=== score_keeper ===
$ cat src/rtl/score_pkg.sv
// Shared types and constants for the score keeper: points table, BCD digit
// type, game states and active-low 7-segment codes.
package score_pkg;

  typedef logic [3:0] bcd_t;

  typedef enum logic {
    PLAYING = 1'b0,
    OVER    = 1'b1
  } game_state_t;

  // Indexed directly by the 3-bit lines field; entries 0 and 5..7 add nothing.
  localparam logic [7:0][3:0] POINTS = {
    4'd0, 4'd0, 4'd0, 4'd8, 4'd5, 4'd3, 4'd1, 4'd0
  };

  // Segment order {g,f,e,d,c,b,a}, a 0 lights the segment.
  localparam logic [6:0] SEG_0     = 7'h40;
  localparam logic [6:0] SEG_1     = 7'h79;
  localparam logic [6:0] SEG_2     = 7'h24;
  localparam logic [6:0] SEG_3     = 7'h30;
  localparam logic [6:0] SEG_4     = 7'h19;
  localparam logic [6:0] SEG_5     = 7'h12;
  localparam logic [6:0] SEG_6     = 7'h02;
  localparam logic [6:0] SEG_7     = 7'h78;
  localparam logic [6:0] SEG_8     = 7'h00;
  localparam logic [6:0] SEG_9     = 7'h10;
  localparam logic [6:0] SEG_BLANK = 7'h7F;

  function automatic logic [6:0] seg_decode(input bcd_t d);
    case (d)
      4'd0:    return SEG_0;
      4'd1:    return SEG_1;
      4'd2:    return SEG_2;
      4'd3:    return SEG_3;
      4'd4:    return SEG_4;
      4'd5:    return SEG_5;
      4'd6:    return SEG_6;
      4'd7:    return SEG_7;
      4'd8:    return SEG_8;
      4'd9:    return SEG_9;
      default: return SEG_BLANK;
    endcase
  endfunction

endpackage

$ cat src/rtl/score_scan.sv
// Multiplexed 7-segment scanner: prescaler, scan index, leading-zero
// blanking and segment decode, with registered anode/cathode outputs.
module score_scan
  import score_pkg::*;
#(
  parameter int NDIGITS     = 4,
  parameter int REFRESH_DIV = 50000
) (
  input  logic                   clk,
  input  logic                   reset,
  input  logic [4*NDIGITS-1:0]   score,
  input  logic [4*NDIGITS-1:0]   high_score,
  input  logic                   show_high,
  output logic [NDIGITS-1:0]     anodes,
  output logic [6:0]             cathodes
);

  localparam int PW = (REFRESH_DIV > 2) ? $clog2(REFRESH_DIV) : 1;
  localparam int IW = $clog2(NDIGITS);
  localparam logic [PW-1:0] P_LAST = PW'(REFRESH_DIV - 1);
  localparam logic [IW-1:0] I_LAST = IW'(NDIGITS - 1);

  logic [PW-1:0]        presc;
  logic [IW-1:0]        idx;
  logic                 wrap;
  logic [4*NDIGITS-1:0] src;
  bcd_t                 digit;
  logic                 blank;
  logic [6:0]           seg_next;
  logic [NDIGITS-1:0]   an_next;

  // The source is only sampled at a wrap, so a show_high change never
  // disturbs the slot currently on the display.
  always_comb begin
    wrap  = (presc == P_LAST);
    src   = show_high ? high_score : score;
    digit = src[4*int'(idx) +: 4];
    blank = (idx != '0);
    for (int i = 0; i < NDIGITS; i++) begin
      if (i >= int'(idx) && src[4*i +: 4] != 4'd0) blank = 1'b0;
    end
    seg_next = blank ? SEG_BLANK : seg_decode(digit);
    an_next  = ~(NDIGITS'(1) << idx);
  end

  always_ff @(posedge clk or negedge reset) begin
    if (!reset) begin
      presc    <= '0;
      idx      <= '0;
      anodes   <= '1;
      cathodes <= SEG_BLANK;
    end else if (wrap) begin
      presc    <= '0;
      anodes   <= an_next;
      cathodes <= seg_next;
      idx      <= (idx == I_LAST) ? '0 : idx + IW'(1);
    end else begin
      presc <= presc + PW'(1);
    end
  end

endmodule

$ cat src/rtl/score_keeper.sv
// Game score keeper: saturating BCD score accumulation, PLAYING/OVER state
// machine, high-score capture and a scanned 7-segment display.
module score_keeper
  import score_pkg::*;
#(
  parameter int NDIGITS     = 4,
  parameter int REFRESH_DIV = 50000
) (
  input  logic                 clk,
  input  logic                 reset,
  input  logic                 lines_valid,
  input  logic [2:0]           lines,
  input  logic                 perdu,
  input  logic                 new_game,
  input  logic                 show_high,
  output logic [4*NDIGITS-1:0] score,
  output logic [4*NDIGITS-1:0] high_score,
  output logic                 game_over,
  output logic [NDIGITS-1:0]   anodes,
  output logic [6:0]           cathodes
);

  localparam logic [4*NDIGITS-1:0] ALL_NINES = {NDIGITS{4'h9}};

  game_state_t          state_q, state_d;
  logic [4*NDIGITS-1:0] score_q, score_d;
  logic [4*NDIGITS-1:0] high_q, high_d;
  logic [4*NDIGITS-1:0] sum;
  logic [3:0]           carry;
  logic [4:0]           dsum;
  logic [4:0]           dfix;

  // Ripple decimal add of a 0..8 point value; a carry out of the top digit
  // saturates the score instead of wrapping.
  always_comb begin
    sum   = score_q;
    carry = POINTS[lines];
    dsum  = '0;
    dfix  = '0;
    for (int i = 0; i < NDIGITS; i++) begin
      dsum = {1'b0, score_q[4*i +: 4]} + {1'b0, carry};
      dfix = dsum - 5'd10;
      if (dsum > 5'd9) begin
        sum[4*i +: 4] = dfix[3:0];
        carry         = 4'd1;
      end else begin
        sum[4*i +: 4] = dsum[3:0];
        carry         = 4'd0;
      end
    end
    if (carry != 4'd0) sum = ALL_NINES;
  end

  always_comb begin
    state_d = state_q;
    score_d = score_q;
    high_d  = high_q;
    if (new_game) begin
      state_d = PLAYING;
      score_d = '0;
    end else if (state_q == PLAYING) begin
      if (lines_valid) score_d = sum;
      // Points from the same cycle count toward the final score.
      if (perdu) begin
        state_d = OVER;
        if (score_d > high_q) high_d = score_d;
      end
    end
  end

  always_ff @(posedge clk or negedge reset) begin
    if (!reset) begin
      state_q <= PLAYING;
      score_q <= '0;
      high_q  <= '0;
    end else begin
      state_q <= state_d;
      score_q <= score_d;
      high_q  <= high_d;
    end
  end

  assign score      = score_q;
  assign high_score = high_q;
  assign game_over  = (state_q == OVER);

  score_scan #(
    .NDIGITS     (NDIGITS),
    .REFRESH_DIV (REFRESH_DIV)
  ) u_scan (
    .clk        (clk),
    .reset      (reset),
    .score      (score_q),
    .high_score (high_q),
    .show_high  (show_high),
    .anodes     (anodes),
    .cathodes   (cathodes)
  );

endmodule

$ cat config.mk
export PLATFORM = sky130hd
export DESIGN_NAME = score_keeper
export DESIGN_NICKNAME = d
export VERILOG_FILES = /design/src/rtl/score_pkg.sv /design/src/rtl/score_scan.sv /design/src/rtl/score_keeper.sv
export SDC_FILE = /design/constraint.sdc
export NUM_CORES = 1
export LEC_CHECK = 0
export CAP_MARGIN = 0
export CORE_MARGIN = 5
export CORE_UTILIZATION = 40
export CTS_CLUSTER_DIAMETER = 100
export DETAILED_ROUTE_END_ITERATION = 12
export PLACE_DENSITY = 0.68
export SYNTH_ARGS = -nofsm -noshare
export SYNTH_HDL_FRONTEND = slang
export SYNTH_HIERARCHICAL = 1
export SYNTH_SLANG_ARGS = --single-unit
$ cat constraint.sdc
create_clock -name clk -period 16.4 [get_ports clk]
set_input_delay 3.28 -clock clk [delete_from_list [all_inputs] [get_ports clk]]
set_output_delay 3.28 -clock clk [all_outputs]
set_load 0.03 [all_outputs]
==> Changelog: implementation <==
### Metrics

* Outcome: complete, no violations
* Yosys cell count at 486
* DPL Wire Length at 8190 µm
* CTS tree: yes
* Final hold violation count at 0
* Post-cts resize count at 0
* Most used cell, CP: ha_1
* Final max-slew violation count at 0
* Vias/cell at 5.53
* Top cells by count: nor2_1 (54), dfrtp_1 (51), ha_1 (40)
* Die area at 0.0138 mm²
* Final non-filler cell total at 677
* Placed Cells at 661
* Via count at 3741
* Routed Wire Length at 11200 µm
* Reg2Reg Setup Slack at 8.29 ns
* Clock latency (worst-skew pair) at 0.33 ns
* GRT overflow at 0
* Tot Pwr at 0.000607 W
* Cts hold-fix bufs at 0
* Post-synth EDFFs at 0
* Clk sink count at 62
* M1 WL at 4940 µm
* Die Y at 117 µm
* Final instance area at 0.00554 mm²
* DRC at 0
* Top area contributor share at 27.7%
* P per Cell Area at 110 mW/mm²
==> report_power, final <==
group          internal, W  total, W  switching (W)  leakage (nW)
Sequential        0.000169  0.000195      0.0000257         0.789
Combinational    0.0000888  0.000203       0.000114          1.45
Clock             0.000141  0.000210      0.0000687         0.162
==> worst max-delay path, delay by kind of cell <==
kind,cells,cell delay (ns)
AOI/OAI and AO/OA,11,2.81
xor gates and xnor gates,1,0.25
adders and majority gates,8,2.60
buffers and inverters,1,0.50
muxes,1,0.42
and+or+nand+nor,7,1.70
==> registers in the layout, indices dropped and copies added, names as in the netlist <==
| register | count |
|---|---|
| game_over | 1 |
| high_score | 16 |
| score | 16 |
| u_scan/anodes | 4 |
| u_scan/cathodes | 7 |
| u_scan/idx | 2 |
| u_scan/presc | 16 |
==> final cells by class <==
type	count	share of cell area (%)
clock buffers	11	4.56
clock inverters	5	1.47
inverters	39	2.64
multi-input cells	363	50.3
flip-flops and latches	62	28.2
well taps	143	3.23
repair buffers	54	9.57
==> routing by layer <==
metal  vias up  track usage [%]
met1      1784             22.4
met4         0             4.79
met3        12             3.90
li1       1820                -
met2       125             26.6
met5         -                0
### Clock distribution, score_keeper

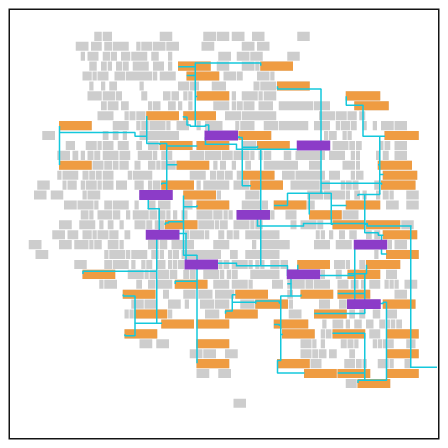
purple -> clock-net drivers  # count 9
cyan -> clock wires  # length 907 µm
orange -> flip-flops  # count 62
routed clock nets = 10

### Cells by drive strength, score_keeper

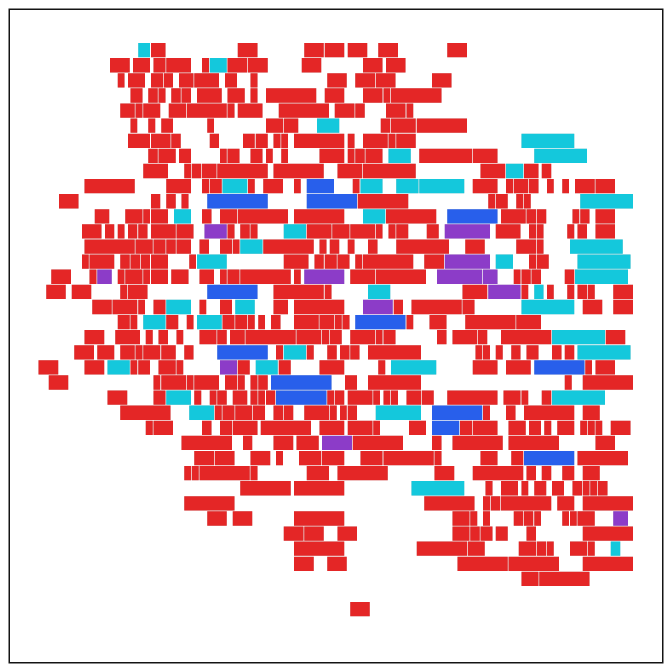
cyan -> x2  # cells 40, share 7.5%
purple -> x3 and x4  # cells 12, share 2.2%
red -> x1 and smaller  # cells 469, share 88%
blue -> x6 and larger  # cells 13, share 2.4%
bufs w/o clock: 54
post-route setup slack: 5.06 ns
Area Overhead vs Synth: 20.1%


=== preg_free_list_flat ===
==> src/rtl/preg_free_list_pkg.sv <==
// Shared sizing for the physical-register free list: tag width, list depth and counter widths.
package preg_free_list_pkg;

    localparam int NUM_PREGS = 64;
    localparam int NUM_AREGS = 32;
    localparam int PREG_W    = $clog2(NUM_PREGS);
    localparam int DEPTH     = NUM_PREGS - NUM_AREGS;
    localparam int PTR_W     = $clog2(DEPTH);
    localparam int CNT_W     = $clog2(DEPTH + 1);

    typedef logic [PREG_W-1:0] preg_tag_t;
    typedef logic [PTR_W-1:0]  fl_ptr_t;
    typedef logic [CNT_W-1:0]  fl_cnt_t;

endpackage

==> src/rtl/preg_free_list_if.sv <==
// Rename-side allocate and commit-side free signals of the free list.
interface preg_free_list_if;
    import preg_free_list_pkg::*;

    logic      alloc_req;
    logic      alloc_ok;
    preg_tag_t alloc_tag;
    logic      stall_out;
    logic      free_valid;
    preg_tag_t free_tag;
    fl_cnt_t   free_count;
    logic      free_err;

    modport master (
        output alloc_req, free_valid, free_tag,
        input  alloc_ok, alloc_tag, stall_out, free_count, free_err
    );

    modport slave (
        input  alloc_req, free_valid, free_tag,
        output alloc_ok, alloc_tag, stall_out, free_count, free_err
    );

endinterface

==> src/rtl/preg_free_list_fifo.sv <==
// Circular buffer of free tags. Reset preloads entry i with tag NUM_AREGS+i, so the
// list starts full. The parent guarantees pop only when non-empty and push only when not full.
module preg_fifo
    import preg_free_list_pkg::*;
(
    input  logic      clk,
    input  logic      rst_n,
    input  logic      push_i,
    input  preg_tag_t push_tag_i,
    input  logic      pop_i,
    output preg_tag_t head_tag_o,
    output fl_cnt_t   count_o
);

    preg_tag_t mem_q [DEPTH];
    fl_ptr_t   head_q, head_d;
    fl_ptr_t   tail_q, tail_d;
    fl_cnt_t   count_q, count_d;

    // Pointer and occupancy next-state; pointers wrap by natural overflow.
    always_comb begin
        head_d  = head_q;
        tail_d  = tail_q;
        count_d = count_q;
        if (pop_i) begin
            head_d = head_q + fl_ptr_t'(1);
        end
        if (push_i) begin
            tail_d = tail_q + fl_ptr_t'(1);
        end
        count_d = count_q + fl_cnt_t'(push_i) - fl_cnt_t'(pop_i);
    end

    // Pointer and occupancy registers.
    always_ff @(posedge clk or negedge rst_n) begin
        if (!rst_n) begin
            head_q  <= '0;
            tail_q  <= '0;
            count_q <= fl_cnt_t'(DEPTH);
        end else begin
            head_q  <= head_d;
            tail_q  <= tail_d;
            count_q <= count_d;
        end
    end

    // Storage, preloaded with the tags not mapped at reset.
    always_ff @(posedge clk or negedge rst_n) begin
        if (!rst_n) begin
            for (int i = 0; i < DEPTH; i++) begin
                mem_q[i] <= preg_tag_t'(NUM_AREGS + i);
            end
        end else if (push_i) begin
            mem_q[tail_q] <= push_tag_i;
        end
    end

    assign head_tag_o = mem_q[head_q];
    assign count_o    = count_q;

endmodule

==> src/rtl/preg_free_list.sv <==
// Physical-register free list: show-ahead allocate to rename, checked free from commit.
// The bitmap mirrors list membership so double-frees are caught without searching the FIFO.
module preg_free_list
    import preg_free_list_pkg::*;
(
    input  logic             clk,
    input  logic             rst_n,
    preg_free_list_if.slave  fl
);

    logic [NUM_PREGS-1:0] bitmap_q, bitmap_d;
    logic                 free_err_q, free_err_d;
    preg_tag_t            head_tag_w;
    fl_cnt_t              count_w;
    fl_cnt_t              count_after_pop_w;
    logic                 alloc_ok_w;
    logic                 pop_w;
    logic                 push_w;

    assign alloc_ok_w        = (count_w != '0);
    assign pop_w             = fl.alloc_req && alloc_ok_w;
    assign count_after_pop_w = count_w - fl_cnt_t'(pop_w);

    // A free is accepted only for a non-zero tag that is currently allocated and
    // only if the list has room once this cycle's pop is accounted for. Legality
    // uses the registered bitmap, so there is no same-cycle bypass of the pop.
    assign push_w = fl.free_valid
                 && (fl.free_tag != '0)
                 && !bitmap_q[fl.free_tag]
                 && (count_after_pop_w < fl_cnt_t'(DEPTH));

    preg_fifo u_fifo (
        .clk        (clk),
        .rst_n      (rst_n),
        .push_i     (push_w),
        .push_tag_i (fl.free_tag),
        .pop_i      (pop_w),
        .head_tag_o (head_tag_w),
        .count_o    (count_w)
    );

    // Membership bitmap and sticky error next-state.
    always_comb begin
        bitmap_d   = bitmap_q;
        free_err_d = free_err_q;
        if (pop_w) begin
            bitmap_d[head_tag_w] = 1'b0;
        end
        if (push_w) begin
            bitmap_d[fl.free_tag] = 1'b1;
        end
        if (fl.free_valid && !push_w) begin
            free_err_d = 1'b1;
        end
    end

    // Bitmap and error registers; tags above the architectural range start free.
    always_ff @(posedge clk or negedge rst_n) begin
        if (!rst_n) begin
            bitmap_q   <= {{DEPTH{1'b1}}, {NUM_AREGS{1'b0}}};
            free_err_q <= 1'b0;
        end else begin
            bitmap_q   <= bitmap_d;
            free_err_q <= free_err_d;
        end
    end

    assign fl.alloc_ok   = alloc_ok_w;
    assign fl.alloc_tag  = head_tag_w;
    assign fl.stall_out  = !alloc_ok_w;
    assign fl.free_count = count_w;
    assign fl.free_err   = free_err_q;

endmodule

==> src/flat_wrapper.sv <==
// flat-port wrapper written by rule: the top's interface ports become plain ports
module preg_free_list_flat import preg_free_list_pkg::*;
  (clk, rst_n, fl_alloc_req, fl_free_valid, fl_free_tag, fl_alloc_ok, fl_alloc_tag, fl_stall_out, fl_free_count, fl_free_err);
  preg_free_list_if fl_i ();
  input  logic clk;
  input  logic rst_n;
  input wire logic [$bits(fl_i.alloc_req)-1:0] fl_alloc_req;
  input wire logic [$bits(fl_i.free_valid)-1:0] fl_free_valid;
  input wire logic [$bits(fl_i.free_tag)-1:0] fl_free_tag;
  output wire logic [$bits(fl_i.alloc_ok)-1:0] fl_alloc_ok;
  output wire logic [$bits(fl_i.alloc_tag)-1:0] fl_alloc_tag;
  output wire logic [$bits(fl_i.stall_out)-1:0] fl_stall_out;
  output wire logic [$bits(fl_i.free_count)-1:0] fl_free_count;
  output wire logic [$bits(fl_i.free_err)-1:0] fl_free_err;
  assign fl_i.alloc_req = fl_alloc_req;
  assign fl_i.free_valid = fl_free_valid;
  assign fl_i.free_tag = fl_free_tag;
  assign fl_alloc_ok = fl_i.alloc_ok;
  assign fl_alloc_tag = fl_i.alloc_tag;
  assign fl_stall_out = fl_i.stall_out;
  assign fl_free_count = fl_i.free_count;
  assign fl_free_err = fl_i.free_err;
  preg_free_list u_core (.clk(clk), .rst_n(rst_n), .fl(fl_i));
endmodule
==> config.mk <==
export PLATFORM = sky130hd
export DESIGN_NAME = preg_free_list_flat
export DESIGN_NICKNAME = d
export VERILOG_FILES = /design/src/rtl/preg_free_list_pkg.sv /design/src/rtl/preg_free_list_if.sv /design/src/rtl/preg_free_list_fifo.sv /design/src/rtl/preg_free_list.sv /design/src/flat_wrapper.sv
export SDC_FILE = /design/constraint.sdc
export NUM_CORES = 1
export LEC_CHECK = 0
export CAP_MARGIN = 30
export CORE_UTILIZATION = 60
export DETAILED_ROUTE_END_ITERATION = 8
export PLACE_DENSITY = 0.77
export SLEW_MARGIN = 15
export SYNTH_ARGS = -nofsm -noshare
export SYNTH_HDL_FRONTEND = slang
export SYNTH_HIERARCHICAL = 1
export SYNTH_SLANG_ARGS = --single-unit
export TNS_END_PERCENT = 50
==> constraint.sdc <==
create_clock -name clk -period 3.9 [get_ports clk]
set_clock_uncertainty 0.05 [all_clocks]
set_input_delay 0.39 -clock clk [delete_from_list [all_inputs] [get_ports clk]]
set_output_delay 0.39 -clock clk [all_outputs]
set_load 0.005 [all_outputs]
### Met1 routing, preg_free_list_flat

Supply wires on this layer in grey.
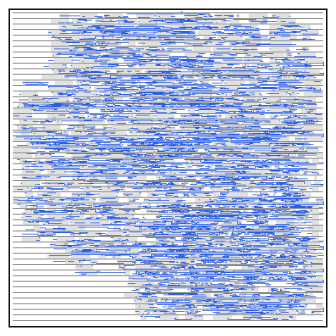
share of all routed wire = 43%
nets with wire on the layer = 1079
main direction = horizontal
wire length on this layer = 14400 µm
longest straight run = 44.6 µm
via count: 9162
met1 usage: 41.2%

### Clock distribution, preg_free_list_flat

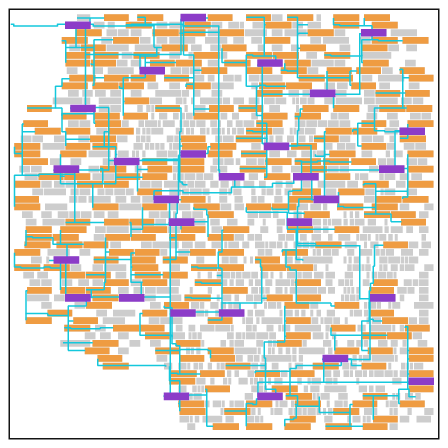
purple -> clock-net drivers  # count 29
orange -> flip-flops  # count 273
cyan -> clock wires  # length 3140 µm
routed clock nets = 30
flops lie = all over the die

==> Changelog: implementation <==
### Metrics

* Period utilization at 97.2%
* Post-cts resize count at 0
* Met3 wire len at 2340 µm
* Maximum buffer depth of the clock tree at 3
* Post-synth regs at 273
* Asr flop ratio synth at 100%
* Psw at 0.00386 W
* Core area at 0.0226 mm²
* Outcome: complete, no violations
* CTS root buf: clkbuf_16
* Post-route ant nets at 0
* CP max-delay cell: dfrtp_4
* Nets at 1132
* Sequential Area at 0.00702 mm²
* Row cnt at 55
* # setup viols final at 0
* First-pass GRT wire length at 53100 µm
* Post-synthesis sequential area ratio at 50.8%
* Placed Cells at 1361
* Commonest Layout Cell: mux2_2
* Top Layer Used: met4
* Final non-filler cell total at 1419
* Post-DP Area at 0.0144 mm²
* Worst EP arrival at 3.35 ns
* Met2 usage at 46.6%
* GRT overflow at 0
### Placed cells, one colour a class, preg_free_list_flat

Bar = 50 µm.
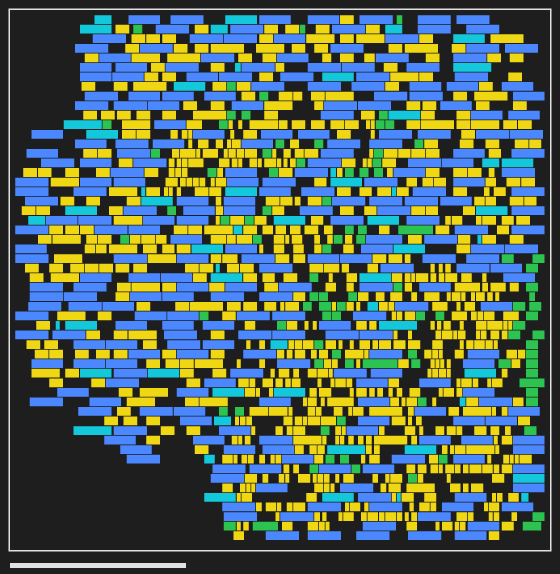
yellow -> remaining logic cells  # cells 712
cyan -> clock drivers and dummy loads  # cells 54
blue -> registers  # cells 273
green -> remaining buffers and delay cells  # cells 94

-- metrics by stage --
step                      setup slack, ns  hold WS (ns)  util, %
after floorplan                     0.782        0.0444        -
after detailed placement            0.285         0.394     64.0
after global routing               0.0247         0.287     68.9
final                               0.111         0.302     68.9
after CTS                           0.120         0.257     68.8
after global placement              0.337         0.390     64.0
-- flip-flops by register name (all words and copies together), names as in the netlist --
| signal | count |
|---|---|
| u_core/u_fifo/tail_q | 5 |
| u_core/bitmap_q | 64 |
| u_core/u_fifo/count_o | 6 |
| u_core/fl.free_err | 1 |
| u_core/u_fifo/mem_q | 192 |
| u_core/u_fifo/head_q | 5 |
-- layout make-up --
class | count | share of cell area (%)
antenna | 1 | 0.0161
clock buffer | 42 | 5.43
clock inverter | 12 | 1.26
inverter | 21 | 0.507
multi-input combinational | 691 | 40.1
sequential | 273 | 45.1
tap | 285 | 2.29
timing repair buffer | 94 | 5.29
-- cell families after synthesis --
logic type               synth area share [%]
flip-flops                               50.8
AND-OR/OR-AND                            9.87
XOR/XNOR                                0.698
AND/OR/NAND/NOR                          7.02
adder cells (fa/ha/maj)                  1.14
multiplexers                             26.3
buffers and inverters                    4.14

=== debounce_array ===
### Placed cells, one colour a class, debounce_array

Bar = 50 µm.
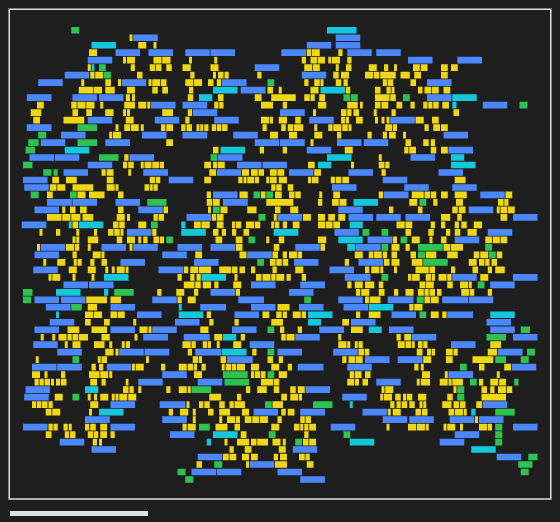
## src/rtl/debounce_array.sv

```systemverilog
// Multi-channel pushbutton conditioner: per-channel synchroniser, stability
// counter and long-press / auto-repeat timer with registered level and strobes.
module debounce_array #(
    parameter int unsigned NCH           = 4,
    parameter int unsigned CLKPD_NS      = 10,
    parameter int unsigned CLKFREQ       = 1_000_000_000 / CLKPD_NS,
    parameter int unsigned DEBOUNCE_MS   = 10,
    parameter int unsigned DB_CYCLES     = DEBOUNCE_MS * CLKFREQ / 1000,
    parameter int unsigned HOLD_CYCLES   = 50_000_000,
    parameter int unsigned REPEAT_CYCLES = 10_000_000,
    parameter int unsigned SYNC_STAGES   = 2
) (
    input  logic           clk,
    input  logic           rst,
    input  logic [NCH-1:0] pb,
    output logic [NCH-1:0] pb_debounced,
    output logic [NCH-1:0] pb_rise,
    output logic [NCH-1:0] pb_fall,
    output logic [NCH-1:0] pb_hold
);

    localparam int unsigned DBW       = $clog2(DB_CYCLES);
    localparam int unsigned HMAX      = (HOLD_CYCLES > REPEAT_CYCLES) ? HOLD_CYCLES : REPEAT_CYCLES;
    localparam int unsigned HW        = $clog2(HMAX + 1);
    localparam int unsigned DB_LAST   = DB_CYCLES - 1;
    localparam int unsigned HOLD_LAST = HOLD_CYCLES - 1;
    localparam int unsigned REP_LAST  = (REPEAT_CYCLES > 0) ? REPEAT_CYCLES - 1 : 0;

    typedef enum logic [1:0] {
        HP_FIRST,
        HP_REPEAT,
        HP_DONE
    } hold_phase_e;

    logic [NCH-1:0] sync_q [SYNC_STAGES];
    logic [NCH-1:0] sync_out;

    logic [DBW-1:0] db_cnt_q   [NCH];
    logic [DBW-1:0] db_cnt_d   [NCH];
    logic [HW-1:0]  hold_cnt_q [NCH];
    logic [HW-1:0]  hold_cnt_d [NCH];
    hold_phase_e    phase_q    [NCH];
    hold_phase_e    phase_d    [NCH];

    logic [NCH-1:0] deb_d;
    logic [NCH-1:0] rise_d;
    logic [NCH-1:0] fall_d;
    logic [NCH-1:0] hold_d;

    assign sync_out = sync_q[SYNC_STAGES-1];

    // State register: synchroniser chain, per-channel counters and all outputs.
    always_ff @(posedge clk or negedge rst) begin
        if (!rst) begin
            for (int i = 0; i < int'(SYNC_STAGES); i++) begin
                sync_q[i] <= '0;
            end
            for (int ch = 0; ch < int'(NCH); ch++) begin
                db_cnt_q[ch]   <= '0;
                hold_cnt_q[ch] <= '0;
                phase_q[ch]    <= HP_FIRST;
            end
            pb_debounced <= '0;
            pb_rise      <= '0;
            pb_fall      <= '0;
            pb_hold      <= '0;
        end else begin
            sync_q[0] <= pb;
            for (int i = 1; i < int'(SYNC_STAGES); i++) begin
                sync_q[i] <= sync_q[i-1];
            end
            for (int ch = 0; ch < int'(NCH); ch++) begin
                db_cnt_q[ch]   <= db_cnt_d[ch];
                hold_cnt_q[ch] <= hold_cnt_d[ch];
                phase_q[ch]    <= phase_d[ch];
            end
            pb_debounced <= deb_d;
            pb_rise      <= rise_d;
            pb_fall      <= fall_d;
            pb_hold      <= hold_d;
        end
    end

    // Next-state: stability counting, then the hold/repeat phase machine.
    always_comb begin
        deb_d  = pb_debounced;
        rise_d = '0;
        fall_d = '0;
        hold_d = '0;
        for (int ch = 0; ch < int'(NCH); ch++) begin
            db_cnt_d[ch]   = db_cnt_q[ch];
            hold_cnt_d[ch] = hold_cnt_q[ch];
            phase_d[ch]    = phase_q[ch];

            if (sync_out[ch] == pb_debounced[ch]) begin
                db_cnt_d[ch] = '0;
            end else if (db_cnt_q[ch] == DBW'(DB_LAST)) begin
                deb_d[ch]    = sync_out[ch];
                db_cnt_d[ch] = '0;
                rise_d[ch]   = sync_out[ch];
                fall_d[ch]   = ~sync_out[ch];
            end else begin
                db_cnt_d[ch] = db_cnt_q[ch] + DBW'(1);
            end

            // Only count while pressed and not falling; this also masks a
            // hold strobe that would land in the fall cycle.
            if (!(pb_debounced[ch] && deb_d[ch])) begin
                hold_cnt_d[ch] = '0;
                phase_d[ch]    = HP_FIRST;
            end else begin
                case (phase_q[ch])
                    HP_FIRST: begin
                        if (hold_cnt_q[ch] == HW'(HOLD_LAST)) begin
                            hold_d[ch] = 1'b1;
                            if (REPEAT_CYCLES > 0) begin
                                hold_cnt_d[ch] = '0;
                                phase_d[ch]    = HP_REPEAT;
                            end else begin
                                phase_d[ch]    = HP_DONE;
                            end
                        end else begin
                            hold_cnt_d[ch] = hold_cnt_q[ch] + HW'(1);
                        end
                    end
                    HP_REPEAT: begin
                        if (hold_cnt_q[ch] == HW'(REP_LAST)) begin
                            hold_d[ch]     = 1'b1;
                            hold_cnt_d[ch] = '0;
                        end else begin
                            hold_cnt_d[ch] = hold_cnt_q[ch] + HW'(1);
                        end
                    end
                    HP_DONE: begin
                        hold_cnt_d[ch] = hold_cnt_q[ch];
                    end
                    default: begin
                        hold_cnt_d[ch] = '0;
                        phase_d[ch]    = HP_FIRST;
                    end
                endcase
            end
        end
    end

endmodule

```

## config.mk

```make
export PLATFORM = sky130hd
export DESIGN_NAME = debounce_array
export DESIGN_NICKNAME = d
export VERILOG_FILES = /design/src/rtl/debounce_array.sv
export SDC_FILE = /design/constraint.sdc
export NUM_CORES = 1
export LEC_CHECK = 0
export CORE_ASPECT_RATIO = 0.9
export CORE_MARGIN = 4
export CORE_UTILIZATION = 34
export DETAILED_ROUTE_END_ITERATION = 12
export PLACE_DENSITY_LB_ADDON = 0.1
export SETUP_SLACK_MARGIN = 0.5
export SLEW_MARGIN = 10
export SYNTH_ARGS = -nofsm -noshare
export SYNTH_HDL_FRONTEND = slang
export SYNTH_SLANG_ARGS = --single-unit
```

## constraint.sdc

```tcl
create_clock -name clk -period 2.59 [get_ports clk]
set_input_delay 0.518 -clock clk [delete_from_list [all_inputs] [get_ports clk]]
set_output_delay 0.518 -clock clk [all_outputs]
set_load 0.05 [all_outputs]
```

==> Changelog: implementation <==
### Metrics

* Outcome: complete, no violations
* Initial antenna violation count at 0
* Die Y at 177 µm
* RSZ-0062 raised after global routing: true
* Vias in the first global route at 8165
* Nets at 1166
* NonClk Buf Share at 6.49%
* Top Layer Used: met4
* # port buffers at 21
* Final min period at 2.06 ns
* Die Width at 196 µm
* Pre-antenna DRT Iters at 5
* GRT overflow at 0
* Worst Setup Start Kind: register
* Area Overhead vs Synth at 19.9%
* Worst hold stages at 0
* Via count at 8548
* Bufs w/o clock at 82
About 'Placed cells, one colour a class' of debounce_array:
blue -> registers  # cells 212
green -> remaining buffers and delay cells  # cells 82
yellow -> remaining logic cells  # cells 827
cyan -> clock drivers and dummy loads  # cells 45

-- sequential cells by signal (all words and copies together), names as in the netlist --
name / count
pb_hold: 4
pb_rise: 4
sync_out: 4
pb_debounced: 4
pb_fall: 4
phase_q: 4
db_cnt_q: 80
hold_cnt_q: 104
sync_q: 4
-- where the power goes --
group | total (W) | internal (W) | switching [W]
logic | 0.000155 | 0.0000513 | 0.000104
clock network | 0.00348 | 0.00210 | 0.00138
registers | 0.00336 | 0.00333 | 0.0000245
total | 0.00699 | 0.00548 | 0.00151
-- through the flow --
stage          hold slack, ns  setup slack [ns]  power, W
5_1_grt                 0.353             0.462   0.00730
4_1_cts                 0.348             0.422   0.00714
3_5_place_dp            0.335             0.366   0.00357
2_1_floorplan           0.222             0.494   0.00345
3_3_place_gp            0.333             0.354   0.00357
6_report                0.345             0.528   0.00699
-- kinds of logic after synthesis --
family	Yosys count	synth area share, %
compound gates	155	9.87
fa+ha+maj	12	1.39
simple gates	531	28.2
flops	212	49.0
buf+inv	67	2.81
xor+xnor	103	8.33
mux	4	0.416
-- worst max-delay path: cells and delay by family (launching register included) --
kind,cells,cell delay (ns)
compound gates,1,0.22
simple gates,3,1.37
flops,1,0.39

=== mem_bus_arbiter ===
### Placed cells, one colour a class, mem_bus_arbiter

Bar = 50 µm.
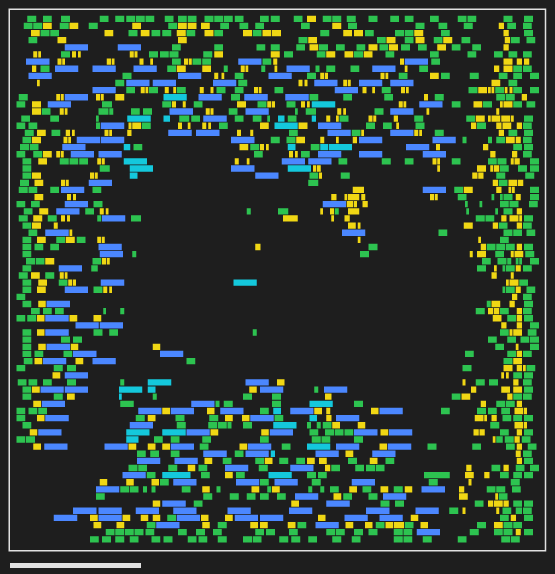
### Clock distribution, mem_bus_arbiter

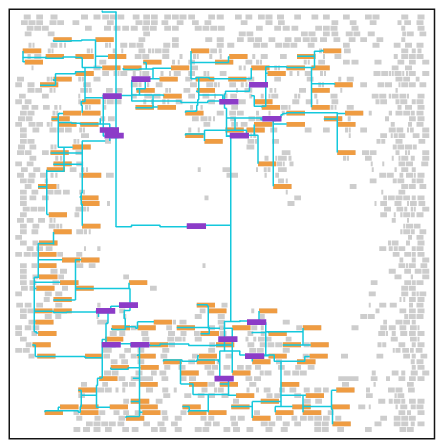
### Met1 routing, mem_bus_arbiter

Supply wires on this layer in grey.
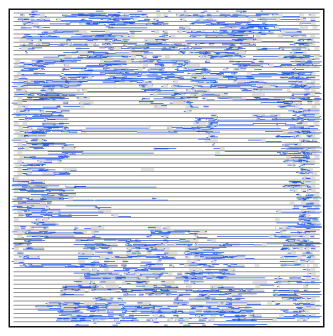
--- config.mk ---
export PLATFORM = sky130hd
export DESIGN_NAME = mem_bus_arbiter
export DESIGN_NICKNAME = d
export VERILOG_FILES = /design/src/rtl/mem_bus_arbiter.sv
export SDC_FILE = /design/constraint.sdc
export NUM_CORES = 1
export LEC_CHECK = 0
export CORE_AREA = 2 2 202 204
export DETAILED_ROUTE_END_ITERATION = 10
export DIE_AREA = 0 0 204 206
export GPL_TIMING_DRIVEN = 0
export PLACE_DENSITY = 0.46
export SYNTH_ARGS = -nofsm -noshare
export SYNTH_HDL_FRONTEND = slang
export SYNTH_SLANG_ARGS = --single-unit
export TNS_END_PERCENT = 1
--- constraint.sdc ---
create_clock -name clk -period 4.8 [get_ports clk]
set_input_delay 0.72 -clock clk [delete_from_list [all_inputs] [get_ports clk]]
set_output_delay 0.72 -clock clk [all_outputs]
set_load 0.02 [all_outputs]
--- src/rtl/mem_bus_arbiter.sv ---
// mem_bus_arbiter: two-to-one fetch/data arbiter onto a single memory port.
// Define MEM_BUS_ARB_RR_EN for round-robin ties; otherwise data wins ties.
module mem_bus_arbiter (
    input  logic        clk,
    input  logic        reset,
    input  logic        ireq_valid,
    input  logic [63:0] ireq_addr,
    output logic        iresp_addr_ok,
    output logic        iresp_data_ok,
    output logic [31:0] iresp_data,
    input  logic        dreq_valid,
    input  logic [63:0] dreq_addr,
    input  logic [2:0]  dreq_size,
    input  logic [7:0]  dreq_strobe,
    input  logic [63:0] dreq_data,
    output logic        dresp_addr_ok,
    output logic        dresp_data_ok,
    output logic [63:0] dresp_data,
    output logic        mreq_valid,
    output logic        mreq_is_write,
    output logic [63:0] mreq_addr,
    output logic [2:0]  mreq_size,
    output logic [7:0]  mreq_strobe,
    output logic [63:0] mreq_data,
    input  logic        mresp_ready,
    input  logic        mresp_last,
    input  logic [63:0] mresp_data
);
    typedef enum logic [1:0] {IDLE, BUSY_I, BUSY_D} state_t;
    state_t      state;
    logic        grant_d;
    logic        done;
    logic        req_is_write;
    logic [63:0] req_addr;
    logic [2:0]  req_size;
    logic [7:0]  req_strobe;
    logic [63:0] req_data;
    assign done = mresp_ready & mresp_last;
`ifdef MEM_BUS_ARB_RR_EN
    logic last_grant;
    assign grant_d = dreq_valid & (~ireq_valid | ~last_grant);
    always_ff @(posedge clk or posedge reset)
        if (reset)
            last_grant <= 1'b0;
        else if (state != IDLE && done)
            last_grant <= state == BUSY_D;
`else
    assign grant_d = dreq_valid;
`endif
    // The request register is only loaded in IDLE, which locks it until the last beat.
    always_ff @(posedge clk or posedge reset) begin
        if (reset) begin
            state        <= IDLE;
            req_is_write <= 1'b0;
            req_addr     <= '0;
            req_size     <= '0;
            req_strobe   <= '0;
            req_data     <= '0;
        end else begin
            case (state)
                IDLE: if (ireq_valid | dreq_valid) begin
                    state        <= grant_d ? BUSY_D : BUSY_I;
                    req_is_write <= grant_d ? |dreq_strobe : 1'b0;
                    req_addr     <= grant_d ? dreq_addr : ireq_addr;
                    req_size     <= grant_d ? dreq_size : 3'b010;
                    req_strobe   <= grant_d ? dreq_strobe : 8'h00;
                    req_data     <= grant_d ? dreq_data : 64'h0;
                end
                BUSY_I, BUSY_D: if (done) state <= IDLE;
                default: state <= IDLE;
            endcase
        end
    end
    assign mreq_valid    = state != IDLE;
    assign mreq_is_write = req_is_write;
    assign mreq_addr     = req_addr;
    assign mreq_size     = req_size;
    assign mreq_strobe   = req_strobe;
    assign mreq_data     = req_data;
    assign iresp_data_ok = state == BUSY_I && done;
    assign dresp_data_ok = state == BUSY_D && done;
    assign iresp_addr_ok = iresp_data_ok;
    assign dresp_addr_ok = dresp_data_ok;
    assign iresp_data    = !iresp_data_ok ? 32'h0 : req_addr[2] ? mresp_data[63:32] : mresp_data[31:0];
    assign dresp_data    = dresp_data_ok ? mresp_data : 64'h0;
endmodule

==> Changelog: implementation <==
### Metrics

* CP max FO at 10
* Inverters excl. clock at 7
* Top cells by count: dfrtp_1 (142), mux2i_1 (96), a22o_1 (74)
* Routed WL per cell at 18.8 µm
* Commonest Layout Cell: clkdlybuf4s50_1
* CTS tree: yes
* Fin Setup TNS at 0 ns
* GPL Wtd Cong at 0.874
* Synthesized area per cell at 10.9 µm²
* Static Leak at 5.57 nW
* Outcome: complete, no violations
* # port buffers at 512
* Worst Hold Slack at 0.481 ns
* Ao+oa area frac at 15.3%
* Met2 usage at 27.2%
## Picture notes: 'Placed cells, one colour a class' of mem_bus_arbiter
cyan -> clock drivers and dummy loads  # cells 31
yellow -> remaining logic cells  # cells 421
blue -> registers  # cells 142
green -> remaining buffers and delay cells  # cells 567

## Picture notes: 'Clock distribution' of mem_bus_arbiter
cyan -> clock wires  # length 2230 µm
purple -> clock-net drivers  # count 17
orange -> flip-flops  # count 142
routed clock nets = 18
flops lie = all over the die
Worst Skew: 0.0148 ns
clock group share of total power: 17.1%
clock latency (worst-skew pair): 0.43 ns
Clk. pwr: 0.00127 W

## Picture notes: 'Met1 routing' of mem_bus_arbiter
nets with wire on the layer = 1218
share of all routed wire = 38%

## worst max-delay path: cells and delay by family
kind | cells | cell delay, ns
AND/OR/NAND/NOR | 2 | 0.45
buffers and inverters | 4 | 1.83
## power groups by stage
stage / sequential (W) / combinational (W) / clock [W]
after global routing: 0.00220 / 0.00427 / 0.00136
after CTS: 0.00213 / 0.00410 / 0.00132
after floorplan: 0.00285 / 0.00126 / 0
final: 0.00212 / 0.00401 / 0.00127
after detailed placement: 0.00212 / 0.00410 / 0
after global placement: 0.00212 / 0.00410 / 0
## path summary, 6_finish.rpt
path | slack [ns] | cells after the start | to | startpoint
worst max-delay path | 1.07 | 6 | dresp_data[40] | mresp_last
worst min-delay path | 0.48 | 2 | mreq_addr[25]$_DFFE_PP0P_ | mreq_addr[25]$_DFFE_PP0P_
worst max register to register | 2.92 | 6 | mreq_data[45]$_DFFE_PP0P_ | state[0]$_DFFE_PP0P_
worst min register to register | 0.48 | 2 | mreq_addr[25]$_DFFE_PP0P_ | mreq_addr[25]$_DFFE_PP0P_
max in group asynchronous | 3.29 | 3 | mreq_addr[31]$_DFFE_PP0P_ | reset
min in group asynchronous | 0.73 | 2 | mreq_data[0]$_DFFE_PP0P_ | reset

=== serial_pwd_transmitter ===
### Clock wiring as the flow saved it, serial_pwd_transmitter

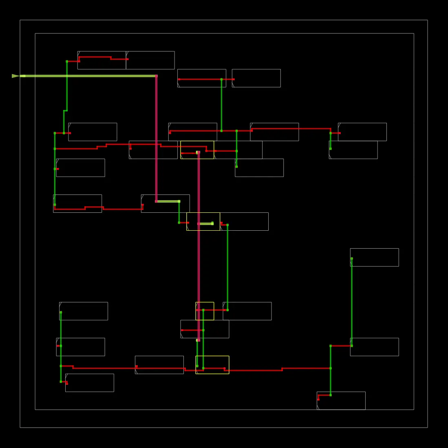
### Met1 routing, serial_pwd_transmitter

Supply wires on this layer in grey.
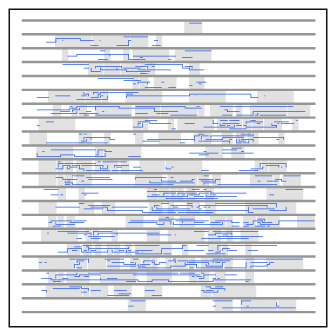
### Placed cells, one colour a class, serial_pwd_transmitter

Bar = 20 µm.
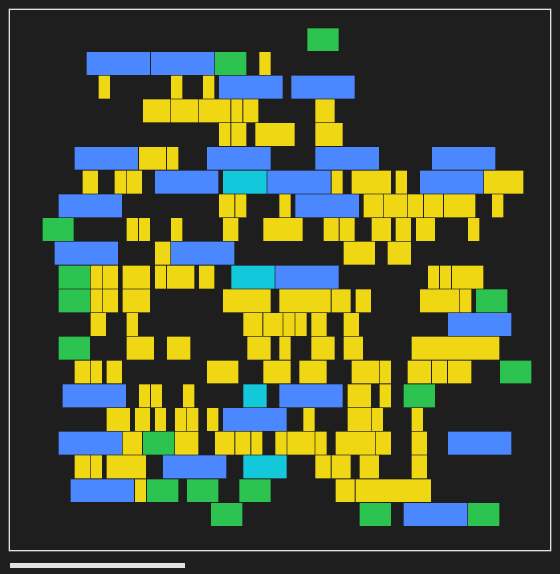
==> config.mk <==
export PLATFORM = sky130hd
export DESIGN_NAME = serial_pwd_transmitter
export DESIGN_NICKNAME = d
export VERILOG_FILES = /design/src/rtl/lock_pkg.sv /design/src/rtl/pwd_shift_reg.sv /design/src/rtl/serial_pwd_transmitter.sv
export SDC_FILE = /design/constraint.sdc
export NUM_CORES = 1
export LEC_CHECK = 0
export CORE_MARGIN = 2
export CORE_UTILIZATION = 40
export CTS_BUF_LIST = sky130_fd_sc_hd__clkbuf_8
export DETAILED_ROUTE_END_ITERATION = 10
export HOLD_SLACK_MARGIN = 0.12
export SLEW_MARGIN = 0
export SYNTH_ARGS = -nofsm -noshare
export SYNTH_HDL_FRONTEND = slang
export SYNTH_SLANG_ARGS = --single-unit
==> constraint.sdc <==
create_clock -name clk -period 4.55 [get_ports clk]
set_input_delay 0.91 -clock clk [delete_from_list [all_inputs] [get_ports clk]]
set_output_delay 0.91 -clock clk [all_outputs]
set_load 0.01 [all_outputs]
==> src/rtl/lock_pkg.sv <==
// -----------------------------------------------------------------------------
// lock_pkg
// Shared definitions for the bit-serial password link: the transmitter state
// encoding, the default password width and the code the lock accepts.
// No ports (package).
// -----------------------------------------------------------------------------
package lock_pkg;

    // Transmitter states.
    typedef enum logic [2:0] {
        IDLE      = 3'd0,
        SEND      = 3'd1,
        WAIT_RESP = 3'd2,
        GAP       = 3'd3,
        FIN       = 3'd4
    } tx_state_t;

    localparam int DEFAULT_PWD_WIDTH = 4;

    // Code the lock-side FSM unlocks on, sent MSB first.
    localparam logic [3:0] LOCK_CODE = 4'b1011;

endpackage

==> src/rtl/pwd_shift_reg.sv <==
// -----------------------------------------------------------------------------
// pwd_shift_reg
// Parallel-load shift register that presents the password MSB first.
// Ports:
//   clk, reset  - clock, synchronous active-high reset (clears the register)
//   load        - load din (takes priority over shift)
//   shift       - shift left by one, zero fill
//   din         - parallel password
//   msb         - current bit on the wire (register MSB)
// -----------------------------------------------------------------------------
module pwd_shift_reg #(
    parameter int WIDTH = 4
) (
    input  logic             clk,
    input  logic             reset,
    input  logic             load,
    input  logic             shift,
    input  logic [WIDTH-1:0] din,
    output logic             msb
);

    logic [WIDTH-1:0] shift_r;

    // Password shift register: load, shift left, or hold.
    always_ff @(posedge clk) begin
        if (reset) begin
            shift_r <= '0;
        end else if (load) begin
            shift_r <= din;
        end else if (shift) begin
            shift_r <= shift_r << 1;
        end else begin
            shift_r <= shift_r;
        end
    end

    assign msb = shift_r[WIDTH-1];

endmodule

==> src/rtl/serial_pwd_transmitter.sv <==
// -----------------------------------------------------------------------------
// serial_pwd_transmitter
// Initiator side of the bit-serial password link. Shifts a captured password
// out MSB first, listens for the lock's unlock / pwd_incorrect response,
// retries on rejection or silence, and reports one pass/fail result per start.
// Ports:
//   clk, reset        - clock, synchronous active-high reset
//   start, pwd_in     - begin a transaction with this password (IDLE only)
//   busy, done        - transaction in progress / one-cycle end pulse
//   success           - result, held until the next accepted start
//   attempts_used     - attempts consumed, held until the next accepted start
//   serial_data/valid - offered bit and its qualifier
//   serial_ready      - lock accepts the offered bit
//   unlock            - lock response: correct password
//   pwd_incorrect     - lock response: wrong password (wins over unlock)
// -----------------------------------------------------------------------------
module serial_pwd_transmitter
    import lock_pkg::*;
#(
    parameter int PWD_WIDTH      = DEFAULT_PWD_WIDTH,
    parameter int MAX_ATTEMPTS   = 3,
    parameter int TIMEOUT_CYCLES = 16
) (
    input  logic                              clk,
    input  logic                              reset,
    input  logic                              start,
    input  logic [PWD_WIDTH-1:0]              pwd_in,
    output logic                              busy,
    output logic                              done,
    output logic                              success,
    output logic [$clog2(MAX_ATTEMPTS+1)-1:0] attempts_used,
    output logic                              serial_data,
    output logic                              serial_valid,
    input  logic                              serial_ready,
    input  logic                              unlock,
    input  logic                              pwd_incorrect
);

    localparam int AW = $clog2(MAX_ATTEMPTS+1);
    localparam int BW = $clog2(PWD_WIDTH+1);
    localparam int TW = $clog2(TIMEOUT_CYCLES+1);

    localparam logic [AW-1:0] ATT_MAX  = AW'(MAX_ATTEMPTS);
    localparam logic [AW-1:0] ATT_ONE  = AW'(1);
    localparam logic [BW-1:0] BIT_LAST = BW'(PWD_WIDTH-1);
    localparam logic [BW-1:0] BIT_ONE  = BW'(1);
    localparam logic [TW-1:0] TMO_LAST = TW'(TIMEOUT_CYCLES-1);
    localparam logic [TW-1:0] TMO_MAX  = TW'(TIMEOUT_CYCLES);
    localparam logic [TW-1:0] TMO_ONE  = TW'(1);

    tx_state_t            state_r;
    logic [PWD_WIDTH-1:0] pwd_r;
    logic [BW-1:0]        bit_cnt_r;
    logic [TW-1:0]        tmo_r;

    logic                 listen_s;
    logic                 accept_s;
    logic                 resp_ok_s;
    logic                 tmo_hit_s;
    logic                 fail_s;
    logic                 load_s;
    logic [PWD_WIDTH-1:0] load_val_s;

    // Response decode, bit acceptance, timeout and shift-register load control.
    always_comb begin
        listen_s  = (state_r == SEND) || (state_r == WAIT_RESP);
        // Both responses together count as a rejection.
        resp_ok_s = listen_s && unlock && !pwd_incorrect;
        // A response in the same cycle wins over accepting the offered bit.
        accept_s  = (state_r == SEND) && serial_ready && !unlock && !pwd_incorrect;
        // Fires on the edge closing the TIMEOUT_CYCLES-th idle cycle.
        tmo_hit_s = listen_s && !unlock && !pwd_incorrect && !accept_s &&
                    (tmo_r >= TMO_LAST);
        fail_s    = (listen_s && pwd_incorrect) || tmo_hit_s;
        if (state_r == IDLE) begin
            load_s     = start;
            load_val_s = pwd_in;
        end else if (state_r == GAP) begin
            load_s     = 1'b1;
            load_val_s = pwd_r;
        end else begin
            load_s     = 1'b0;
            load_val_s = pwd_r;
        end
    end

    pwd_shift_reg #(
        .WIDTH (PWD_WIDTH)
    ) u_shift (
        .clk   (clk),
        .reset (reset),
        .load  (load_s),
        .shift (accept_s),
        .din   (load_val_s),
        .msb   (serial_data)
    );

    // Transaction FSM with registered handshake and status outputs.
    always_ff @(posedge clk) begin
        if (reset) begin
            state_r       <= IDLE;
            pwd_r         <= '0;
            bit_cnt_r     <= '0;
            tmo_r         <= '0;
            busy          <= 1'b0;
            done          <= 1'b0;
            success       <= 1'b0;
            attempts_used <= '0;
            serial_valid  <= 1'b0;
        end else begin
            done <= 1'b0;
            case (state_r)
                IDLE: begin
                    if (start) begin
                        pwd_r         <= pwd_in;
                        attempts_used <= ATT_ONE;
                        success       <= 1'b0;
                        busy          <= 1'b1;
                        serial_valid  <= 1'b1;
                        bit_cnt_r     <= '0;
                        tmo_r         <= '0;
                        state_r       <= SEND;
                    end else begin
                        state_r <= IDLE;
                    end
                end
                SEND, WAIT_RESP: begin
                    if (resp_ok_s) begin
                        success      <= 1'b1;
                        done         <= 1'b1;
                        busy         <= 1'b0;
                        serial_valid <= 1'b0;
                        state_r      <= FIN;
                    end else if (fail_s) begin
                        serial_valid <= 1'b0;
                        tmo_r        <= '0;
                        if (attempts_used < ATT_MAX) begin
                            state_r <= GAP;
                        end else begin
                            success <= 1'b0;
                            done    <= 1'b1;
                            busy    <= 1'b0;
                            state_r <= FIN;
                        end
                    end else if (accept_s) begin
                        bit_cnt_r <= bit_cnt_r + BIT_ONE;
                        tmo_r     <= '0;
                        if (bit_cnt_r == BIT_LAST) begin
                            serial_valid <= 1'b0;
                            state_r      <= WAIT_RESP;
                        end else begin
                            state_r <= SEND;
                        end
                    end else begin
                        tmo_r <= (tmo_r == TMO_MAX) ? tmo_r : tmo_r + TMO_ONE;
                    end
                end
                GAP: begin
                    // One quiet cycle lets the lock return to idle before resending.
                    bit_cnt_r     <= '0;
                    tmo_r         <= '0;
                    attempts_used <= attempts_used + ATT_ONE;
                    serial_valid  <= 1'b1;
                    state_r       <= SEND;
                end
                FIN: begin
                    state_r <= IDLE;
                end
                default: begin
                    busy         <= 1'b0;
                    serial_valid <= 1'b0;
                    state_r      <= IDLE;
                end
            endcase
        end
    end

endmodule

==> Changelog: implementation <==
### Metrics

* GR Util met3 at 2.69%
* Worst hold stages at 2
* GR peak layer: met2
* Fillers at 336
* Outcome: complete, no violations
* Xor/xnor share at 0%
* Worst R2R End: tmo_r[4]$_SDFFE_PP0P_
* Clock slew at reported path FFs at 0.09 ns
* Mapped Area at 0.00134 mm²
* CP endpoint: state_r[0]$_SDFFE_PP0P_
* Met3 wire len at 110 µm
* F_max at 0.404 GHz
* Reg2Reg Setup Slack at 2.36 ns
* CTS HTree Levels at 1
* Maximum VDD drop at 176 µV
* Yosys top cell by area: dfxtp_1
* Worst Setup Start Kind: primary input
* Routed Wire Length at 2920 µm
* Final min period at 2.47 ns
* MaxCap Viol Count at 0
* CP top delay family: simple AND/OR/NAND/NOR gates
* R2R cell count at 5
* Adder Area Share at 5.60%
* Fin Setup TNS at 0 ns
About 'Clock wiring as the flow saved it' of serial_pwd_transmitter:
Worst Skew: 0.00164 ns
clk sink count: 25
sequential cell count: 25
number of CTS-inserted buffers: 3
clock latency (worst-skew pair): 0.27 ns

About 'Met1 routing' of serial_pwd_transmitter:
main direction = horizontal
nets with wire on the layer = 170
wire length on this layer = 1370 µm
longest straight run = 19.8 µm
share of all routed wire = 47%

About 'Placed cells, one colour a class' of serial_pwd_transmitter:
cyan -> clock drivers and dummy loads  # cells 4
blue -> registers  # cells 25
green -> remaining buffers and delay cells  # cells 16
yellow -> remaining logic cells  # cells 126
row cnt: 21
Seq/total area: 31.8%
fin util: 47.8%

## through the flow
step                      utilization [%]  area, µm²  hold WS, ns  setup WS, ns
after floorplan                         -       1340        0.454          2.49
after global placement               46.4       1520        0.465          1.89
after detailed placement             46.4       1520        0.474          1.79
after CTS                            47.8       1570        0.487          2.09
after global routing                 47.8       1570        0.527          1.97
final                                47.8       1570        0.487          2.08
## power breakdown
| part | internal (W) | switching [W] | leakage (nW) | total, W |
|---|---|---|---|---|
| sequential | 0.000232 | 0.0000134 | 0.204 | 0.000245 |
| clock | 0.0000621 | 0.0000739 | 0.0217 | 0.000136 |
| combinational | 0.0000443 | 0.0000530 | 0.351 | 0.0000973 |
## synthesized netlist by cell type, types with 3 or more instances
master     n
a21o_1     3
a21oi_1   12
a221oi_1   4
a32oi_1    5
clkbuf_1   6
dfxtp_1   25
ha_1       6
inv_1     10
mux2i_1    3
nand2_1   10
nand2b_1   6
nor2_1    25
nor3_1     7
nor3b_1    4
o21ai_0    8
## flip-flops by register name, indices dropped and copies added (netlist names)
signal and flops:
u_shift.shift_r 4, success 1, pwd_r 4, state_r 3, attempts_used 2, tmo_r 5, busy 1, done 1
serial_valid 1, bit_cnt_r 3

=== stopwatch_core ===
## config.mk

```make
export PLATFORM = sky130hd
export DESIGN_NAME = stopwatch_core
export DESIGN_NICKNAME = d
export VERILOG_FILES = /design/src/rtl/stopwatch_core.sv
export SDC_FILE = /design/constraint.sdc
export NUM_CORES = 1
export LEC_CHECK = 0
export CORE_ASPECT_RATIO = 2
export CORE_MARGIN = 1.5
export CORE_UTILIZATION = 45
export DETAILED_ROUTE_END_ITERATION = 10
export DONT_BUFFER_PORTS = 1
export HOLD_SLACK_MARGIN = 0.12
export PLACE_DENSITY_LB_ADDON = 0.2
export SLEW_MARGIN = 20
export SYNTH_ARGS = -nofsm -noshare
export SYNTH_HDL_FRONTEND = slang
export SYNTH_SLANG_ARGS = --single-unit
```

## constraint.sdc

```tcl
create_clock -name clk_i -period 1.8 [get_ports clk_i]
set_clock_uncertainty 0.05 [all_clocks]
set_input_delay 0.36 -clock clk_i [delete_from_list [all_inputs] [get_ports clk_i]]
set_output_delay 0.36 -clock clk_i [all_outputs]
set_load 0.01 [all_outputs]
```

## src/rtl/stopwatch_core.sv

```systemverilog
// stopwatch_core: BCD stopwatch counter (mm:ss.cc) with IDLE/RUN/PAUSE control.
//
// Parameters:
//   c_min_lim     minutes roll-over limit (2..100)
// Ports:
//   clk_i         system clock, rising edge
//   rst_i         asynchronous active-high reset
//   incr_i        10 ms tick (single-cycle pulse)
//   start_stop_i  start/stop command pulse
//   clear_i       clear command pulse (wins over start_stop_i)
//   cs_o          centiseconds, two BCD digits
//   sec_o         seconds, two BCD digits
//   min_o         minutes, two BCD digits
//   running_o     high in RUN
//   ovf_o         sticky: minutes wrapped at least once
// Optional feature (macro STOPWATCH_LAP_EN):
//   lap_i         lap capture pulse, honoured in RUN
//   lap_cs_o, lap_sec_o, lap_min_o  captured BCD time
//   lap_valid_o   a capture exists
module stopwatch_core #(
  parameter int unsigned c_min_lim = 60
) (
  input  logic       clk_i,
  input  logic       rst_i,
  input  logic       incr_i,
  input  logic       start_stop_i,
  input  logic       clear_i,
`ifdef STOPWATCH_LAP_EN
  input  logic       lap_i,
  output logic [7:0] lap_cs_o,
  output logic [7:0] lap_sec_o,
  output logic [7:0] lap_min_o,
  output logic       lap_valid_o,
`endif
  output logic [7:0] cs_o,
  output logic [7:0] sec_o,
  output logic [7:0] min_o,
  output logic       running_o,
  output logic       ovf_o
);

  localparam logic [7:0] MIN_LAST = {4'((c_min_lim - 1) / 10), 4'((c_min_lim - 1) % 10)};

  typedef enum logic [1:0] {
    IDLE  = 2'd0,
    RUN   = 2'd1,
    PAUSE = 2'd2
  } state_t;

  state_t     r_state;
  state_t     w_state_nxt;
  logic [7:0] r_cs;
  logic [7:0] r_sec;
  logic [7:0] r_min;
  logic       r_ovf;
  logic [7:0] w_nxt_cs;
  logic [7:0] w_nxt_sec;
  logic [7:0] w_nxt_min;
  logic       w_wrap;
  logic       w_cnt_en;
  logic       w_running;

  // Ticks count on the current state, so a tick alongside RUN->PAUSE is
  // counted and one alongside IDLE/PAUSE->RUN is not.
  assign w_cnt_en = (r_state == RUN) && incr_i && !clear_i;

  always_ff @(posedge clk_i or posedge rst_i) begin
    if (rst_i) r_state <= IDLE;
    else       r_state <= w_state_nxt;
  end

  always_comb begin
    w_state_nxt = r_state;
    if (clear_i) begin
      w_state_nxt = IDLE;
    end else if (start_stop_i) begin
      case (r_state)
        IDLE:    w_state_nxt = RUN;
        RUN:     w_state_nxt = PAUSE;
        PAUSE:   w_state_nxt = RUN;
        default: w_state_nxt = IDLE;
      endcase
    end
  end

  always_comb begin
    w_running = (r_state == RUN);
  end

  // Next count with the whole carry chain resolved in one cycle; equals the
  // current count when not counting.
  always_comb begin
    w_nxt_cs  = r_cs;
    w_nxt_sec = r_sec;
    w_nxt_min = r_min;
    w_wrap    = 1'b0;
    if (w_cnt_en) begin
      if (r_cs[3:0] != 4'd9) begin
        w_nxt_cs[3:0] = r_cs[3:0] + 4'd1;
      end else begin
        w_nxt_cs[3:0] = '0;
        if (r_cs[7:4] != 4'd9) begin
          w_nxt_cs[7:4] = r_cs[7:4] + 4'd1;
        end else begin
          w_nxt_cs[7:4] = '0;
          if (r_sec[3:0] != 4'd9) begin
            w_nxt_sec[3:0] = r_sec[3:0] + 4'd1;
          end else begin
            w_nxt_sec[3:0] = '0;
            if (r_sec[7:4] != 4'd5) begin
              w_nxt_sec[7:4] = r_sec[7:4] + 4'd1;
            end else begin
              w_nxt_sec[7:4] = '0;
              if (r_min == MIN_LAST) begin
                w_nxt_min = '0;
                w_wrap    = 1'b1;
              end else if (r_min[3:0] != 4'd9) begin
                w_nxt_min[3:0] = r_min[3:0] + 4'd1;
              end else begin
                w_nxt_min[3:0] = '0;
                w_nxt_min[7:4] = r_min[7:4] + 4'd1;
              end
            end
          end
        end
      end
    end
  end

  always_ff @(posedge clk_i or posedge rst_i) begin
    if (rst_i) begin
      r_cs  <= '0;
      r_sec <= '0;
      r_min <= '0;
      r_ovf <= 1'b0;
    end else if (clear_i) begin
      r_cs  <= '0;
      r_sec <= '0;
      r_min <= '0;
      r_ovf <= 1'b0;
    end else begin
      r_cs  <= w_nxt_cs;
      r_sec <= w_nxt_sec;
      r_min <= w_nxt_min;
      r_ovf <= r_ovf | w_wrap;
    end
  end

`ifdef STOPWATCH_LAP_EN
  logic [7:0] r_lap_cs;
  logic [7:0] r_lap_sec;
  logic [7:0] r_lap_min;
  logic       r_lap_valid;

  // Capture the post-edge count so a same-edge tick is included.
  always_ff @(posedge clk_i or posedge rst_i) begin
    if (rst_i) begin
      r_lap_cs    <= '0;
      r_lap_sec   <= '0;
      r_lap_min   <= '0;
      r_lap_valid <= 1'b0;
    end else if (clear_i) begin
      r_lap_cs    <= '0;
      r_lap_sec   <= '0;
      r_lap_min   <= '0;
      r_lap_valid <= 1'b0;
    end else if (lap_i && (r_state == RUN)) begin
      r_lap_cs    <= w_nxt_cs;
      r_lap_sec   <= w_nxt_sec;
      r_lap_min   <= w_nxt_min;
      r_lap_valid <= 1'b1;
    end
  end

  assign lap_cs_o    = r_lap_cs;
  assign lap_sec_o   = r_lap_sec;
  assign lap_min_o   = r_lap_min;
  assign lap_valid_o = r_lap_valid;
`endif

  assign cs_o      = r_cs;
  assign sec_o     = r_sec;
  assign min_o     = r_min;
  assign ovf_o     = r_ovf;
  assign running_o = w_running;

endmodule

```

### Met1 routing, stopwatch_core

Supply wires on this layer in grey.
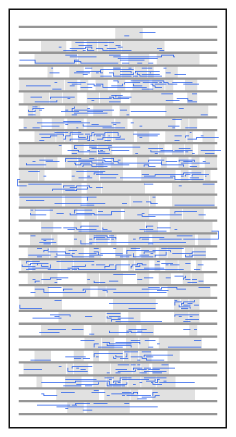
share of all routed wire = 37%
wire length on this layer = 1520 µm

==> Changelog: implementation <==
### Metrics

* Largest net degree at the start of global routing at 28
* Fin Setup TNS at -0.119 ns
* Worst EP arrival at 1.98 ns
* MUX area fraction at 3.40%
* Mapped Area at 0.00162 mm²
* Seq. pwr at 0.000772 W
* Outcome: finished with violations
* Final non-filler cell total at 256
* Psw at 0.000569 W
* CP top delay family: simple AND/OR/NAND/NOR gates
* CTS tree: yes
* Yosys cell count at 161
* Post-route setup slack at -0.0631 ns
* Maximum VDD drop at 558 µV
* CP bufs+invs at 1
* Failing checks: setup timing
* Post-synth regs at 27
* # setup viols final at 4
* Post-synthesis sequential area ratio at 41.7%
* Pre-antenna DRT Iters at 4
* CTS root buf: clkbuf_8
-- metal layers --
layer | vias to the layer above | GRT usage [%] | share of wire (%)
met1 | 723 | 23.4 | 37
met3 | 6 | 4.33 | 3.8
met4 | 0 | 8.02 | 1.1
met5 | - | 0 | 0
li1 | 688 | - | -
met2 | 33 | 39.2 | 58
-- cell usage after synthesis, drive strengths merged (2+ instances only) --
master and n:
a21o 3, a21oi 9, and3 2, and3b 5, buf 4, clkbuf 2, dfrtp 27, ha 12
inv 12, mux2 4, nand2 3, nand3 6, nand3b 4, nor2 12, nor3 6, nor4 2
o21ai 10, o31ai 6, o41ai 8, or2 3, or3 5, xnor2 3
-- registers in the layout, summed over array words and instances (netlist names) --
register,count
cs_o,8
min_o,8
ovf_o,1
r_state,2
sec_o,8
-- layout make-up --
class | instances | area (µm²) | area share (%)
inverters | 12 | 45.0 | 2.02
multi-input cells | 116 | 1010 | 45.2
clock inverters | 1 | 5.00 | 0.225
clock buffers | 3 | 41.3 | 1.85
flip-flops and latches | 27 | 677 | 30.4
well taps | 48 | 60.1 | 2.70
repair buffers | 49 | 392 | 17.6

=== scope_trigger_ctrl ===
### Cells by drive strength, scope_trigger_ctrl

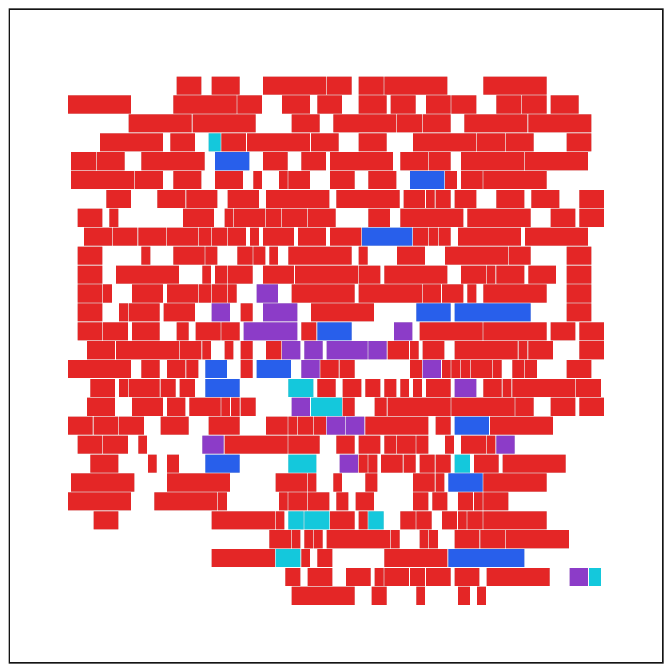
### Clock distribution, scope_trigger_ctrl

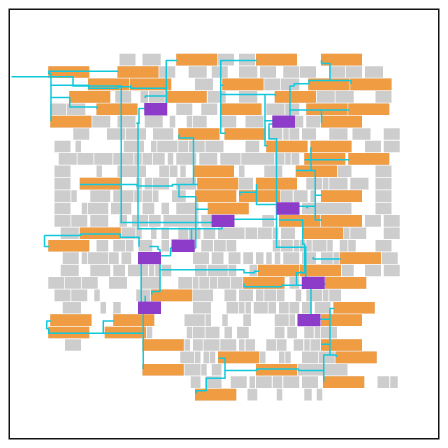
--- src/rtl/scope_trigger_ctrl.sv ---
// Capture sequencer for the scope sample buffer: level/slope trigger, pre/post window
// written into a circular buffer, then frozen until the display finishes a frame.
module scope_trigger_ctrl #(
  parameter int DW      = 8,
  parameter int AW      = 8,
  parameter int PRE     = 64,
  parameter int AUTO_TO = 4096
) (
  input  logic                 CLOCK_50,
  input  logic                 reset_n,
  input  logic                 run,
  input  logic                 auto_mode,
  input  logic                 trig_slope,
  input  logic signed [DW-1:0] trig_level,
  input  logic                 sample_valid,
  input  logic signed [DW-1:0] sample_in,
  input  logic                 frame_done,
  output logic                 wr_en,
  output logic [AW-1:0]        wr_addr,
  output logic signed [DW-1:0] wr_data,
  output logic                 capture_ready,
  output logic [AW-1:0]        start_addr,
  output logic                 trig_forced,
  output logic [2:0]           state_o
);

  localparam int DEPTH = 1 << AW;
  localparam int CMAX  = (AUTO_TO > DEPTH) ? AUTO_TO : DEPTH;
  localparam int CW    = $clog2(CMAX + 1);

  typedef enum logic [2:0] {
    IDLE    = 3'd0,
    PREFILL = 3'd1,
    ARMED   = 3'd2,
    POST    = 3'd3,
    HOLD    = 3'd4
  } state_t;

  state_t               state_q, state_d;
  logic [CW-1:0]        cnt_q, cnt_d;
  logic [AW-1:0]        ptr_q, ptr_d;
  logic signed [DW-1:0] prev_q, prev_d;
  logic                 wr_en_q, wr_en_d;
  logic [AW-1:0]        wr_addr_q, wr_addr_d;
  logic signed [DW-1:0] wr_data_q, wr_data_d;
  logic [AW-1:0]        start_q, start_d;
  logic                 forced_q, forced_d;
  logic                 ready_q, ready_d;
  logic                 accept, real_trig, auto_trig;

  // A sample is only taken while a capture is in progress and run is still high.
  always_comb begin
    accept    = sample_valid && run && (state_q inside {PREFILL, ARMED, POST});
    real_trig = trig_slope ? ((prev_q > trig_level) && (sample_in <= trig_level))
                           : ((prev_q < trig_level) && (sample_in >= trig_level));
    auto_trig = auto_mode && (cnt_q >= CW'(AUTO_TO - 1));
  end

  always_comb begin
    state_d   = state_q;
    cnt_d     = cnt_q;
    ptr_d     = ptr_q;
    prev_d    = prev_q;
    wr_en_d   = accept;
    wr_addr_d = wr_addr_q;
    wr_data_d = wr_data_q;
    start_d   = start_q;
    forced_d  = forced_q;
    ready_d   = (state_q == HOLD);

    // ptr_q is the next free slot; wr_addr presents the slot just written.
    if (accept) begin
      wr_addr_d = ptr_q;
      wr_data_d = sample_in;
      ptr_d     = ptr_q + AW'(1);
    end

    case (state_q)
      IDLE: begin
        if (run) begin
          state_d = PREFILL;
          cnt_d   = '0;
        end
      end
      PREFILL: begin
        if (!run) begin
          state_d = IDLE;
          cnt_d   = '0;
        end else if (accept) begin
          prev_d = sample_in;
          if (cnt_q == CW'(PRE - 1)) begin
            state_d = ARMED;
            cnt_d   = '0;
          end else begin
            cnt_d = cnt_q + CW'(1);
          end
        end
      end
      ARMED: begin
        if (!run) begin
          state_d = IDLE;
          cnt_d   = '0;
        end else if (accept) begin
          prev_d = sample_in;
          if (real_trig || auto_trig) begin
            state_d  = POST;
            cnt_d    = '0;
            start_d  = ptr_q - AW'(PRE);
            forced_d = !real_trig;
          end else if (cnt_q < CW'(AUTO_TO - 1)) begin
            // Saturate so a late switch to auto mode forces on the next sample.
            cnt_d = cnt_q + CW'(1);
          end
        end
      end
      POST: begin
        if (!run) begin
          state_d = IDLE;
          cnt_d   = '0;
        end else if (accept) begin
          if (cnt_q == CW'(DEPTH - PRE - 2)) begin
            state_d = HOLD;
            cnt_d   = '0;
          end else begin
            cnt_d = cnt_q + CW'(1);
          end
        end
      end
      HOLD: begin
        if (frame_done && run) begin
          state_d = PREFILL;
          cnt_d   = '0;
        end
      end
      default: begin
        state_d = IDLE;
        cnt_d   = '0;
      end
    endcase
  end

  always_ff @(posedge CLOCK_50 or negedge reset_n) begin
    if (!reset_n) begin
      state_q   <= IDLE;
      cnt_q     <= '0;
      ptr_q     <= '0;
      prev_q    <= '0;
      wr_en_q   <= 1'b0;
      wr_addr_q <= '0;
      wr_data_q <= '0;
      start_q   <= '0;
      forced_q  <= 1'b0;
      ready_q   <= 1'b0;
    end else begin
      state_q   <= state_d;
      cnt_q     <= cnt_d;
      ptr_q     <= ptr_d;
      prev_q    <= prev_d;
      wr_en_q   <= wr_en_d;
      wr_addr_q <= wr_addr_d;
      wr_data_q <= wr_data_d;
      start_q   <= start_d;
      forced_q  <= forced_d;
      ready_q   <= ready_d;
    end
  end

  assign wr_en         = wr_en_q;
  assign wr_addr       = wr_addr_q;
  assign wr_data       = wr_data_q;
  assign capture_ready = ready_q;
  assign start_addr    = start_q;
  assign trig_forced   = forced_q;
  assign state_o       = state_q;

endmodule

--- config.mk ---
export PLATFORM = sky130hd
export DESIGN_NAME = scope_trigger_ctrl
export DESIGN_NICKNAME = d
export VERILOG_FILES = /design/src/rtl/scope_trigger_ctrl.sv
export SDC_FILE = /design/constraint.sdc
export NUM_CORES = 1
export LEC_CHECK = 0
export CAP_MARGIN = 15
export CORE_MARGIN = 8
export CORE_UTILIZATION = 52
export DETAILED_ROUTE_END_ITERATION = 16
export GPL_ROUTABILITY_DRIVEN = 0
export GPL_TIMING_DRIVEN = 1
export PLACE_DENSITY_LB_ADDON = 0.3
export SLEW_MARGIN = 20
export SYNTH_ARGS = -nofsm -noshare
export SYNTH_HDL_FRONTEND = slang
export SYNTH_SLANG_ARGS = --single-unit
--- constraint.sdc ---
create_clock -name CLOCK_50 -period 3.68 [get_ports CLOCK_50]
set_clock_uncertainty 0.1 [all_clocks]
set_input_delay 0.92 -clock CLOCK_50 [delete_from_list [all_inputs] [get_ports CLOCK_50]]
set_output_delay 0.92 -clock CLOCK_50 [all_outputs]
set_load 0.02 [all_outputs]
==> Changelog: implementation <==
### Metrics

* # port buffers at 52
* Syn nets at 327
* Logic pwr share at 33.3%
* Top FF cell, synth: dfrtp_1
* # setup viols final at 0
* Synthesized area per cell at 11.1 µm²
* Synth logic family: simple AND/OR/NAND/NOR gates
* Max reg flops at 13
* Fillers at 444
* MUX area fraction at 11.8%
* Pre-antenna DRT Iters at 5
* Initial DRC count at 99
* CTS tree: yes
* First-pass GRT wire length at 11200 µm
* CP max FO at 11
* Crit. path cell count at 10
* Die Width at 93.8 µm
* Cts hold-fix bufs at 0
* Final hold violation count at 0
* Worst R2R End: cnt_q[8]$_DFFE_PN0P_
* Met2 usage at 25.6%
* Routed WL per cell at 15.1 µm
* Top post-synthesis cells by area: dfrtp_1 (47%), mux2_1 (11%), ha_1 (7.5%)
* Max power group: registers
* GR peak layer: met2
* Initial antenna violation count at 0
* Outcome: complete, no violations
* Crit Path Class: in2reg
* Core area at 0.00589 mm²
* Reg2Reg Launch Point: prev_q[7]$_DFFE_PN0P_
Notes on 'Cells by drive strength' of scope_trigger_ctrl above:
purple -> x3 and x4  # cells 19, share 5.3%
red -> x1 and smaller  # cells 318, share 88%
cyan -> x2  # cells 10, share 2.8%
blue -> x6 and larger  # cells 13, share 3.6%
final instance area: 0.00407 mm²
bufs w/o clock: 66
post-route setup slack: 0.264 ns

Notes on 'Clock distribution' of scope_trigger_ctrl above:
orange -> flip-flops  # count 59
cyan -> clock wires  # length 747 µm
purple -> clock-net drivers  # count 9
routed clock nets = 10

[through the flow]
step	area, µm²	hold WS [ns]
floorplan	3150	0.362
global placement	3850	0.368
detailed placement	3850	0.376
CTS	4070	0.393
global route	4070	0.415
finish	4070	0.387
[worst reg2reg max path, cell delays in order, from the launching register on]
cell and delay [ns]:
dfrtp_1 0.39, ha_1 0.34, nor2b_4 0.14, nor2b_1 0.05, a221o_1 0.39, nor4_4 0.30
nor3_2 0.11, or2_1 0.36, a221o_1 0.40
[layout by cell type, fill, tap and decap left out, types with 5 or more instances in the layout]
cell             netlist  final
a21oi_1               12     12
a221o_1               10     10
and3_1                11     11
buf_4                  1     13
clkbuf_8               0      9
clkdlybuf4s50_1        0     51
dfrtp_1               59     59
ha_1                  19     19
inv_1                 20     20
mux2_1                31     31
nand2_1               17     17
nand3_1                7      7
nand4_1                5      5
nor2_1                20     19
o31ai_1                5      5
xnor2_1                7      7
[final cells by class]
class	count	share of cell area [%]
inverter	20	1.84
multi-input combinational	199	38.6
timing repair buffer	66	15.5
clock buffer	9	3.04
clock inverter	7	2.46
sequential	59	36.3
tap	75	2.30

=== load_store_unit_flat ===
### Clock wiring as the flow saved it, load_store_unit_flat

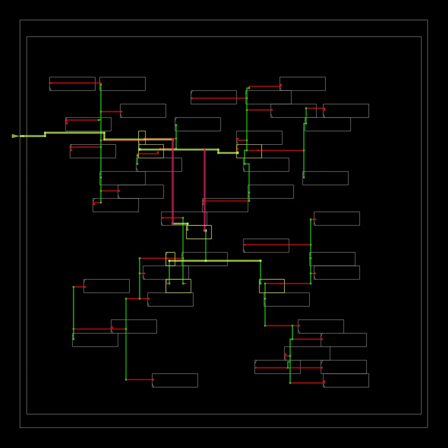
File: config.mk
export PLATFORM = sky130hd
export DESIGN_NAME = load_store_unit_flat
export DESIGN_NICKNAME = d
export VERILOG_FILES = /design/src/rtl/load_store_unit_if.sv /design/src/rtl/load_store_unit.sv /design/src/flat_wrapper.sv
export SDC_FILE = /design/constraint.sdc
export NUM_CORES = 1
export LEC_CHECK = 0
export ABC_AREA = 1
export CORE_UTILIZATION = 30
export DETAILED_ROUTE_END_ITERATION = 6
export SYNTH_ARGS = -nofsm -noshare
export SYNTH_HDL_FRONTEND = slang
export SYNTH_SLANG_ARGS = --single-unit
export TNS_END_PERCENT = 5
File: constraint.sdc
create_clock -name clk -period 1.8 [get_ports clk]
set_input_delay 0.36 -clock clk [delete_from_list [all_inputs] [get_ports clk]]
set_output_delay 0.36 -clock clk [all_outputs]
set_load 0.01 [all_outputs]
File: src/rtl/load_store_unit_if.sv
// Request/response handshake and data-memory bus of the load/store unit.
// The master modport is the environment: the core plus the data memory.
interface load_store_unit_if;
    logic       req_valid;
    logic       req_ready;
    logic       req_write;
    logic [7:0] req_addr;
    logic [7:0] req_wdata;
    logic [2:0] req_rd;

    logic       resp_valid;
    logic       resp_ready;
    logic [7:0] resp_data;
    logic [2:0] resp_rd;
    logic       resp_is_load;
    logic       resp_fault;

    logic [7:0] mem_address;
    logic [7:0] mem_write_data;
    logic       mem_write_enable;
    logic [7:0] mem_read_data;

    modport master (
        output req_valid, req_write, req_addr, req_wdata, req_rd, resp_ready, mem_read_data,
        input  req_ready, resp_valid, resp_data, resp_rd, resp_is_load, resp_fault,
               mem_address, mem_write_data, mem_write_enable
    );

    modport slave (
        input  req_valid, req_write, req_addr, req_wdata, req_rd, resp_ready, mem_read_data,
        output req_ready, resp_valid, resp_data, resp_rd, resp_is_load, resp_fault,
               mem_address, mem_write_data, mem_write_enable
    );
endinterface

File: src/rtl/load_store_unit.sv
// Single-outstanding load/store unit in front of a registered-read data memory,
// with range checking and a saturating count of faulted requests.
module load_store_unit #(
    parameter int BASE_ADDR = 64,
    parameter int DEPTH     = 64
) (
    input  logic                 clk,
    input  logic                 rst_n,
    load_store_unit_if.slave     bus,
    output logic [7:0]           fault_count
);

    localparam int LAST_ADDR = BASE_ADDR + DEPTH - 1;

    typedef enum logic [1:0] {
        IDLE,
        ACCESS,
        CAPTURE,
        RESP
    } state_t;

    state_t     state;
    state_t     state_next;

    logic [7:0] addr_q;
    logic [7:0] wdata_q;
    logic       write_q;

    logic [7:0] resp_data_q;
    logic [2:0] resp_rd_q;
    logic       resp_is_load_q;
    logic       resp_fault_q;

    logic       accept;
    logic       in_range;
    logic       req_ready;
    logic       resp_valid;
    logic [7:0] mem_address;
    logic [7:0] mem_write_data;
    logic       mem_write_enable;

    assign in_range = (int'(bus.req_addr) >= BASE_ADDR) && (int'(bus.req_addr) <= LAST_ADDR);

    // NOTE: sequential state uses non-blocking assignments so every register
    // samples pre-edge values, independent of process ordering.
    always_ff @(posedge clk or negedge rst_n) begin
        if (!rst_n) begin
            state <= IDLE;
        end else begin
            state <= state_next;
        end
    end

    // Memory-bus outputs decode from the state register only, so an
    // asynchronous reset removes a pending write strobe without a clock.
    always_comb begin
        // NOTE: every output gets a default first so no path leaves it
        // unassigned, which would otherwise infer a latch.
        state_next       = state;
        accept           = 1'b0;
        req_ready        = 1'b0;
        resp_valid       = 1'b0;
        mem_address      = 8'h00;
        mem_write_data   = 8'h00;
        mem_write_enable = 1'b0;

        unique case (state)
            IDLE: begin
                req_ready = 1'b1;
                if (bus.req_valid) begin
                    accept     = 1'b1;
                    state_next = in_range ? ACCESS : RESP;
                end
            end
            ACCESS: begin
                mem_address      = addr_q;
                mem_write_data   = wdata_q;
                mem_write_enable = write_q;
                state_next       = write_q ? RESP : CAPTURE;
            end
            CAPTURE: begin
                mem_address    = addr_q;
                mem_write_data = wdata_q;
                state_next     = RESP;
            end
            RESP: begin
                resp_valid = 1'b1;
                if (bus.resp_ready) begin
                    state_next = IDLE;
                end
            end
            default: state_next = IDLE;
        endcase
    end

    // Response fields are fixed at acceptance, except load data which
    // arrives from the memory at the end of CAPTURE.
    always_ff @(posedge clk or negedge rst_n) begin
        if (!rst_n) begin
            addr_q         <= 8'h00;
            wdata_q        <= 8'h00;
            write_q        <= 1'b0;
            resp_data_q    <= 8'h00;
            resp_rd_q      <= 3'h0;
            resp_is_load_q <= 1'b0;
            resp_fault_q   <= 1'b0;
            fault_count    <= 8'h00;
        end else begin
            if (accept) begin
                addr_q         <= bus.req_addr;
                wdata_q        <= bus.req_wdata;
                write_q        <= bus.req_write;
                resp_data_q    <= 8'h00;
                resp_rd_q      <= bus.req_rd;
                resp_is_load_q <= !bus.req_write;
                resp_fault_q   <= !in_range;
                if (!in_range && fault_count != 8'hFF) begin
                    fault_count <= fault_count + 8'h01;
                end
            end
            if (state == CAPTURE) begin
                resp_data_q <= bus.mem_read_data;
            end
        end
    end

    assign bus.req_ready        = req_ready;
    assign bus.resp_valid       = resp_valid;
    assign bus.resp_data        = resp_data_q;
    assign bus.resp_rd          = resp_rd_q;
    assign bus.resp_is_load     = resp_is_load_q;
    assign bus.resp_fault       = resp_fault_q;
    assign bus.mem_address      = mem_address;
    assign bus.mem_write_data   = mem_write_data;
    assign bus.mem_write_enable = mem_write_enable;

endmodule

File: src/flat_wrapper.sv
// flat-port wrapper written by rule: the top's interface ports become plain ports
module load_store_unit_flat 
#(
    parameter int BASE_ADDR = 64,
    parameter int DEPTH     = 64
)
  (clk, rst_n, fault_count, bus_req_valid, bus_req_write, bus_req_addr, bus_req_wdata, bus_req_rd, bus_resp_ready, bus_mem_read_data, bus_req_ready, bus_resp_valid, bus_resp_data, bus_resp_rd, bus_resp_is_load, bus_resp_fault, bus_mem_address, bus_mem_write_data, bus_mem_write_enable);
  load_store_unit_if bus_i ();
  input  logic clk;
  input  logic rst_n;
  output logic [7:0] fault_count;
  input wire logic [$bits(bus_i.req_valid)-1:0] bus_req_valid;
  input wire logic [$bits(bus_i.req_write)-1:0] bus_req_write;
  input wire logic [$bits(bus_i.req_addr)-1:0] bus_req_addr;
  input wire logic [$bits(bus_i.req_wdata)-1:0] bus_req_wdata;
  input wire logic [$bits(bus_i.req_rd)-1:0] bus_req_rd;
  input wire logic [$bits(bus_i.resp_ready)-1:0] bus_resp_ready;
  input wire logic [$bits(bus_i.mem_read_data)-1:0] bus_mem_read_data;
  output wire logic [$bits(bus_i.req_ready)-1:0] bus_req_ready;
  output wire logic [$bits(bus_i.resp_valid)-1:0] bus_resp_valid;
  output wire logic [$bits(bus_i.resp_data)-1:0] bus_resp_data;
  output wire logic [$bits(bus_i.resp_rd)-1:0] bus_resp_rd;
  output wire logic [$bits(bus_i.resp_is_load)-1:0] bus_resp_is_load;
  output wire logic [$bits(bus_i.resp_fault)-1:0] bus_resp_fault;
  output wire logic [$bits(bus_i.mem_address)-1:0] bus_mem_address;
  output wire logic [$bits(bus_i.mem_write_data)-1:0] bus_mem_write_data;
  output wire logic [$bits(bus_i.mem_write_enable)-1:0] bus_mem_write_enable;
  assign bus_i.req_valid = bus_req_valid;
  assign bus_i.req_write = bus_req_write;
  assign bus_i.req_addr = bus_req_addr;
  assign bus_i.req_wdata = bus_req_wdata;
  assign bus_i.req_rd = bus_req_rd;
  assign bus_i.resp_ready = bus_resp_ready;
  assign bus_i.mem_read_data = bus_mem_read_data;
  assign bus_req_ready = bus_i.req_ready;
  assign bus_resp_valid = bus_i.resp_valid;
  assign bus_resp_data = bus_i.resp_data;
  assign bus_resp_rd = bus_i.resp_rd;
  assign bus_resp_is_load = bus_i.resp_is_load;
  assign bus_resp_fault = bus_i.resp_fault;
  assign bus_mem_address = bus_i.mem_address;
  assign bus_mem_write_data = bus_i.mem_write_data;
  assign bus_mem_write_enable = bus_i.mem_write_enable;
  load_store_unit #(.BASE_ADDR(BASE_ADDR), .DEPTH(DEPTH)) u_core (.clk(clk), .rst_n(rst_n), .bus(bus_i), .fault_count(fault_count));
endmodule
==> Changelog: implementation <==
### Metrics

* Multi-In Gates at 169
* Simple share at 30.8%
* # setup viols final at 0
* F_max at 0.577 GHz
* Worst Tran Pin Value at 0.572 ns
* DRC at 0
* R2R cell count at 6
* Cts hold-fix bufs at 0
* Crit-path cells: inv_2 -> ha_4 -> clkbuf_16 -> nand2_1 -> inv_1 -> buf_2
* Crit end category: output port
* Post-DP Area at 0.00279 mm²
* TAP cells at 75
* FP Util at 31.9%
* Cells after synthesis at 249
* Comb area at 783 µm²
* Asr flop ratio synth at 100%
* Worst R2R End: u_core.bus.resp_data[1]$_DFFE_PN0P_
* Final min period at 1.73 ns
* Crit. path cell count at 6
* Fillers at 620
* Row cnt at 28
* Outcome: complete, no violations
* CTS tree: yes
About 'Clock wiring as the flow saved it' of load_store_unit_flat:
Worst Skew: 0.00368 ns
sequential cell count: 40
clock latency (worst-skew pair): 0.28 ns

-- through the flow --
step	setup WS, ns	TNS [ns]	instances	hold slack (ns)
4_1_cts	0.0000426	0	404	0.0902
3_3_place_gp	-0.0622	-0.532	397	0.396
5_1_grt	-0.00214	-0.00214	405	0.106
6_report	0.0679	0	405	0.0698
3_5_place_dp	-0.0889	-1.03	397	0.401
2_1_floorplan	0.249	0	249	0.0644
-- worst reg2reg max path: cells and delay by family (launching register included) --
kind | cells | cell delay, ns
adder cells (fa/ha/maj) | 1 | 0.36
buffers and inverters | 3 | 0.42
flip-flops | 1 | 0.39
AND/OR/NAND/NOR | 2 | 0.19
-- cells in the final DEF (no fill, tap or decap), drive strengths merged --
cell type	count
a21oi	1
buf	26
clkbuf	8
clkdlybuf4s15	1
clkdlybuf4s50	51
clkinv	2
dfrtp	40
dlygate4sd2	1
dlymetal6s2s	1
ha	6
inv	31
nand2	129
nand3	13
nand4	1
nor2	6
o211ai	1
o21a	1
o21ai	8
xnor2	3
-- metal layers --
layer / global-route usage, % / wire length [µm]
met2: 23.9 / 2020
met5: 0 / 0
met1: 17.3 / 2160
met3: 3.63 / 384
met4: 4.39 / 33

=== output_drain96 ===
### Clock distribution, output_drain96

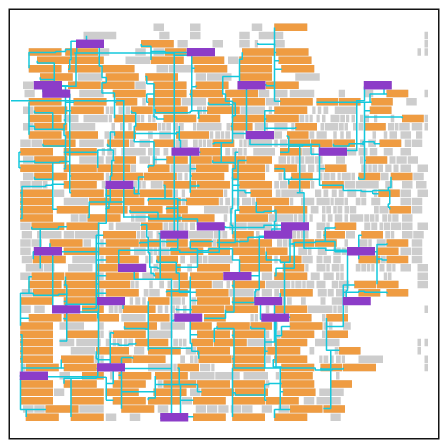
### Met1 routing, output_drain96

Supply wires on this layer in grey.
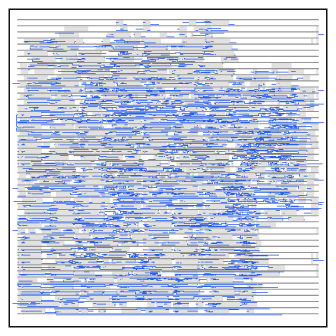
### src/rtl/output_drain96.sv
// Result sink: captures one 3 x FP16 round per rise of output_ready96 into a small FIFO,
// then streams each neuron as an FP32 word over a valid/ready interface.
module output_drain96 #(
  parameter int DEPTH = 4
) (
  input  logic                     clk96,
  input  logic                     rstn96,
  input  logic                     output_ready96,
  input  logic [2:0][15:0]         outtie96,
  output logic                     out_valid96,
  input  logic                     out_ready96,
  output logic [31:0]              out_data96,
  output logic [1:0]               out_index96,
  output logic [12:0]              out_round96,
  output logic [$clog2(DEPTH):0]   level96,
  output logic                     overflow96
);
  localparam int AW = $clog2(DEPTH);
  localparam logic [AW:0] FULL_LVL = (AW+1)'(DEPTH);

  typedef enum logic [1:0] {IDLE, LOAD, SEND} state_t;
  state_t state, state_nxt;

  logic [DEPTH-1:0][2:0][15:0] mem;
  logic [2:0][15:0]            hold;
  logic [AW-1:0]               wptr, rptr;
  logic                        prev_rdy;
  logic                        rise, full, push, pop, fire;
  logic [15:0]                 nxt_half;

  // Subnormals flush to signed zero; Inf/NaN keep their payload.
  function automatic logic [31:0] conv(input logic [15:0] h);
    case (h[14:10])
      5'd0:    conv = {h[15], 31'b0};
      5'd31:   conv = {h[15], 8'hFF, h[9:0], 13'b0};
      default: conv = {h[15], {3'b000, h[14:10]} + 8'd112, h[9:0], 13'b0};
    endcase
  endfunction

  assign rise = output_ready96 && !prev_rdy;
  assign full = (level96 == FULL_LVL);
  assign push = rise && !full;
  assign fire = out_valid96 && out_ready96;

  always_comb begin
    nxt_half = hold[2];
    if (out_index96 == 2'd0) nxt_half = hold[1];
  end

  always_comb begin
    state_nxt = state;
    pop       = 1'b0;
    case (state)
      IDLE: if (level96 != '0) begin
        pop       = 1'b1;
        state_nxt = LOAD;
      end
      LOAD: state_nxt = SEND;
      SEND: if (fire && out_index96 == 2'd2) state_nxt = IDLE;
      default: state_nxt = IDLE;
    endcase
  end

  // Storage array carries no reset; pointers and level define what is live.
  always_ff @(posedge clk96) begin
    if (rstn96 && push) mem[wptr] <= outtie96;
  end

  always_ff @(posedge clk96) begin
    if (!rstn96) begin
      state       <= IDLE;
      prev_rdy    <= 1'b0;
      wptr        <= '0;
      rptr        <= '0;
      level96     <= '0;
      overflow96  <= 1'b0;
      hold        <= '0;
      out_valid96 <= 1'b0;
      out_data96  <= '0;
      out_index96 <= '0;
      out_round96 <= '0;
    end else begin
      state    <= state_nxt;
      prev_rdy <= output_ready96;
      if (push) wptr <= wptr + 1'b1;
      if (rise && full) overflow96 <= 1'b1;
      if (pop) begin
        hold <= mem[rptr];
        rptr <= rptr + 1'b1;
      end
      case ({push, pop})
        2'b10:   level96 <= level96 + 1'b1;
        2'b01:   level96 <= level96 - 1'b1;
        default: level96 <= level96;
      endcase
      case (state)
        LOAD: begin
          out_data96  <= conv(hold[0]);
          out_index96 <= 2'd0;
          out_valid96 <= 1'b1;
        end
        SEND: if (fire) begin
          if (out_index96 != 2'd2) begin
            out_data96  <= conv(nxt_half);
            out_index96 <= out_index96 + 2'd1;
          end else begin
            out_valid96 <= 1'b0;
            out_round96 <= out_round96 + 13'd1;
          end
        end
        default: ;
      endcase
    end
  end
endmodule

### config.mk
export PLATFORM = sky130hd
export DESIGN_NAME = output_drain96
export DESIGN_NICKNAME = d
export VERILOG_FILES = /design/src/rtl/output_drain96.sv
export SDC_FILE = /design/constraint.sdc
export NUM_CORES = 1
export LEC_CHECK = 0
export CAP_MARGIN = 20
export CORE_MARGIN = 3
export CORE_UTILIZATION = 61
export DETAILED_ROUTE_END_ITERATION = 10
export PLACE_DENSITY = 0.91
export REMOVE_ABC_BUFFERS = 1
export SYNTH_ARGS = -nofsm -noshare
export SYNTH_HDL_FRONTEND = slang
export SYNTH_SLANG_ARGS = --single-unit
export TNS_END_PERCENT = 100
### constraint.sdc
create_clock -name clk96 -period 6.47 [get_ports clk96]
set_input_delay 1.6175 -clock clk96 [delete_from_list [all_inputs] [get_ports clk96]]
set_output_delay 1.6175 -clock clk96 [all_outputs]
set_load 0.02 [all_outputs]
==> Changelog: implementation <==
### Metrics

* Outcome: complete, no violations
* Final hold violation count at 0
* Switching portion of total power at 31.1%
* GRT overflow at 0
* Top Layer Used: met4
* Met2 usage at 39.8%
* Post-synth EDFFs at 192
* Seq pwr share at 46.6%
* Post-route ant nets at 0
* Max power group: registers
* Static Leak at 4.30 nW
* Worst Hold Slack at 0.459 ns
* Nets at 896
* Top area contributor share at 52.4%
* Largest net degree at the start of global routing at 51
* Commonest Layout Cell: edfxtp_1
* Max incr delay on CP at 0.88 ns
* Initial antenna violation count at 0
## Picture notes: 'Clock distribution' of output_drain96
cyan -> clock wires  # length 2880 µm
purple -> clock-net drivers  # count 27
orange -> flip-flops  # count 284
routed clock nets = 28
flops lie = all over the die
clock latency (worst-skew pair): 0.55 ns
clock group share of total power: 29.4%
Clk. pwr: 0.00150 W
Worst Skew: 0.0260 ns

## Picture notes: 'Met1 routing' of output_drain96
main direction = horizontal
longest straight run = 100 µm
share of all routed wire = 38%

[cell type report]
type	count	area (µm²)
Sequential cell	284	7610
Fill cell	1009	4600
Multi-Input combinational cell	399	3060
Timing Repair Buffer	99	981
Clock buffer	31	711
Tap cell	225	282
Clock inverter	19	141
Inverter	24	90.1
[stage by stage]
| step | total power [W] | setup slack (ns) | std cells |
|---|---|---|---|
| after floorplan | 0.00315 | 2.66 | 707 |
| after global placement | 0.00352 | 2.09 | 1030 |
| after detailed placement | 0.00358 | 2.06 | 1030 |
| after CTS | 0.00510 | 2.53 | 1080 |
| after global routing | 0.00531 | 2.31 | 1081 |
| final | 0.00510 | 2.51 | 1081 |
[logic make-up after synthesis]
group,after synthesis,synth area share [%]
fa+ha+maj,9,1.09
flops,284,69.2
mux,64,11.3
buf+inv,80,3.44
compound gates,107,5.96
xor+xnor,14,1.12
other cells,1,0.0341
simple gates,192,7.89
[sequential cells by signal (all words and copies together) (netlist names), 2 cells and up]
register	flops
level96	3
out_round96	13
out_index96	2
wptr	2
state	2
out_data96	17
rptr	2
hold	48
mem	192
[worst min-delay path: stages, from the launching register on]
cell and delay, ns:
dfxtp_1 0.31, nand2_1 0.05, a21oi_1 0.06

=== rtr_flow_ctrl_input_batch ===
`src/rtl/rtr_flow_ctrl_input_batch.sv`:
```
// Batched credit receiver: registers downstream credit messages, accumulates them per VC
// and replays them as one round-robin credit event per cycle. Optional bypass: RTR_FC_IN_BYPASS_EN.
module rtr_flow_ctrl_input_batch #(
    parameter int num_vcs        = 4,
    parameter int cred_cnt_width = 2,
    parameter int pend_width     = 4,
    localparam int vc_idx_width    = $clog2(num_vcs),
    localparam int flow_ctrl_width = 1 + vc_idx_width + cred_cnt_width
) (
    input  logic                       clk,
    input  logic                       reset_n,
    input  logic                       active,
    input  logic [flow_ctrl_width-1:0] flow_ctrl_in,
    output logic                       fc_event_valid_out,
    output logic [num_vcs-1:0]         fc_event_sel_out_ovc,
    output logic                       busy_out,
    output logic                       ovf_err_out
);

    localparam int vc_w  = (vc_idx_width > 0) ? vc_idx_width : 1;
    localparam int idx_w = vc_w + 1;
    // Sum width also covers a count field wider than the pending counter.
    localparam int sum_w = ((pend_width > cred_cnt_width) ? pend_width : cred_cnt_width) + 1;
    localparam logic [sum_w-1:0]      sum_one  = sum_w'(1);
    localparam logic [sum_w-1:0]      sum_max  = sum_w'((1 << pend_width) - 1);
    localparam logic [pend_width-1:0] pend_max = pend_width'((1 << pend_width) - 1);

    logic                      msg_valid_q;
    logic [vc_w-1:0]           msg_vc_q;
    logic [cred_cnt_width-1:0] msg_cnt_q;
    logic [pend_width-1:0]     pend_q [num_vcs];
    logic [pend_width-1:0]     pend_d [num_vcs];
    logic [sum_w-1:0]          pend_sum [num_vcs];
    logic [vc_w-1:0]           ptr_q;
    logic [vc_w-1:0]           ptr_d;
    logic                      ovf_q;
    logic                      ovf_hit;
    logic                      load;
    logic                      any_pend;
    logic                      bypass;
    logic                      grant_from_pend;
    logic [vc_w-1:0]           pend_grant_vc;
    logic                      grant_valid;
    logic [vc_w-1:0]           grant_vc;
    logic [idx_w-1:0]          idx_wide;
    logic [vc_w-1:0]           idx;

    assign load = active | busy_out;

    // Message fields carry no reset; only the valid bit qualifies them.
    always_ff @(posedge clk) begin
        if (load) begin
            msg_cnt_q <= flow_ctrl_in[cred_cnt_width-1:0];
        end
    end

    generate
        if (num_vcs > 1) begin : g_vc_field
            always_ff @(posedge clk) begin
                if (load) begin
                    msg_vc_q <= flow_ctrl_in[cred_cnt_width +: vc_w];
                end
            end
        end else begin : g_no_vc_field
            assign msg_vc_q = '0;
        end
    endgenerate

    always_comb begin
        any_pend = 1'b0;
        for (int v = 0; v < num_vcs; v++) begin
            if (pend_q[v] != '0) begin
                any_pend = 1'b1;
            end
        end
    end

`ifdef RTR_FC_IN_BYPASS_EN
    assign bypass = msg_valid_q & ~any_pend;
`else
    assign bypass = 1'b0;
`endif

    // Round-robin search starting at the pointer, wrapping past the last VC.
    always_comb begin
        grant_from_pend = 1'b0;
        pend_grant_vc   = '0;
        idx_wide        = '0;
        idx             = '0;
        for (int i = 0; i < num_vcs; i++) begin
            idx_wide = {1'b0, ptr_q} + idx_w'(i);
            if (idx_wide >= idx_w'(num_vcs)) begin
                idx_wide = idx_wide - idx_w'(num_vcs);
            end
            idx = idx_wide[vc_w-1:0];
            if (!grant_from_pend && (pend_q[idx] != '0)) begin
                grant_from_pend = 1'b1;
                pend_grant_vc   = idx;
            end
        end
    end

    assign grant_valid = grant_from_pend | bypass;
    assign grant_vc    = grant_from_pend ? pend_grant_vc : msg_vc_q;

    always_comb begin
        ptr_d = ptr_q;
        if (grant_valid) begin
            if (grant_vc == vc_w'(num_vcs - 1)) begin
                ptr_d = '0;
            end else begin
                ptr_d = grant_vc + vc_w'(1);
            end
        end
    end

    // A bypassed credit is spent immediately, so the counter takes one credit fewer.
    always_comb begin
        ovf_hit = 1'b0;
        for (int v = 0; v < num_vcs; v++) begin
            pend_sum[v] = sum_w'(pend_q[v]);
            if (grant_from_pend && (pend_grant_vc == vc_w'(v))) begin
                pend_sum[v] = pend_sum[v] - sum_one;
            end
            if (msg_valid_q && (msg_vc_q == vc_w'(v))) begin
                if (bypass) begin
                    pend_sum[v] = pend_sum[v] + sum_w'(msg_cnt_q);
                end else begin
                    pend_sum[v] = pend_sum[v] + sum_w'(msg_cnt_q) + sum_one;
                end
            end
            if (pend_sum[v] > sum_max) begin
                pend_d[v] = pend_max;
                ovf_hit   = 1'b1;
            end else begin
                pend_d[v] = pend_sum[v][pend_width-1:0];
            end
        end
    end

    always_ff @(posedge clk or negedge reset_n) begin
        if (!reset_n) begin
            msg_valid_q <= 1'b0;
            ptr_q       <= '0;
            ovf_q       <= 1'b0;
            for (int v = 0; v < num_vcs; v++) begin
                pend_q[v] <= '0;
            end
        end else begin
            if (load) begin
                msg_valid_q <= flow_ctrl_in[flow_ctrl_width-1];
            end
            ptr_q <= ptr_d;
            if (ovf_hit) begin
                ovf_q <= 1'b1;
            end
            for (int v = 0; v < num_vcs; v++) begin
                pend_q[v] <= pend_d[v];
            end
        end
    end

    always_comb begin
        fc_event_sel_out_ovc = '0;
        for (int v = 0; v < num_vcs; v++) begin
            fc_event_sel_out_ovc[v] = grant_valid && (grant_vc == vc_w'(v));
        end
    end

    assign fc_event_valid_out = grant_valid;
    assign busy_out           = msg_valid_q | any_pend;
    assign ovf_err_out        = ovf_q;

endmodule

```
`config.mk`:
```
export PLATFORM = sky130hd
export DESIGN_NAME = rtr_flow_ctrl_input_batch
export DESIGN_NICKNAME = d
export VERILOG_FILES = /design/src/rtl/rtr_flow_ctrl_input_batch.sv
export SDC_FILE = /design/constraint.sdc
export NUM_CORES = 1
export LEC_CHECK = 0
export CAP_MARGIN = 40
export CORE_MARGIN = 4
export CORE_UTILIZATION = 40
export CTS_BUF_LIST = sky130_fd_sc_hd__clkbuf_16
export DETAILED_ROUTE_END_ITERATION = 6
export PLACE_DENSITY = 0.65
export SKIP_LAST_GASP = 1
export SYNTH_ARGS = -nofsm -noshare
export SYNTH_HDL_FRONTEND = slang
export SYNTH_SLANG_ARGS = --single-unit
```
`constraint.sdc`:
```
create_clock -name clk -period 3.3 [get_ports clk]
set_input_delay 0.495 -clock clk [delete_from_list [all_inputs] [get_ports clk]]
set_output_delay 0.495 -clock clk [all_outputs]
set_load 0.1 [all_outputs]
```
### Cells by drive strength, rtr_flow_ctrl_input_batch

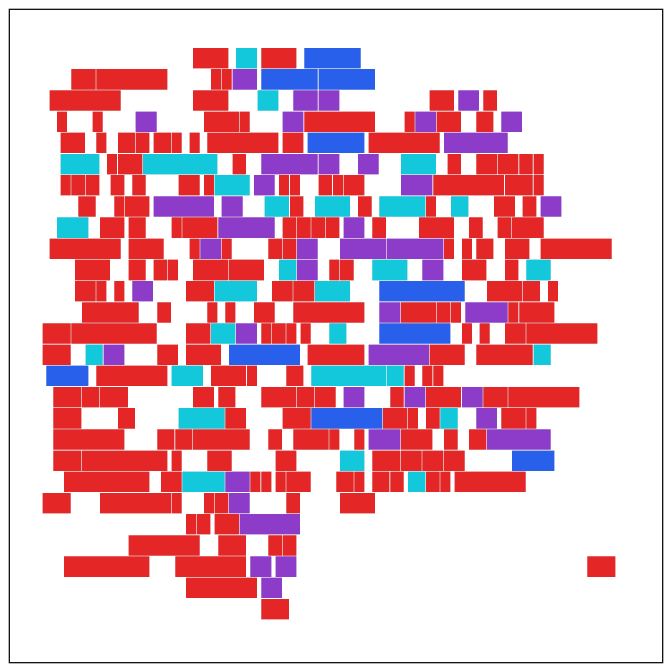
blue -> x6 and larger  # cells 10, share 3.4%
purple -> x3 and x4  # cells 43, share 15%
red -> x1 and smaller  # cells 210, share 72%
cyan -> x2  # cells 28, share 9.6%
final instance area: 0.00295 mm²
bufs w/o clock: 41
post-route setup slack: 0.148 ns
Area Overhead vs Synth: 28.5%

### Clock wiring as the flow saved it, rtr_flow_ctrl_input_batch

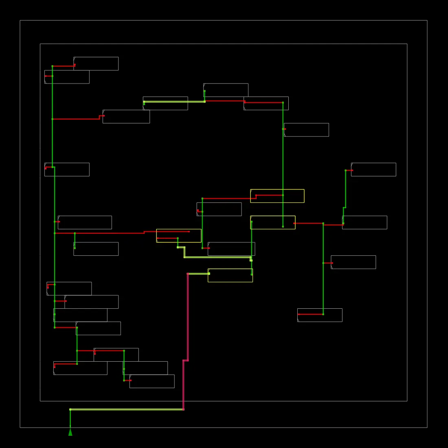
number of CTS-inserted buffers: 3
sequential cell count: 24
clock latency (worst-skew pair): 0.26 ns

==> Changelog: implementation <==
### Metrics

* CP max-delay cell: or4_4
* Outcome: complete, no violations
* Maximum buffer depth of the clock tree at 2
* Fillers at 525
* Inverters excl. clock at 26
* Largest class: multi-input combinational cells
* CTS tree: yes
* Top area contributor share at 21.8%
* Multi-In Gates at 196
* Die area at 0.00701 mm²
* GR peak layer: met2
* Synth cell types at 56
* GPL Wtd Cong at 0.870
* Mapped Area at 0.00229 mm²
* Period utilization at 95.5%
* Layout cell share with drive strength beyond 1 at 27.8%
## cell families (layout without fill, tap and decap cells)
group / after synthesis / after routing / synth area share, %
compound gates: 64 / 64 / 20.3
buf+inv: 33 / 71 / 6.33
simple gates: 88 / 88 / 22.8
mux: 8 / 8 / 4.53
fa+ha+maj: 24 / 24 / 14.4
xor+xnor: 12 / 12 / 4.59
flops: 24 / 24 / 27.1
## cell usage in the layout, fill, tap and decap left out, types with 3 or more instances in the layout
master,synthesis,final
buf_12,0,4
ha_1,20,20
nand2_1,14,14
nor2_1,16,16
clkdlybuf4s50_1,0,8
nand3b_1,3,3
edfxtp_1,4,4
a21oi_1,18,15
clkbuf_16,0,3
o211ai_1,4,4
nor2b_1,5,5
nor4_4,2,3
nor3_1,6,5
and3_1,3,3
dfrtp_1,20,18
fa_1,4,4
o21ai_0,11,11
buf_4,0,27
inv_1,26,25
nand2b_1,5,5
a21oi_2,0,3
or2_2,6,6
nand3_1,7,7
xnor2_1,11,11
## tightest hold or removal path, cell delays in order (launching register included)
cell	delay (ns)
dfrtp_1	0.35
nor2b_1	0.05
nand4_1	0.08

=== spi_slave ===
### Clock distribution, spi_slave

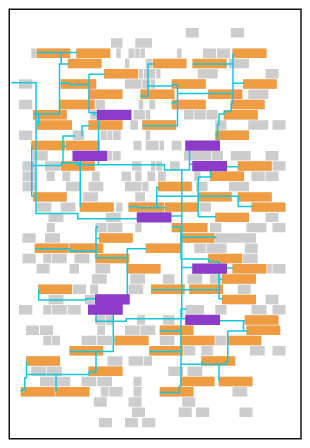
### Cells by drive strength, spi_slave

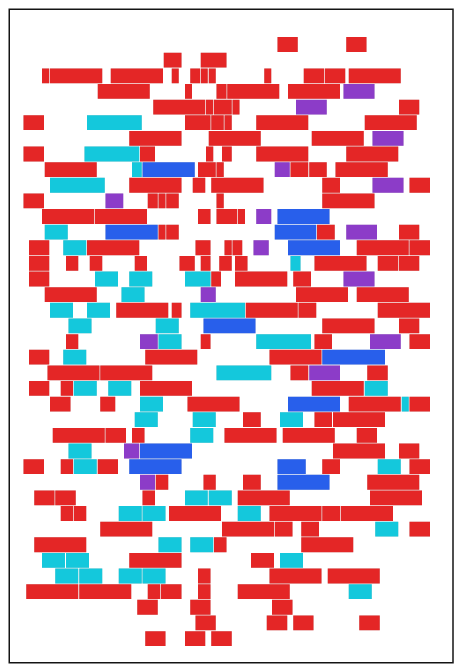
### Clock wiring as the flow saved it, spi_slave

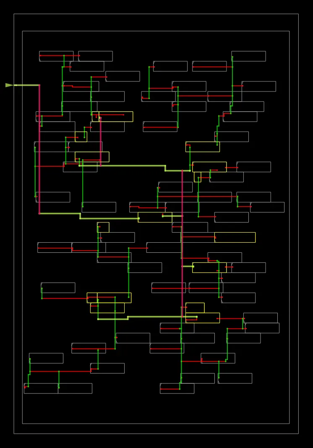
## config.mk

```make
export PLATFORM = sky130hd
export DESIGN_NAME = spi_slave
export DESIGN_NICKNAME = d
export VERILOG_FILES = /design/src/rtl/spi_slave.sv
export SDC_FILE = /design/constraint.sdc
export NUM_CORES = 1
export LEC_CHECK = 0
export CAP_MARGIN = 5
export CORE_ASPECT_RATIO = 1.5
export CORE_MARGIN = 2
export CORE_UTILIZATION = 35
export DETAILED_ROUTE_END_ITERATION = 10
export HOLD_SLACK_MARGIN = 0.02
export PLACE_DENSITY_LB_ADDON = 0.05
export SLEW_MARGIN = 20
export SYNTH_ARGS = -nofsm -noshare
export SYNTH_HDL_FRONTEND = slang
export SYNTH_SLANG_ARGS = --single-unit
export TNS_END_PERCENT = 10
```

## constraint.sdc

```tcl
create_clock -name clk -period 3.2 [get_ports clk]
set_clock_uncertainty 0.2 [all_clocks]
set_input_delay 0.96 -clock clk [delete_from_list [all_inputs] [get_ports clk]]
set_output_delay 0.96 -clock clk [all_outputs]
set_load 0.02 [all_outputs]
```

## src/rtl/spi_slave.sv

```systemverilog
// spi_slave: 16-bit SPI target endpoint, LSB first.
// The ss/sck/mosi pins are oversampled in the clk domain and their edges
// are detected there. Received words appear on rx_data with a one-cycle
// rx_strobe. The reply word is taken from tx_data/tx_valid and shifted out
// on miso.
//
// Handshake: tx_data is offered while tx_valid is high. The source holds it
// until tx_accept pulses for one cycle, which marks the cycle in which the
// word was copied into the reply shifter. Words are taken at the ss fall and
// at every word boundary. When tx_valid is low at a load point, an all-ones
// word is sent and no accept occurs. rx_strobe has no backpressure.
module spi_slave #(
  parameter int SYNC_STAGES = 2
) (
  input  logic        clk,
  input  logic        reset,
  input  logic        ss,
  input  logic        sck,
  input  logic        mosi,
  output logic        miso,
  output logic        miso_oe,
  output logic [15:0] rx_data,
  output logic        rx_strobe,
  input  logic [15:0] tx_data,
  input  logic        tx_valid,
  output logic        tx_accept,
  output logic        frame_error,
  output logic        dbg_active
);

  typedef enum logic {
    ST_IDLE   = 1'b0,
    ST_ACTIVE = 1'b1
  } state_t;

  logic [SYNC_STAGES-1:0] ss_sync_q;
  logic [SYNC_STAGES-1:0] sck_sync_q;
  logic [SYNC_STAGES-1:0] mosi_sync_q;
  // Fills with ones after reset. Once the top bit is set, the synchronizer
  // outputs hold real pin samples rather than their reset values.
  logic [SYNC_STAGES-1:0] sync_ok_q;
  logic                   ss_prev_q;
  logic                   sck_prev_q;

  logic ss_s, sck_s, mosi_s;
  logic ss_fall, ss_rise, sck_rise, sck_fall;

  state_t      state_q;
  logic        armed_q;
  logic [3:0]  bit_cnt_q;
  // Only the upper 15 bits of the receive shifter are kept. The oldest bit
  // would be shifted out at the same edge that completes the word, so it is
  // never visible.
  logic [14:0] rx_shift_q;
  logic [15:0] tx_shift_q;
  logic        miso_q;
  logic [15:0] rx_data_q;
  logic        rx_strobe_q;
  logic        tx_accept_q;
  logic        frame_error_q;

  logic [15:0] load_word;
  logic [15:0] rx_word;

  assign ss_s   = ss_sync_q[SYNC_STAGES-1];
  assign sck_s  = sck_sync_q[SYNC_STAGES-1];
  assign mosi_s = mosi_sync_q[SYNC_STAGES-1];

  assign ss_fall  = ss_prev_q & ~ss_s;
  assign ss_rise  = ~ss_prev_q & ss_s;
  assign sck_rise = ~sck_prev_q & sck_s;
  assign sck_fall = sck_prev_q & ~sck_s;

  assign load_word = tx_valid ? tx_data : 16'hFFFF;
  assign rx_word   = {mosi_s, rx_shift_q};

  assign miso        = miso_q;
  assign miso_oe     = (state_q == ST_ACTIVE);
  assign rx_data     = rx_data_q;
  assign rx_strobe   = rx_strobe_q;
  assign tx_accept   = tx_accept_q;
  assign frame_error = frame_error_q;
  assign dbg_active  = (state_q == ST_ACTIVE);

  // Pin synchronizers, previous-cycle copies for edge detection, and the
  // flag that marks when the synchronized values are real samples.
  always_ff @(posedge clk or posedge reset) begin
    if (reset) begin
      ss_sync_q   <= '1;
      sck_sync_q  <= '0;
      mosi_sync_q <= '1;
      sync_ok_q   <= '0;
      ss_prev_q   <= 1'b1;
      sck_prev_q  <= 1'b0;
    end else begin
      ss_sync_q   <= {ss_sync_q[SYNC_STAGES-2:0], ss};
      sck_sync_q  <= {sck_sync_q[SYNC_STAGES-2:0], sck};
      mosi_sync_q <= {mosi_sync_q[SYNC_STAGES-2:0], mosi};
      sync_ok_q   <= {sync_ok_q[SYNC_STAGES-2:0], 1'b1};
      ss_prev_q   <= ss_s;
      sck_prev_q  <= sck_s;
    end
  end

  // Frame FSM: shifters, bit counter, registered miso and status pulses.
  always_ff @(posedge clk or posedge reset) begin
    if (reset) begin
      state_q       <= ST_IDLE;
      armed_q       <= 1'b0;
      bit_cnt_q     <= 4'd0;
      rx_shift_q    <= '0;
      tx_shift_q    <= '0;
      miso_q        <= 1'b1;
      rx_data_q     <= 16'h0000;
      rx_strobe_q   <= 1'b0;
      tx_accept_q   <= 1'b0;
      frame_error_q <= 1'b0;
    end else begin
      rx_strobe_q   <= 1'b0;
      tx_accept_q   <= 1'b0;
      frame_error_q <= 1'b0;

      // Arm only on a real high sample, so ss held low through reset
      // cannot start a frame.
      if (sync_ok_q[SYNC_STAGES-1] && ss_s) begin
        armed_q <= 1'b1;
      end

      case (state_q)
        ST_IDLE: begin
          miso_q    <= 1'b1;
          bit_cnt_q <= 4'd0;
          if (ss_fall && armed_q) begin
            state_q     <= ST_ACTIVE;
            tx_shift_q  <= load_word;
            tx_accept_q <= tx_valid;
            miso_q      <= load_word[0];
          end
        end

        ST_ACTIVE: begin
          if (ss_rise) begin
            // An ss rise wins over a coincident sck rise.
            state_q    <= ST_IDLE;
            miso_q     <= 1'b1;
            bit_cnt_q  <= 4'd0;
            rx_shift_q <= '0;
            if (bit_cnt_q != 4'd0) begin
              frame_error_q <= 1'b1;
            end
          end else if (sck_rise) begin
            rx_shift_q <= rx_word[15:1];
            bit_cnt_q  <= bit_cnt_q + 4'd1;
            if (bit_cnt_q == 4'd15) begin
              rx_data_q   <= rx_word;
              rx_strobe_q <= 1'b1;
              tx_shift_q  <= load_word;
              tx_accept_q <= tx_valid;
            end else begin
              tx_shift_q <= {1'b1, tx_shift_q[15:1]};
            end
          end else if (sck_fall) begin
            miso_q <= tx_shift_q[0];
          end
        end

        default: begin
          state_q <= ST_IDLE;
        end
      endcase
    end
  end

endmodule

```

==> Changelog: implementation <==
### Metrics

* Top FF cell, synth: dfrtp_1
* Crit end category: output port
* Post-DP Area at 0.00335 mm²
* Worst Setup Start Kind: register
* Met3 wire len at 242 µm
* FP Util at 36.5%
* Adder Area Share at 0.895%
* Top Layout Cells: dfrtp_1 (61), clkdlybuf4s50_1 (43), mux2_2 (38)
* # Post-CTS Setup Buffers at 0
* Outcome: complete, no violations
* Ao+oa area frac at 7.12%
* Mapped Area at 0.00280 mm²
* Initial DRC count at 37
* Static Leak at 1.58 nW
* Crit Path Class: reg2out
* Worst EP arrival at 1.49 ns
Notes on 'Clock distribution' of spi_slave above:
cyan -> clock wires  # length 801 µm
orange -> flip-flops  # count 67
purple -> clock-net drivers  # count 9
flops lie = all over the die
clock latency (worst-skew pair): 0.32 ns
Clk. pwr: 0.000967 W
clock group share of total power: 41.5%

Notes on 'Cells by drive strength' of spi_slave above:
red -> x1 and smaller  # cells 178, share 70%
cyan -> x2  # cells 48, share 19%
purple -> x3 and x4  # cells 16, share 6.3%
blue -> x6 and larger  # cells 12, share 4.7%

Notes on 'Clock wiring as the flow saved it' of spi_slave above:
clock buf count: 10
clk sink count: 67
number of CTS-inserted buffers: 9
sequential cell count: 67

-- cell type report --
cell class | count | area, µm² | area share [%]
well taps | 102 | 128 | 3.50
flip-flops and latches | 67 | 1680 | 46.1
clock buffers | 10 | 239 | 6.55
clock inverters | 6 | 65.1 | 1.78
multi-input cells | 116 | 1020 | 28.1
repair buffers | 49 | 488 | 13.4
inverters | 6 | 22.5 | 0.617
-- report_power, final --
group	total (W)	switching, W	internal (W)
clock	0.000967	0.000344	0.000623
combinational	0.000326	0.000128	0.000198
sequential	0.00104	0.0000672	0.000971
total	0.00233	0.000539	0.00179
-- state kept, by name, indices dropped and copies added, names as in the netlist, 2 cells and up --
name,cells
rx_data,16
rx_shift_q,15
sck_sync_q,2
ss_sync_q,2
mosi_sync_q,2
tx_shift_q,16
sync_ok_q,2
bit_cnt_q,4
-- metrics by stage --
| step | hold slack, ns | total power [W] | setup slack [ns] |
|---|---|---|---|
| finish | 0.149 | 0.00233 | 0.552 |
| global route | 0.152 | 0.00246 | 0.478 |
| detailed placement | 0.137 | 0.00139 | 0.498 |
| CTS | 0.149 | 0.00237 | 0.520 |
| global placement | 0.133 | 0.00138 | 0.501 |
| floorplan | 0.131 | 0.00128 | 0.367 |

=== strobe_sequencer_flat ===
[src/rtl/strobe_sequencer_pkg.sv]
// strobe_sequencer_pkg: shared state encoding and interval clamp floor for the strobe sequencer.
package strobe_sequencer_pkg;
  typedef enum logic [1:0] {IDLE, ARM, RUN} state_t;
  localparam int CLAMP_MIN = 2;
endpackage

[src/rtl/strobe_sequencer_if.sv]
// strobe_sequencer_if: control, table-write and status signals of the strobe sequencer.
interface strobe_sequencer_if #(
  parameter int WIDTH = 25,
  parameter int DEPTH = 4
);
  localparam int AW = $clog2(DEPTH);
  logic tick;
  logic start;
  logic stop;
  logic loop;
  logic [AW-1:0] last_idx;
  logic wr_en;
  logic [AW-1:0] wr_addr;
  logic [WIDTH-1:0] wr_data;
  logic busy;
  logic step_strobe;
  logic [AW-1:0] step_idx;
  logic done;
  logic tick_overrun;
  modport slave (
    input tick, start, stop, loop, last_idx, wr_en, wr_addr, wr_data,
    output busy, step_strobe, step_idx, done, tick_overrun
  );
  modport master (
    output tick, start, stop, loop, last_idx, wr_en, wr_addr, wr_data,
    input busy, step_strobe, step_idx, done, tick_overrun
  );
endinterface

[src/rtl/strobe_sequencer_counter.sv]
// counter_with_strobe: counts enables and strobes one cycle after the reset_value-th enable.
// The count update is pipelined LATENCY stages, so enables must be spaced by LATENCY idle cycles.
module counter_with_strobe #(
  parameter int WIDTH = 25,
  parameter int LATENCY = 0
) (
  input  logic             clk,
  input  logic             rst,
  input  logic             i_enable,
  input  logic [WIDTH-1:0] i_reset_value,
  output logic             o_strobe
);
  logic [WIDTH-1:0] r_count;
  logic w_hit;
  logic w_upd;
  logic w_wrap;
  assign w_hit = i_enable && (r_count + WIDTH'(1) == i_reset_value);
  if (LATENCY == 0) begin : g_direct
    assign w_upd = i_enable;
    assign w_wrap = w_hit;
  end else begin : g_pipe
    logic [LATENCY-1:0] r_en_d;
    logic [LATENCY-1:0] r_hit_d;
    always_ff @(posedge clk) begin
      if (rst) begin
        r_en_d <= '0;
        r_hit_d <= '0;
      end else begin
        r_en_d <= LATENCY'({r_en_d, i_enable});
        r_hit_d <= LATENCY'({r_hit_d, w_hit});
      end
    end
    assign w_upd = r_en_d[LATENCY-1];
    assign w_wrap = r_hit_d[LATENCY-1];
  end
  always_ff @(posedge clk) begin
    if (rst) begin
      r_count <= '0;
      o_strobe <= 1'b0;
    end else begin
      o_strobe <= w_hit;
      r_count <= w_wrap ? '0 : w_upd ? r_count + WIDTH'(1) : r_count;
    end
  end
endmodule

[src/rtl/strobe_sequencer.sv]
// strobe_sequencer: walks a table of tick intervals on one shared counter, strobing at each boundary.
module strobe_sequencer #(
  parameter int WIDTH = 25,
  parameter int LATENCY = 0,
  parameter int DEPTH = 4
) (
  input logic clk,
  input logic rst,
  strobe_sequencer_if.slave sif
);
  import strobe_sequencer_pkg::*;
  localparam int AW = $clog2(DEPTH);
  localparam int LW = $clog2(LATENCY + 2);
  state_t r_state;
  state_t w_next;
  logic [WIDTH-1:0] r_table [DEPTH];
  logic [WIDTH-1:0] r_cur_rv;
  logic [AW-1:0] r_idx;
  logic [AW-1:0] r_last;
  logic [AW-1:0] w_nidx;
  logic [LW-1:0] r_low;
  logic r_loop, r_pending, r_overrun, r_en_prev, r_clr_prev;
  logic w_strobe, w_clr, w_run, w_can, w_enable, w_step, w_end, w_done, w_start;
  function automatic logic [WIDTH-1:0] clamp(input logic [WIDTH-1:0] v);
    return (v < WIDTH'(CLAMP_MIN)) ? WIDTH'(CLAMP_MIN) : v;
  endfunction
  always_comb begin
    w_start = sif.start && !sif.stop && r_state == IDLE;
    w_clr = r_state == ARM || sif.stop;
    w_run = r_state == RUN && !sif.stop;
    w_can = w_run && !r_en_prev && !r_clr_prev && !w_strobe && r_low >= LW'(LATENCY);
    w_enable = w_can && (r_pending || sif.tick);
    w_step = r_state == RUN && w_strobe;
    w_end = r_idx == r_last;
    w_nidx = w_end ? '0 : r_idx + AW'(1);
    w_done = w_step && w_end && !r_loop && !sif.stop;
    w_next = sif.stop ? IDLE : r_state == IDLE ? (sif.start ? ARM : IDLE) : r_state == ARM ? RUN : w_done ? IDLE : r_state;
  end
  always_ff @(posedge clk) begin
    if (sif.wr_en) r_table[sif.wr_addr] <= sif.wr_data;
  end
  always_ff @(posedge clk) begin
    if (rst) begin
      r_state <= IDLE;
      r_idx <= '0;
      r_last <= '0;
      r_loop <= 1'b0;
      r_pending <= 1'b0;
      r_overrun <= 1'b0;
      r_en_prev <= 1'b0;
      r_clr_prev <= 1'b0;
      r_low <= '0;
      r_cur_rv <= WIDTH'(CLAMP_MIN);
    end else begin
      r_state <= w_next;
      r_en_prev <= w_enable;
      r_clr_prev <= w_clr;
      r_low <= w_enable ? '0 : w_clr ? LW'(LATENCY) : r_low >= LW'(LATENCY) ? r_low : r_low + LW'(1);
      // a pending issue hands the pending slot to a same-cycle tick
      r_pending <= w_run && (w_can ? r_pending && sif.tick : sif.tick || r_pending);
      r_overrun <= w_start ? 1'b0 : r_overrun || (w_run && sif.tick && r_pending && !w_can);
      r_idx <= w_start ? '0 : (w_step && !w_done) ? w_nidx : r_idx;
      if (w_start) begin
        r_loop <= sif.loop;
        r_last <= sif.last_idx;
      end
      if (r_state == ARM) r_cur_rv <= clamp(r_table[0]);
      else if (w_step && !w_done) r_cur_rv <= clamp(r_table[w_nidx]);
    end
  end
  counter_with_strobe #(.WIDTH(WIDTH), .LATENCY(LATENCY)) u_counter (
    .clk(clk),
    .rst(rst || w_clr),
    .i_enable(w_enable),
    .i_reset_value(r_cur_rv),
    .o_strobe(w_strobe)
  );
  assign sif.busy = r_state != IDLE;
  assign sif.step_strobe = w_step;
  assign sif.step_idx = r_idx;
  assign sif.done = w_done;
  assign sif.tick_overrun = r_overrun;
endmodule
[src/flat_wrapper.sv]
// flat-port wrapper written by rule: the top's interface ports become plain ports
module strobe_sequencer_flat import strobe_sequencer_pkg::*;
#(
  parameter int WIDTH = 25,
  parameter int LATENCY = 0,
  parameter int DEPTH = 4
)
  (clk, rst, sif_tick, sif_start, sif_stop, sif_loop, sif_last_idx, sif_wr_en, sif_wr_addr, sif_wr_data, sif_busy, sif_step_strobe, sif_step_idx, sif_done, sif_tick_overrun);
  strobe_sequencer_if #(.WIDTH(WIDTH), .DEPTH(DEPTH)) sif_i ();
  input logic clk;
  input logic rst;
  input wire logic [$bits(sif_i.tick)-1:0] sif_tick;
  input wire logic [$bits(sif_i.start)-1:0] sif_start;
  input wire logic [$bits(sif_i.stop)-1:0] sif_stop;
  input wire logic [$bits(sif_i.loop)-1:0] sif_loop;
  input wire logic [$bits(sif_i.last_idx)-1:0] sif_last_idx;
  input wire logic [$bits(sif_i.wr_en)-1:0] sif_wr_en;
  input wire logic [$bits(sif_i.wr_addr)-1:0] sif_wr_addr;
  input wire logic [$bits(sif_i.wr_data)-1:0] sif_wr_data;
  output wire logic [$bits(sif_i.busy)-1:0] sif_busy;
  output wire logic [$bits(sif_i.step_strobe)-1:0] sif_step_strobe;
  output wire logic [$bits(sif_i.step_idx)-1:0] sif_step_idx;
  output wire logic [$bits(sif_i.done)-1:0] sif_done;
  output wire logic [$bits(sif_i.tick_overrun)-1:0] sif_tick_overrun;
  assign sif_i.tick = sif_tick;
  assign sif_i.start = sif_start;
  assign sif_i.stop = sif_stop;
  assign sif_i.loop = sif_loop;
  assign sif_i.last_idx = sif_last_idx;
  assign sif_i.wr_en = sif_wr_en;
  assign sif_i.wr_addr = sif_wr_addr;
  assign sif_i.wr_data = sif_wr_data;
  assign sif_busy = sif_i.busy;
  assign sif_step_strobe = sif_i.step_strobe;
  assign sif_step_idx = sif_i.step_idx;
  assign sif_done = sif_i.done;
  assign sif_tick_overrun = sif_i.tick_overrun;
  strobe_sequencer #(.WIDTH(WIDTH), .LATENCY(LATENCY), .DEPTH(DEPTH)) u_core (.clk(clk), .rst(rst), .sif(sif_i));
endmodule
[config.mk]
export PLATFORM = sky130hd
export DESIGN_NAME = strobe_sequencer_flat
export DESIGN_NICKNAME = d
export VERILOG_FILES = /design/src/rtl/strobe_sequencer_pkg.sv /design/src/rtl/strobe_sequencer_if.sv /design/src/rtl/strobe_sequencer_counter.sv /design/src/rtl/strobe_sequencer.sv /design/src/flat_wrapper.sv
export SDC_FILE = /design/constraint.sdc
export NUM_CORES = 1
export LEC_CHECK = 0
export ABC_CLOCK_PERIOD_IN_PS = 4100
export CAP_MARGIN = 20
export CORE_UTILIZATION = 35
export CTS_BUF_LIST = sky130_fd_sc_hd__clkbuf_16
export CTS_CLUSTER_DIAMETER = 80
export DETAILED_ROUTE_END_ITERATION = 16
export PLACE_DENSITY_LB_ADDON = 0.2
export SYNTH_ARGS = -nofsm -noshare
export SYNTH_HDL_FRONTEND = slang
export SYNTH_SLANG_ARGS = --single-unit
[constraint.sdc]
create_clock -name clk -period 4.1 [get_ports clk]
set_input_delay 1.025 -clock clk [delete_from_list [all_inputs] [get_ports clk]]
set_output_delay 1.025 -clock clk [all_outputs]
set_load 0.005 [all_outputs]
### Placed cells, one colour a class, strobe_sequencer_flat

Bar = 50 µm.
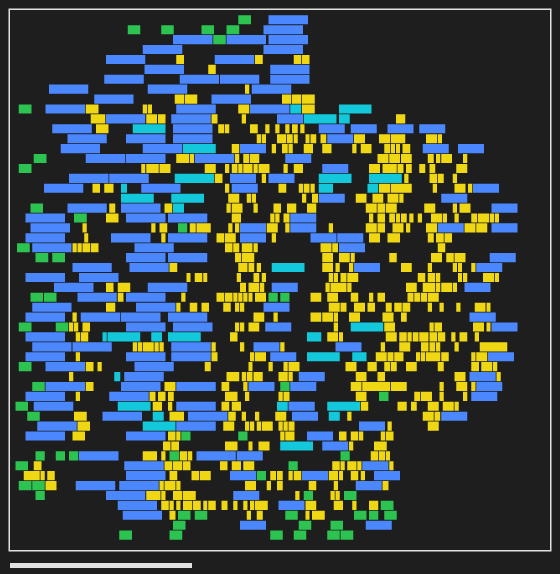
green -> remaining buffers and delay cells  # cells 58
cyan -> clock drivers and dummy loads  # cells 32
yellow -> remaining logic cells  # cells 505
blue -> registers  # cells 162

==> Changelog: implementation <==
### Metrics

* Mapped Area at 0.00748 mm²
* Top cells by count: edfxtp_1 (100), nor2_1 (95), nand2_1 (90)
* Static Leak at 2.93 nW
* Via count at 5358
* YS warnings at 0
* Failing checks: DRC
* Fillers at 1989
* Clock buf count at 17
* DRC at 2
* Outcome: finished with violations
* Row cnt at 53
* Comb group at 0.000243 W
* Comb area at 0.00303 mm²
* Number of CTS-inserted buffers at 17
* Post-synth regs at 162
* GR peak layer: met2
* Clock-cell share at 6.54%
* Simple share at 19.6%
* Synth logic family: simple AND/OR/NAND/NOR gates
* Psw at 0.000873 W
* Clk. pwr at 0.00155 W
* Synthesized area per cell at 10.6 µm²
* Crit end category: output port
* Clock group share of total power at 42.8%
* Die Y at 148 µm
* Top post-synthesis cells by area: edfxtp_1 (40%), dfxtp_1 (17%), nor2_1 (4.8%)
### Clock distribution, strobe_sequencer_flat

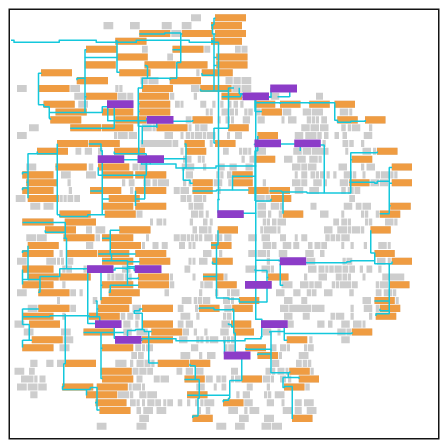
cyan -> clock wires  # length 1970 µm
orange -> flip-flops  # count 162
purple -> clock-net drivers  # count 17
flops lie = all over the die
routed clock nets = 18

## cell usage in the layout, fill, tap and decap left out, types with 8 or more instances in the layout
master,synthesis,routed
a21oi_1,22,22
xor2_1,25,25
a211oi_1,11,11
nand3_1,15,15
buf_4,0,17
nand2b_1,8,8
mux2i_1,18,18
edfxtp_1,100,100
clkbuf_16,0,17
clkdlybuf4s50_1,0,41
nand4_1,13,13
a311oi_1,13,13
xnor2_1,37,37
nand2_1,90,90
nor4_1,15,15
dfxtp_1,62,62
nor2_1,95,94
inv_1,9,9
nor2b_1,12,12
nor3_1,19,19
o22ai_1,13,13
and3_1,10,10
## per-layer routing
metal	vias to the layer above	part of all wire, %
met5	-	0
met4	0	1.3
met3	17	4.1
met2	127	47
met1	2570	48
li1	2644	-
## state kept, by name (all words and copies together) (netlist names)
name and count:
u_core.r_en_prev 1, u_core.sif.step_idx 2, u_core.r_pending 1, u_core.u_counter.o_strobe 1, u_core.sif.tick_overrun 1, u_core.r_last 2, u_core.r_table 100, u_core.r_state 2
u_core.r_cur_rv 25, u_core.r_loop 1, u_core.u_counter.r_count 25, u_core.r_clr_prev 1


==> gallery <==
Clock distribution.
image #1
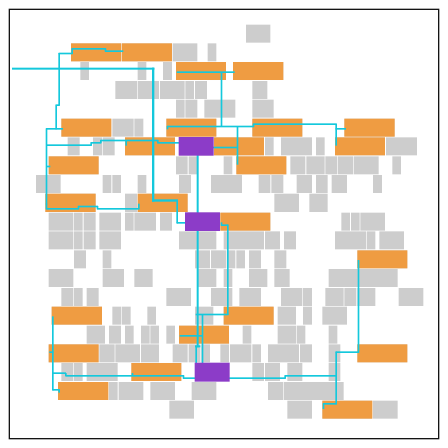
image #2
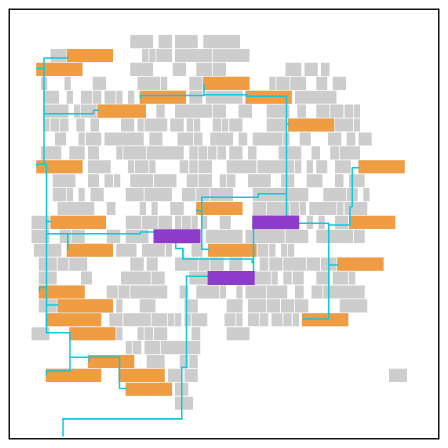
image #3
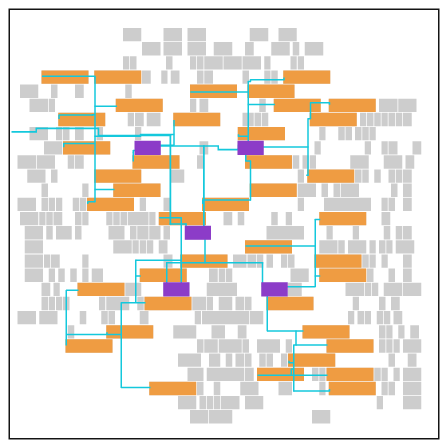
image #4
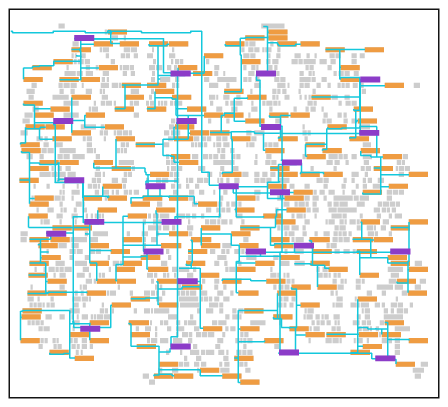
image #5
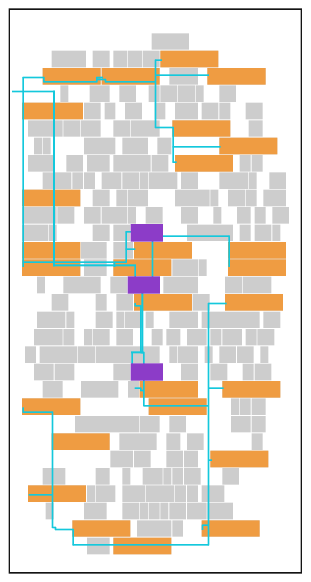
For debounce_array, see image #4.
For rtr_flow_ctrl_input_batch, see image #2.
For serial_pwd_transmitter, see image #1.
For load_store_unit_flat, see image #3.
For stopwatch_core, see image #5.
Of these, most sequential cells: image #4

Key to image #2:
purple -> clock-net drivers  # count 3
orange -> flip-flops  # count 24
cyan -> clock wires  # length 376 µm
flops lie = all over the die
routed clock nets = 4


==> layout pictures side by side <==
Met1 routing.
Supply wires on this layer in grey.
(a)
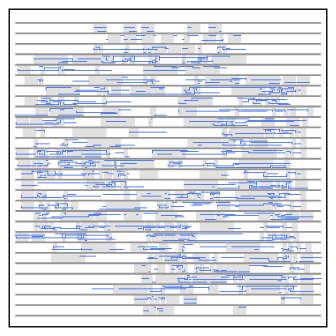
(b)
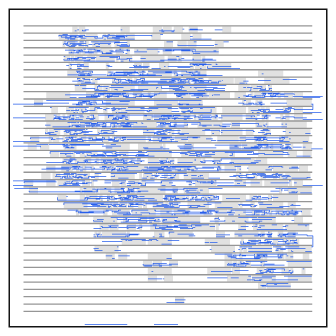
(c)
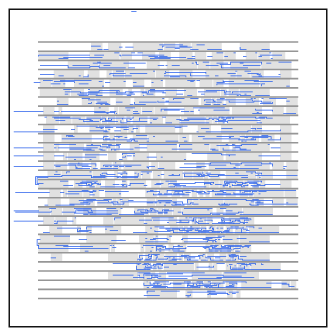
(d)
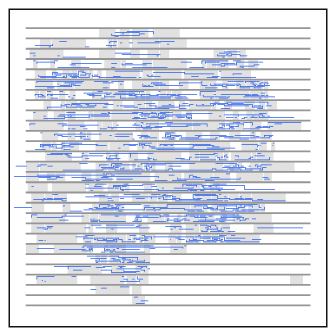
(e)
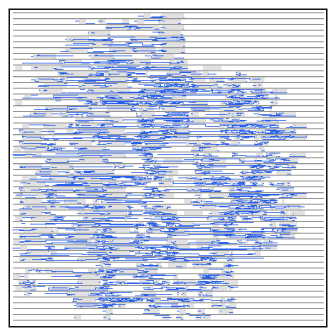
(f)
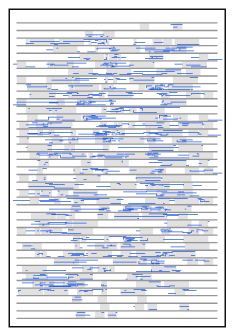
- (d) = rtr_flow_ctrl_input_batch
- (f) = spi_slave
- (e) = strobe_sequencer_flat
- (a) = load_store_unit_flat
- (b) = score_keeper
- (c) = scope_trigger_ctrl

Power and IR drop assume default switching activity.
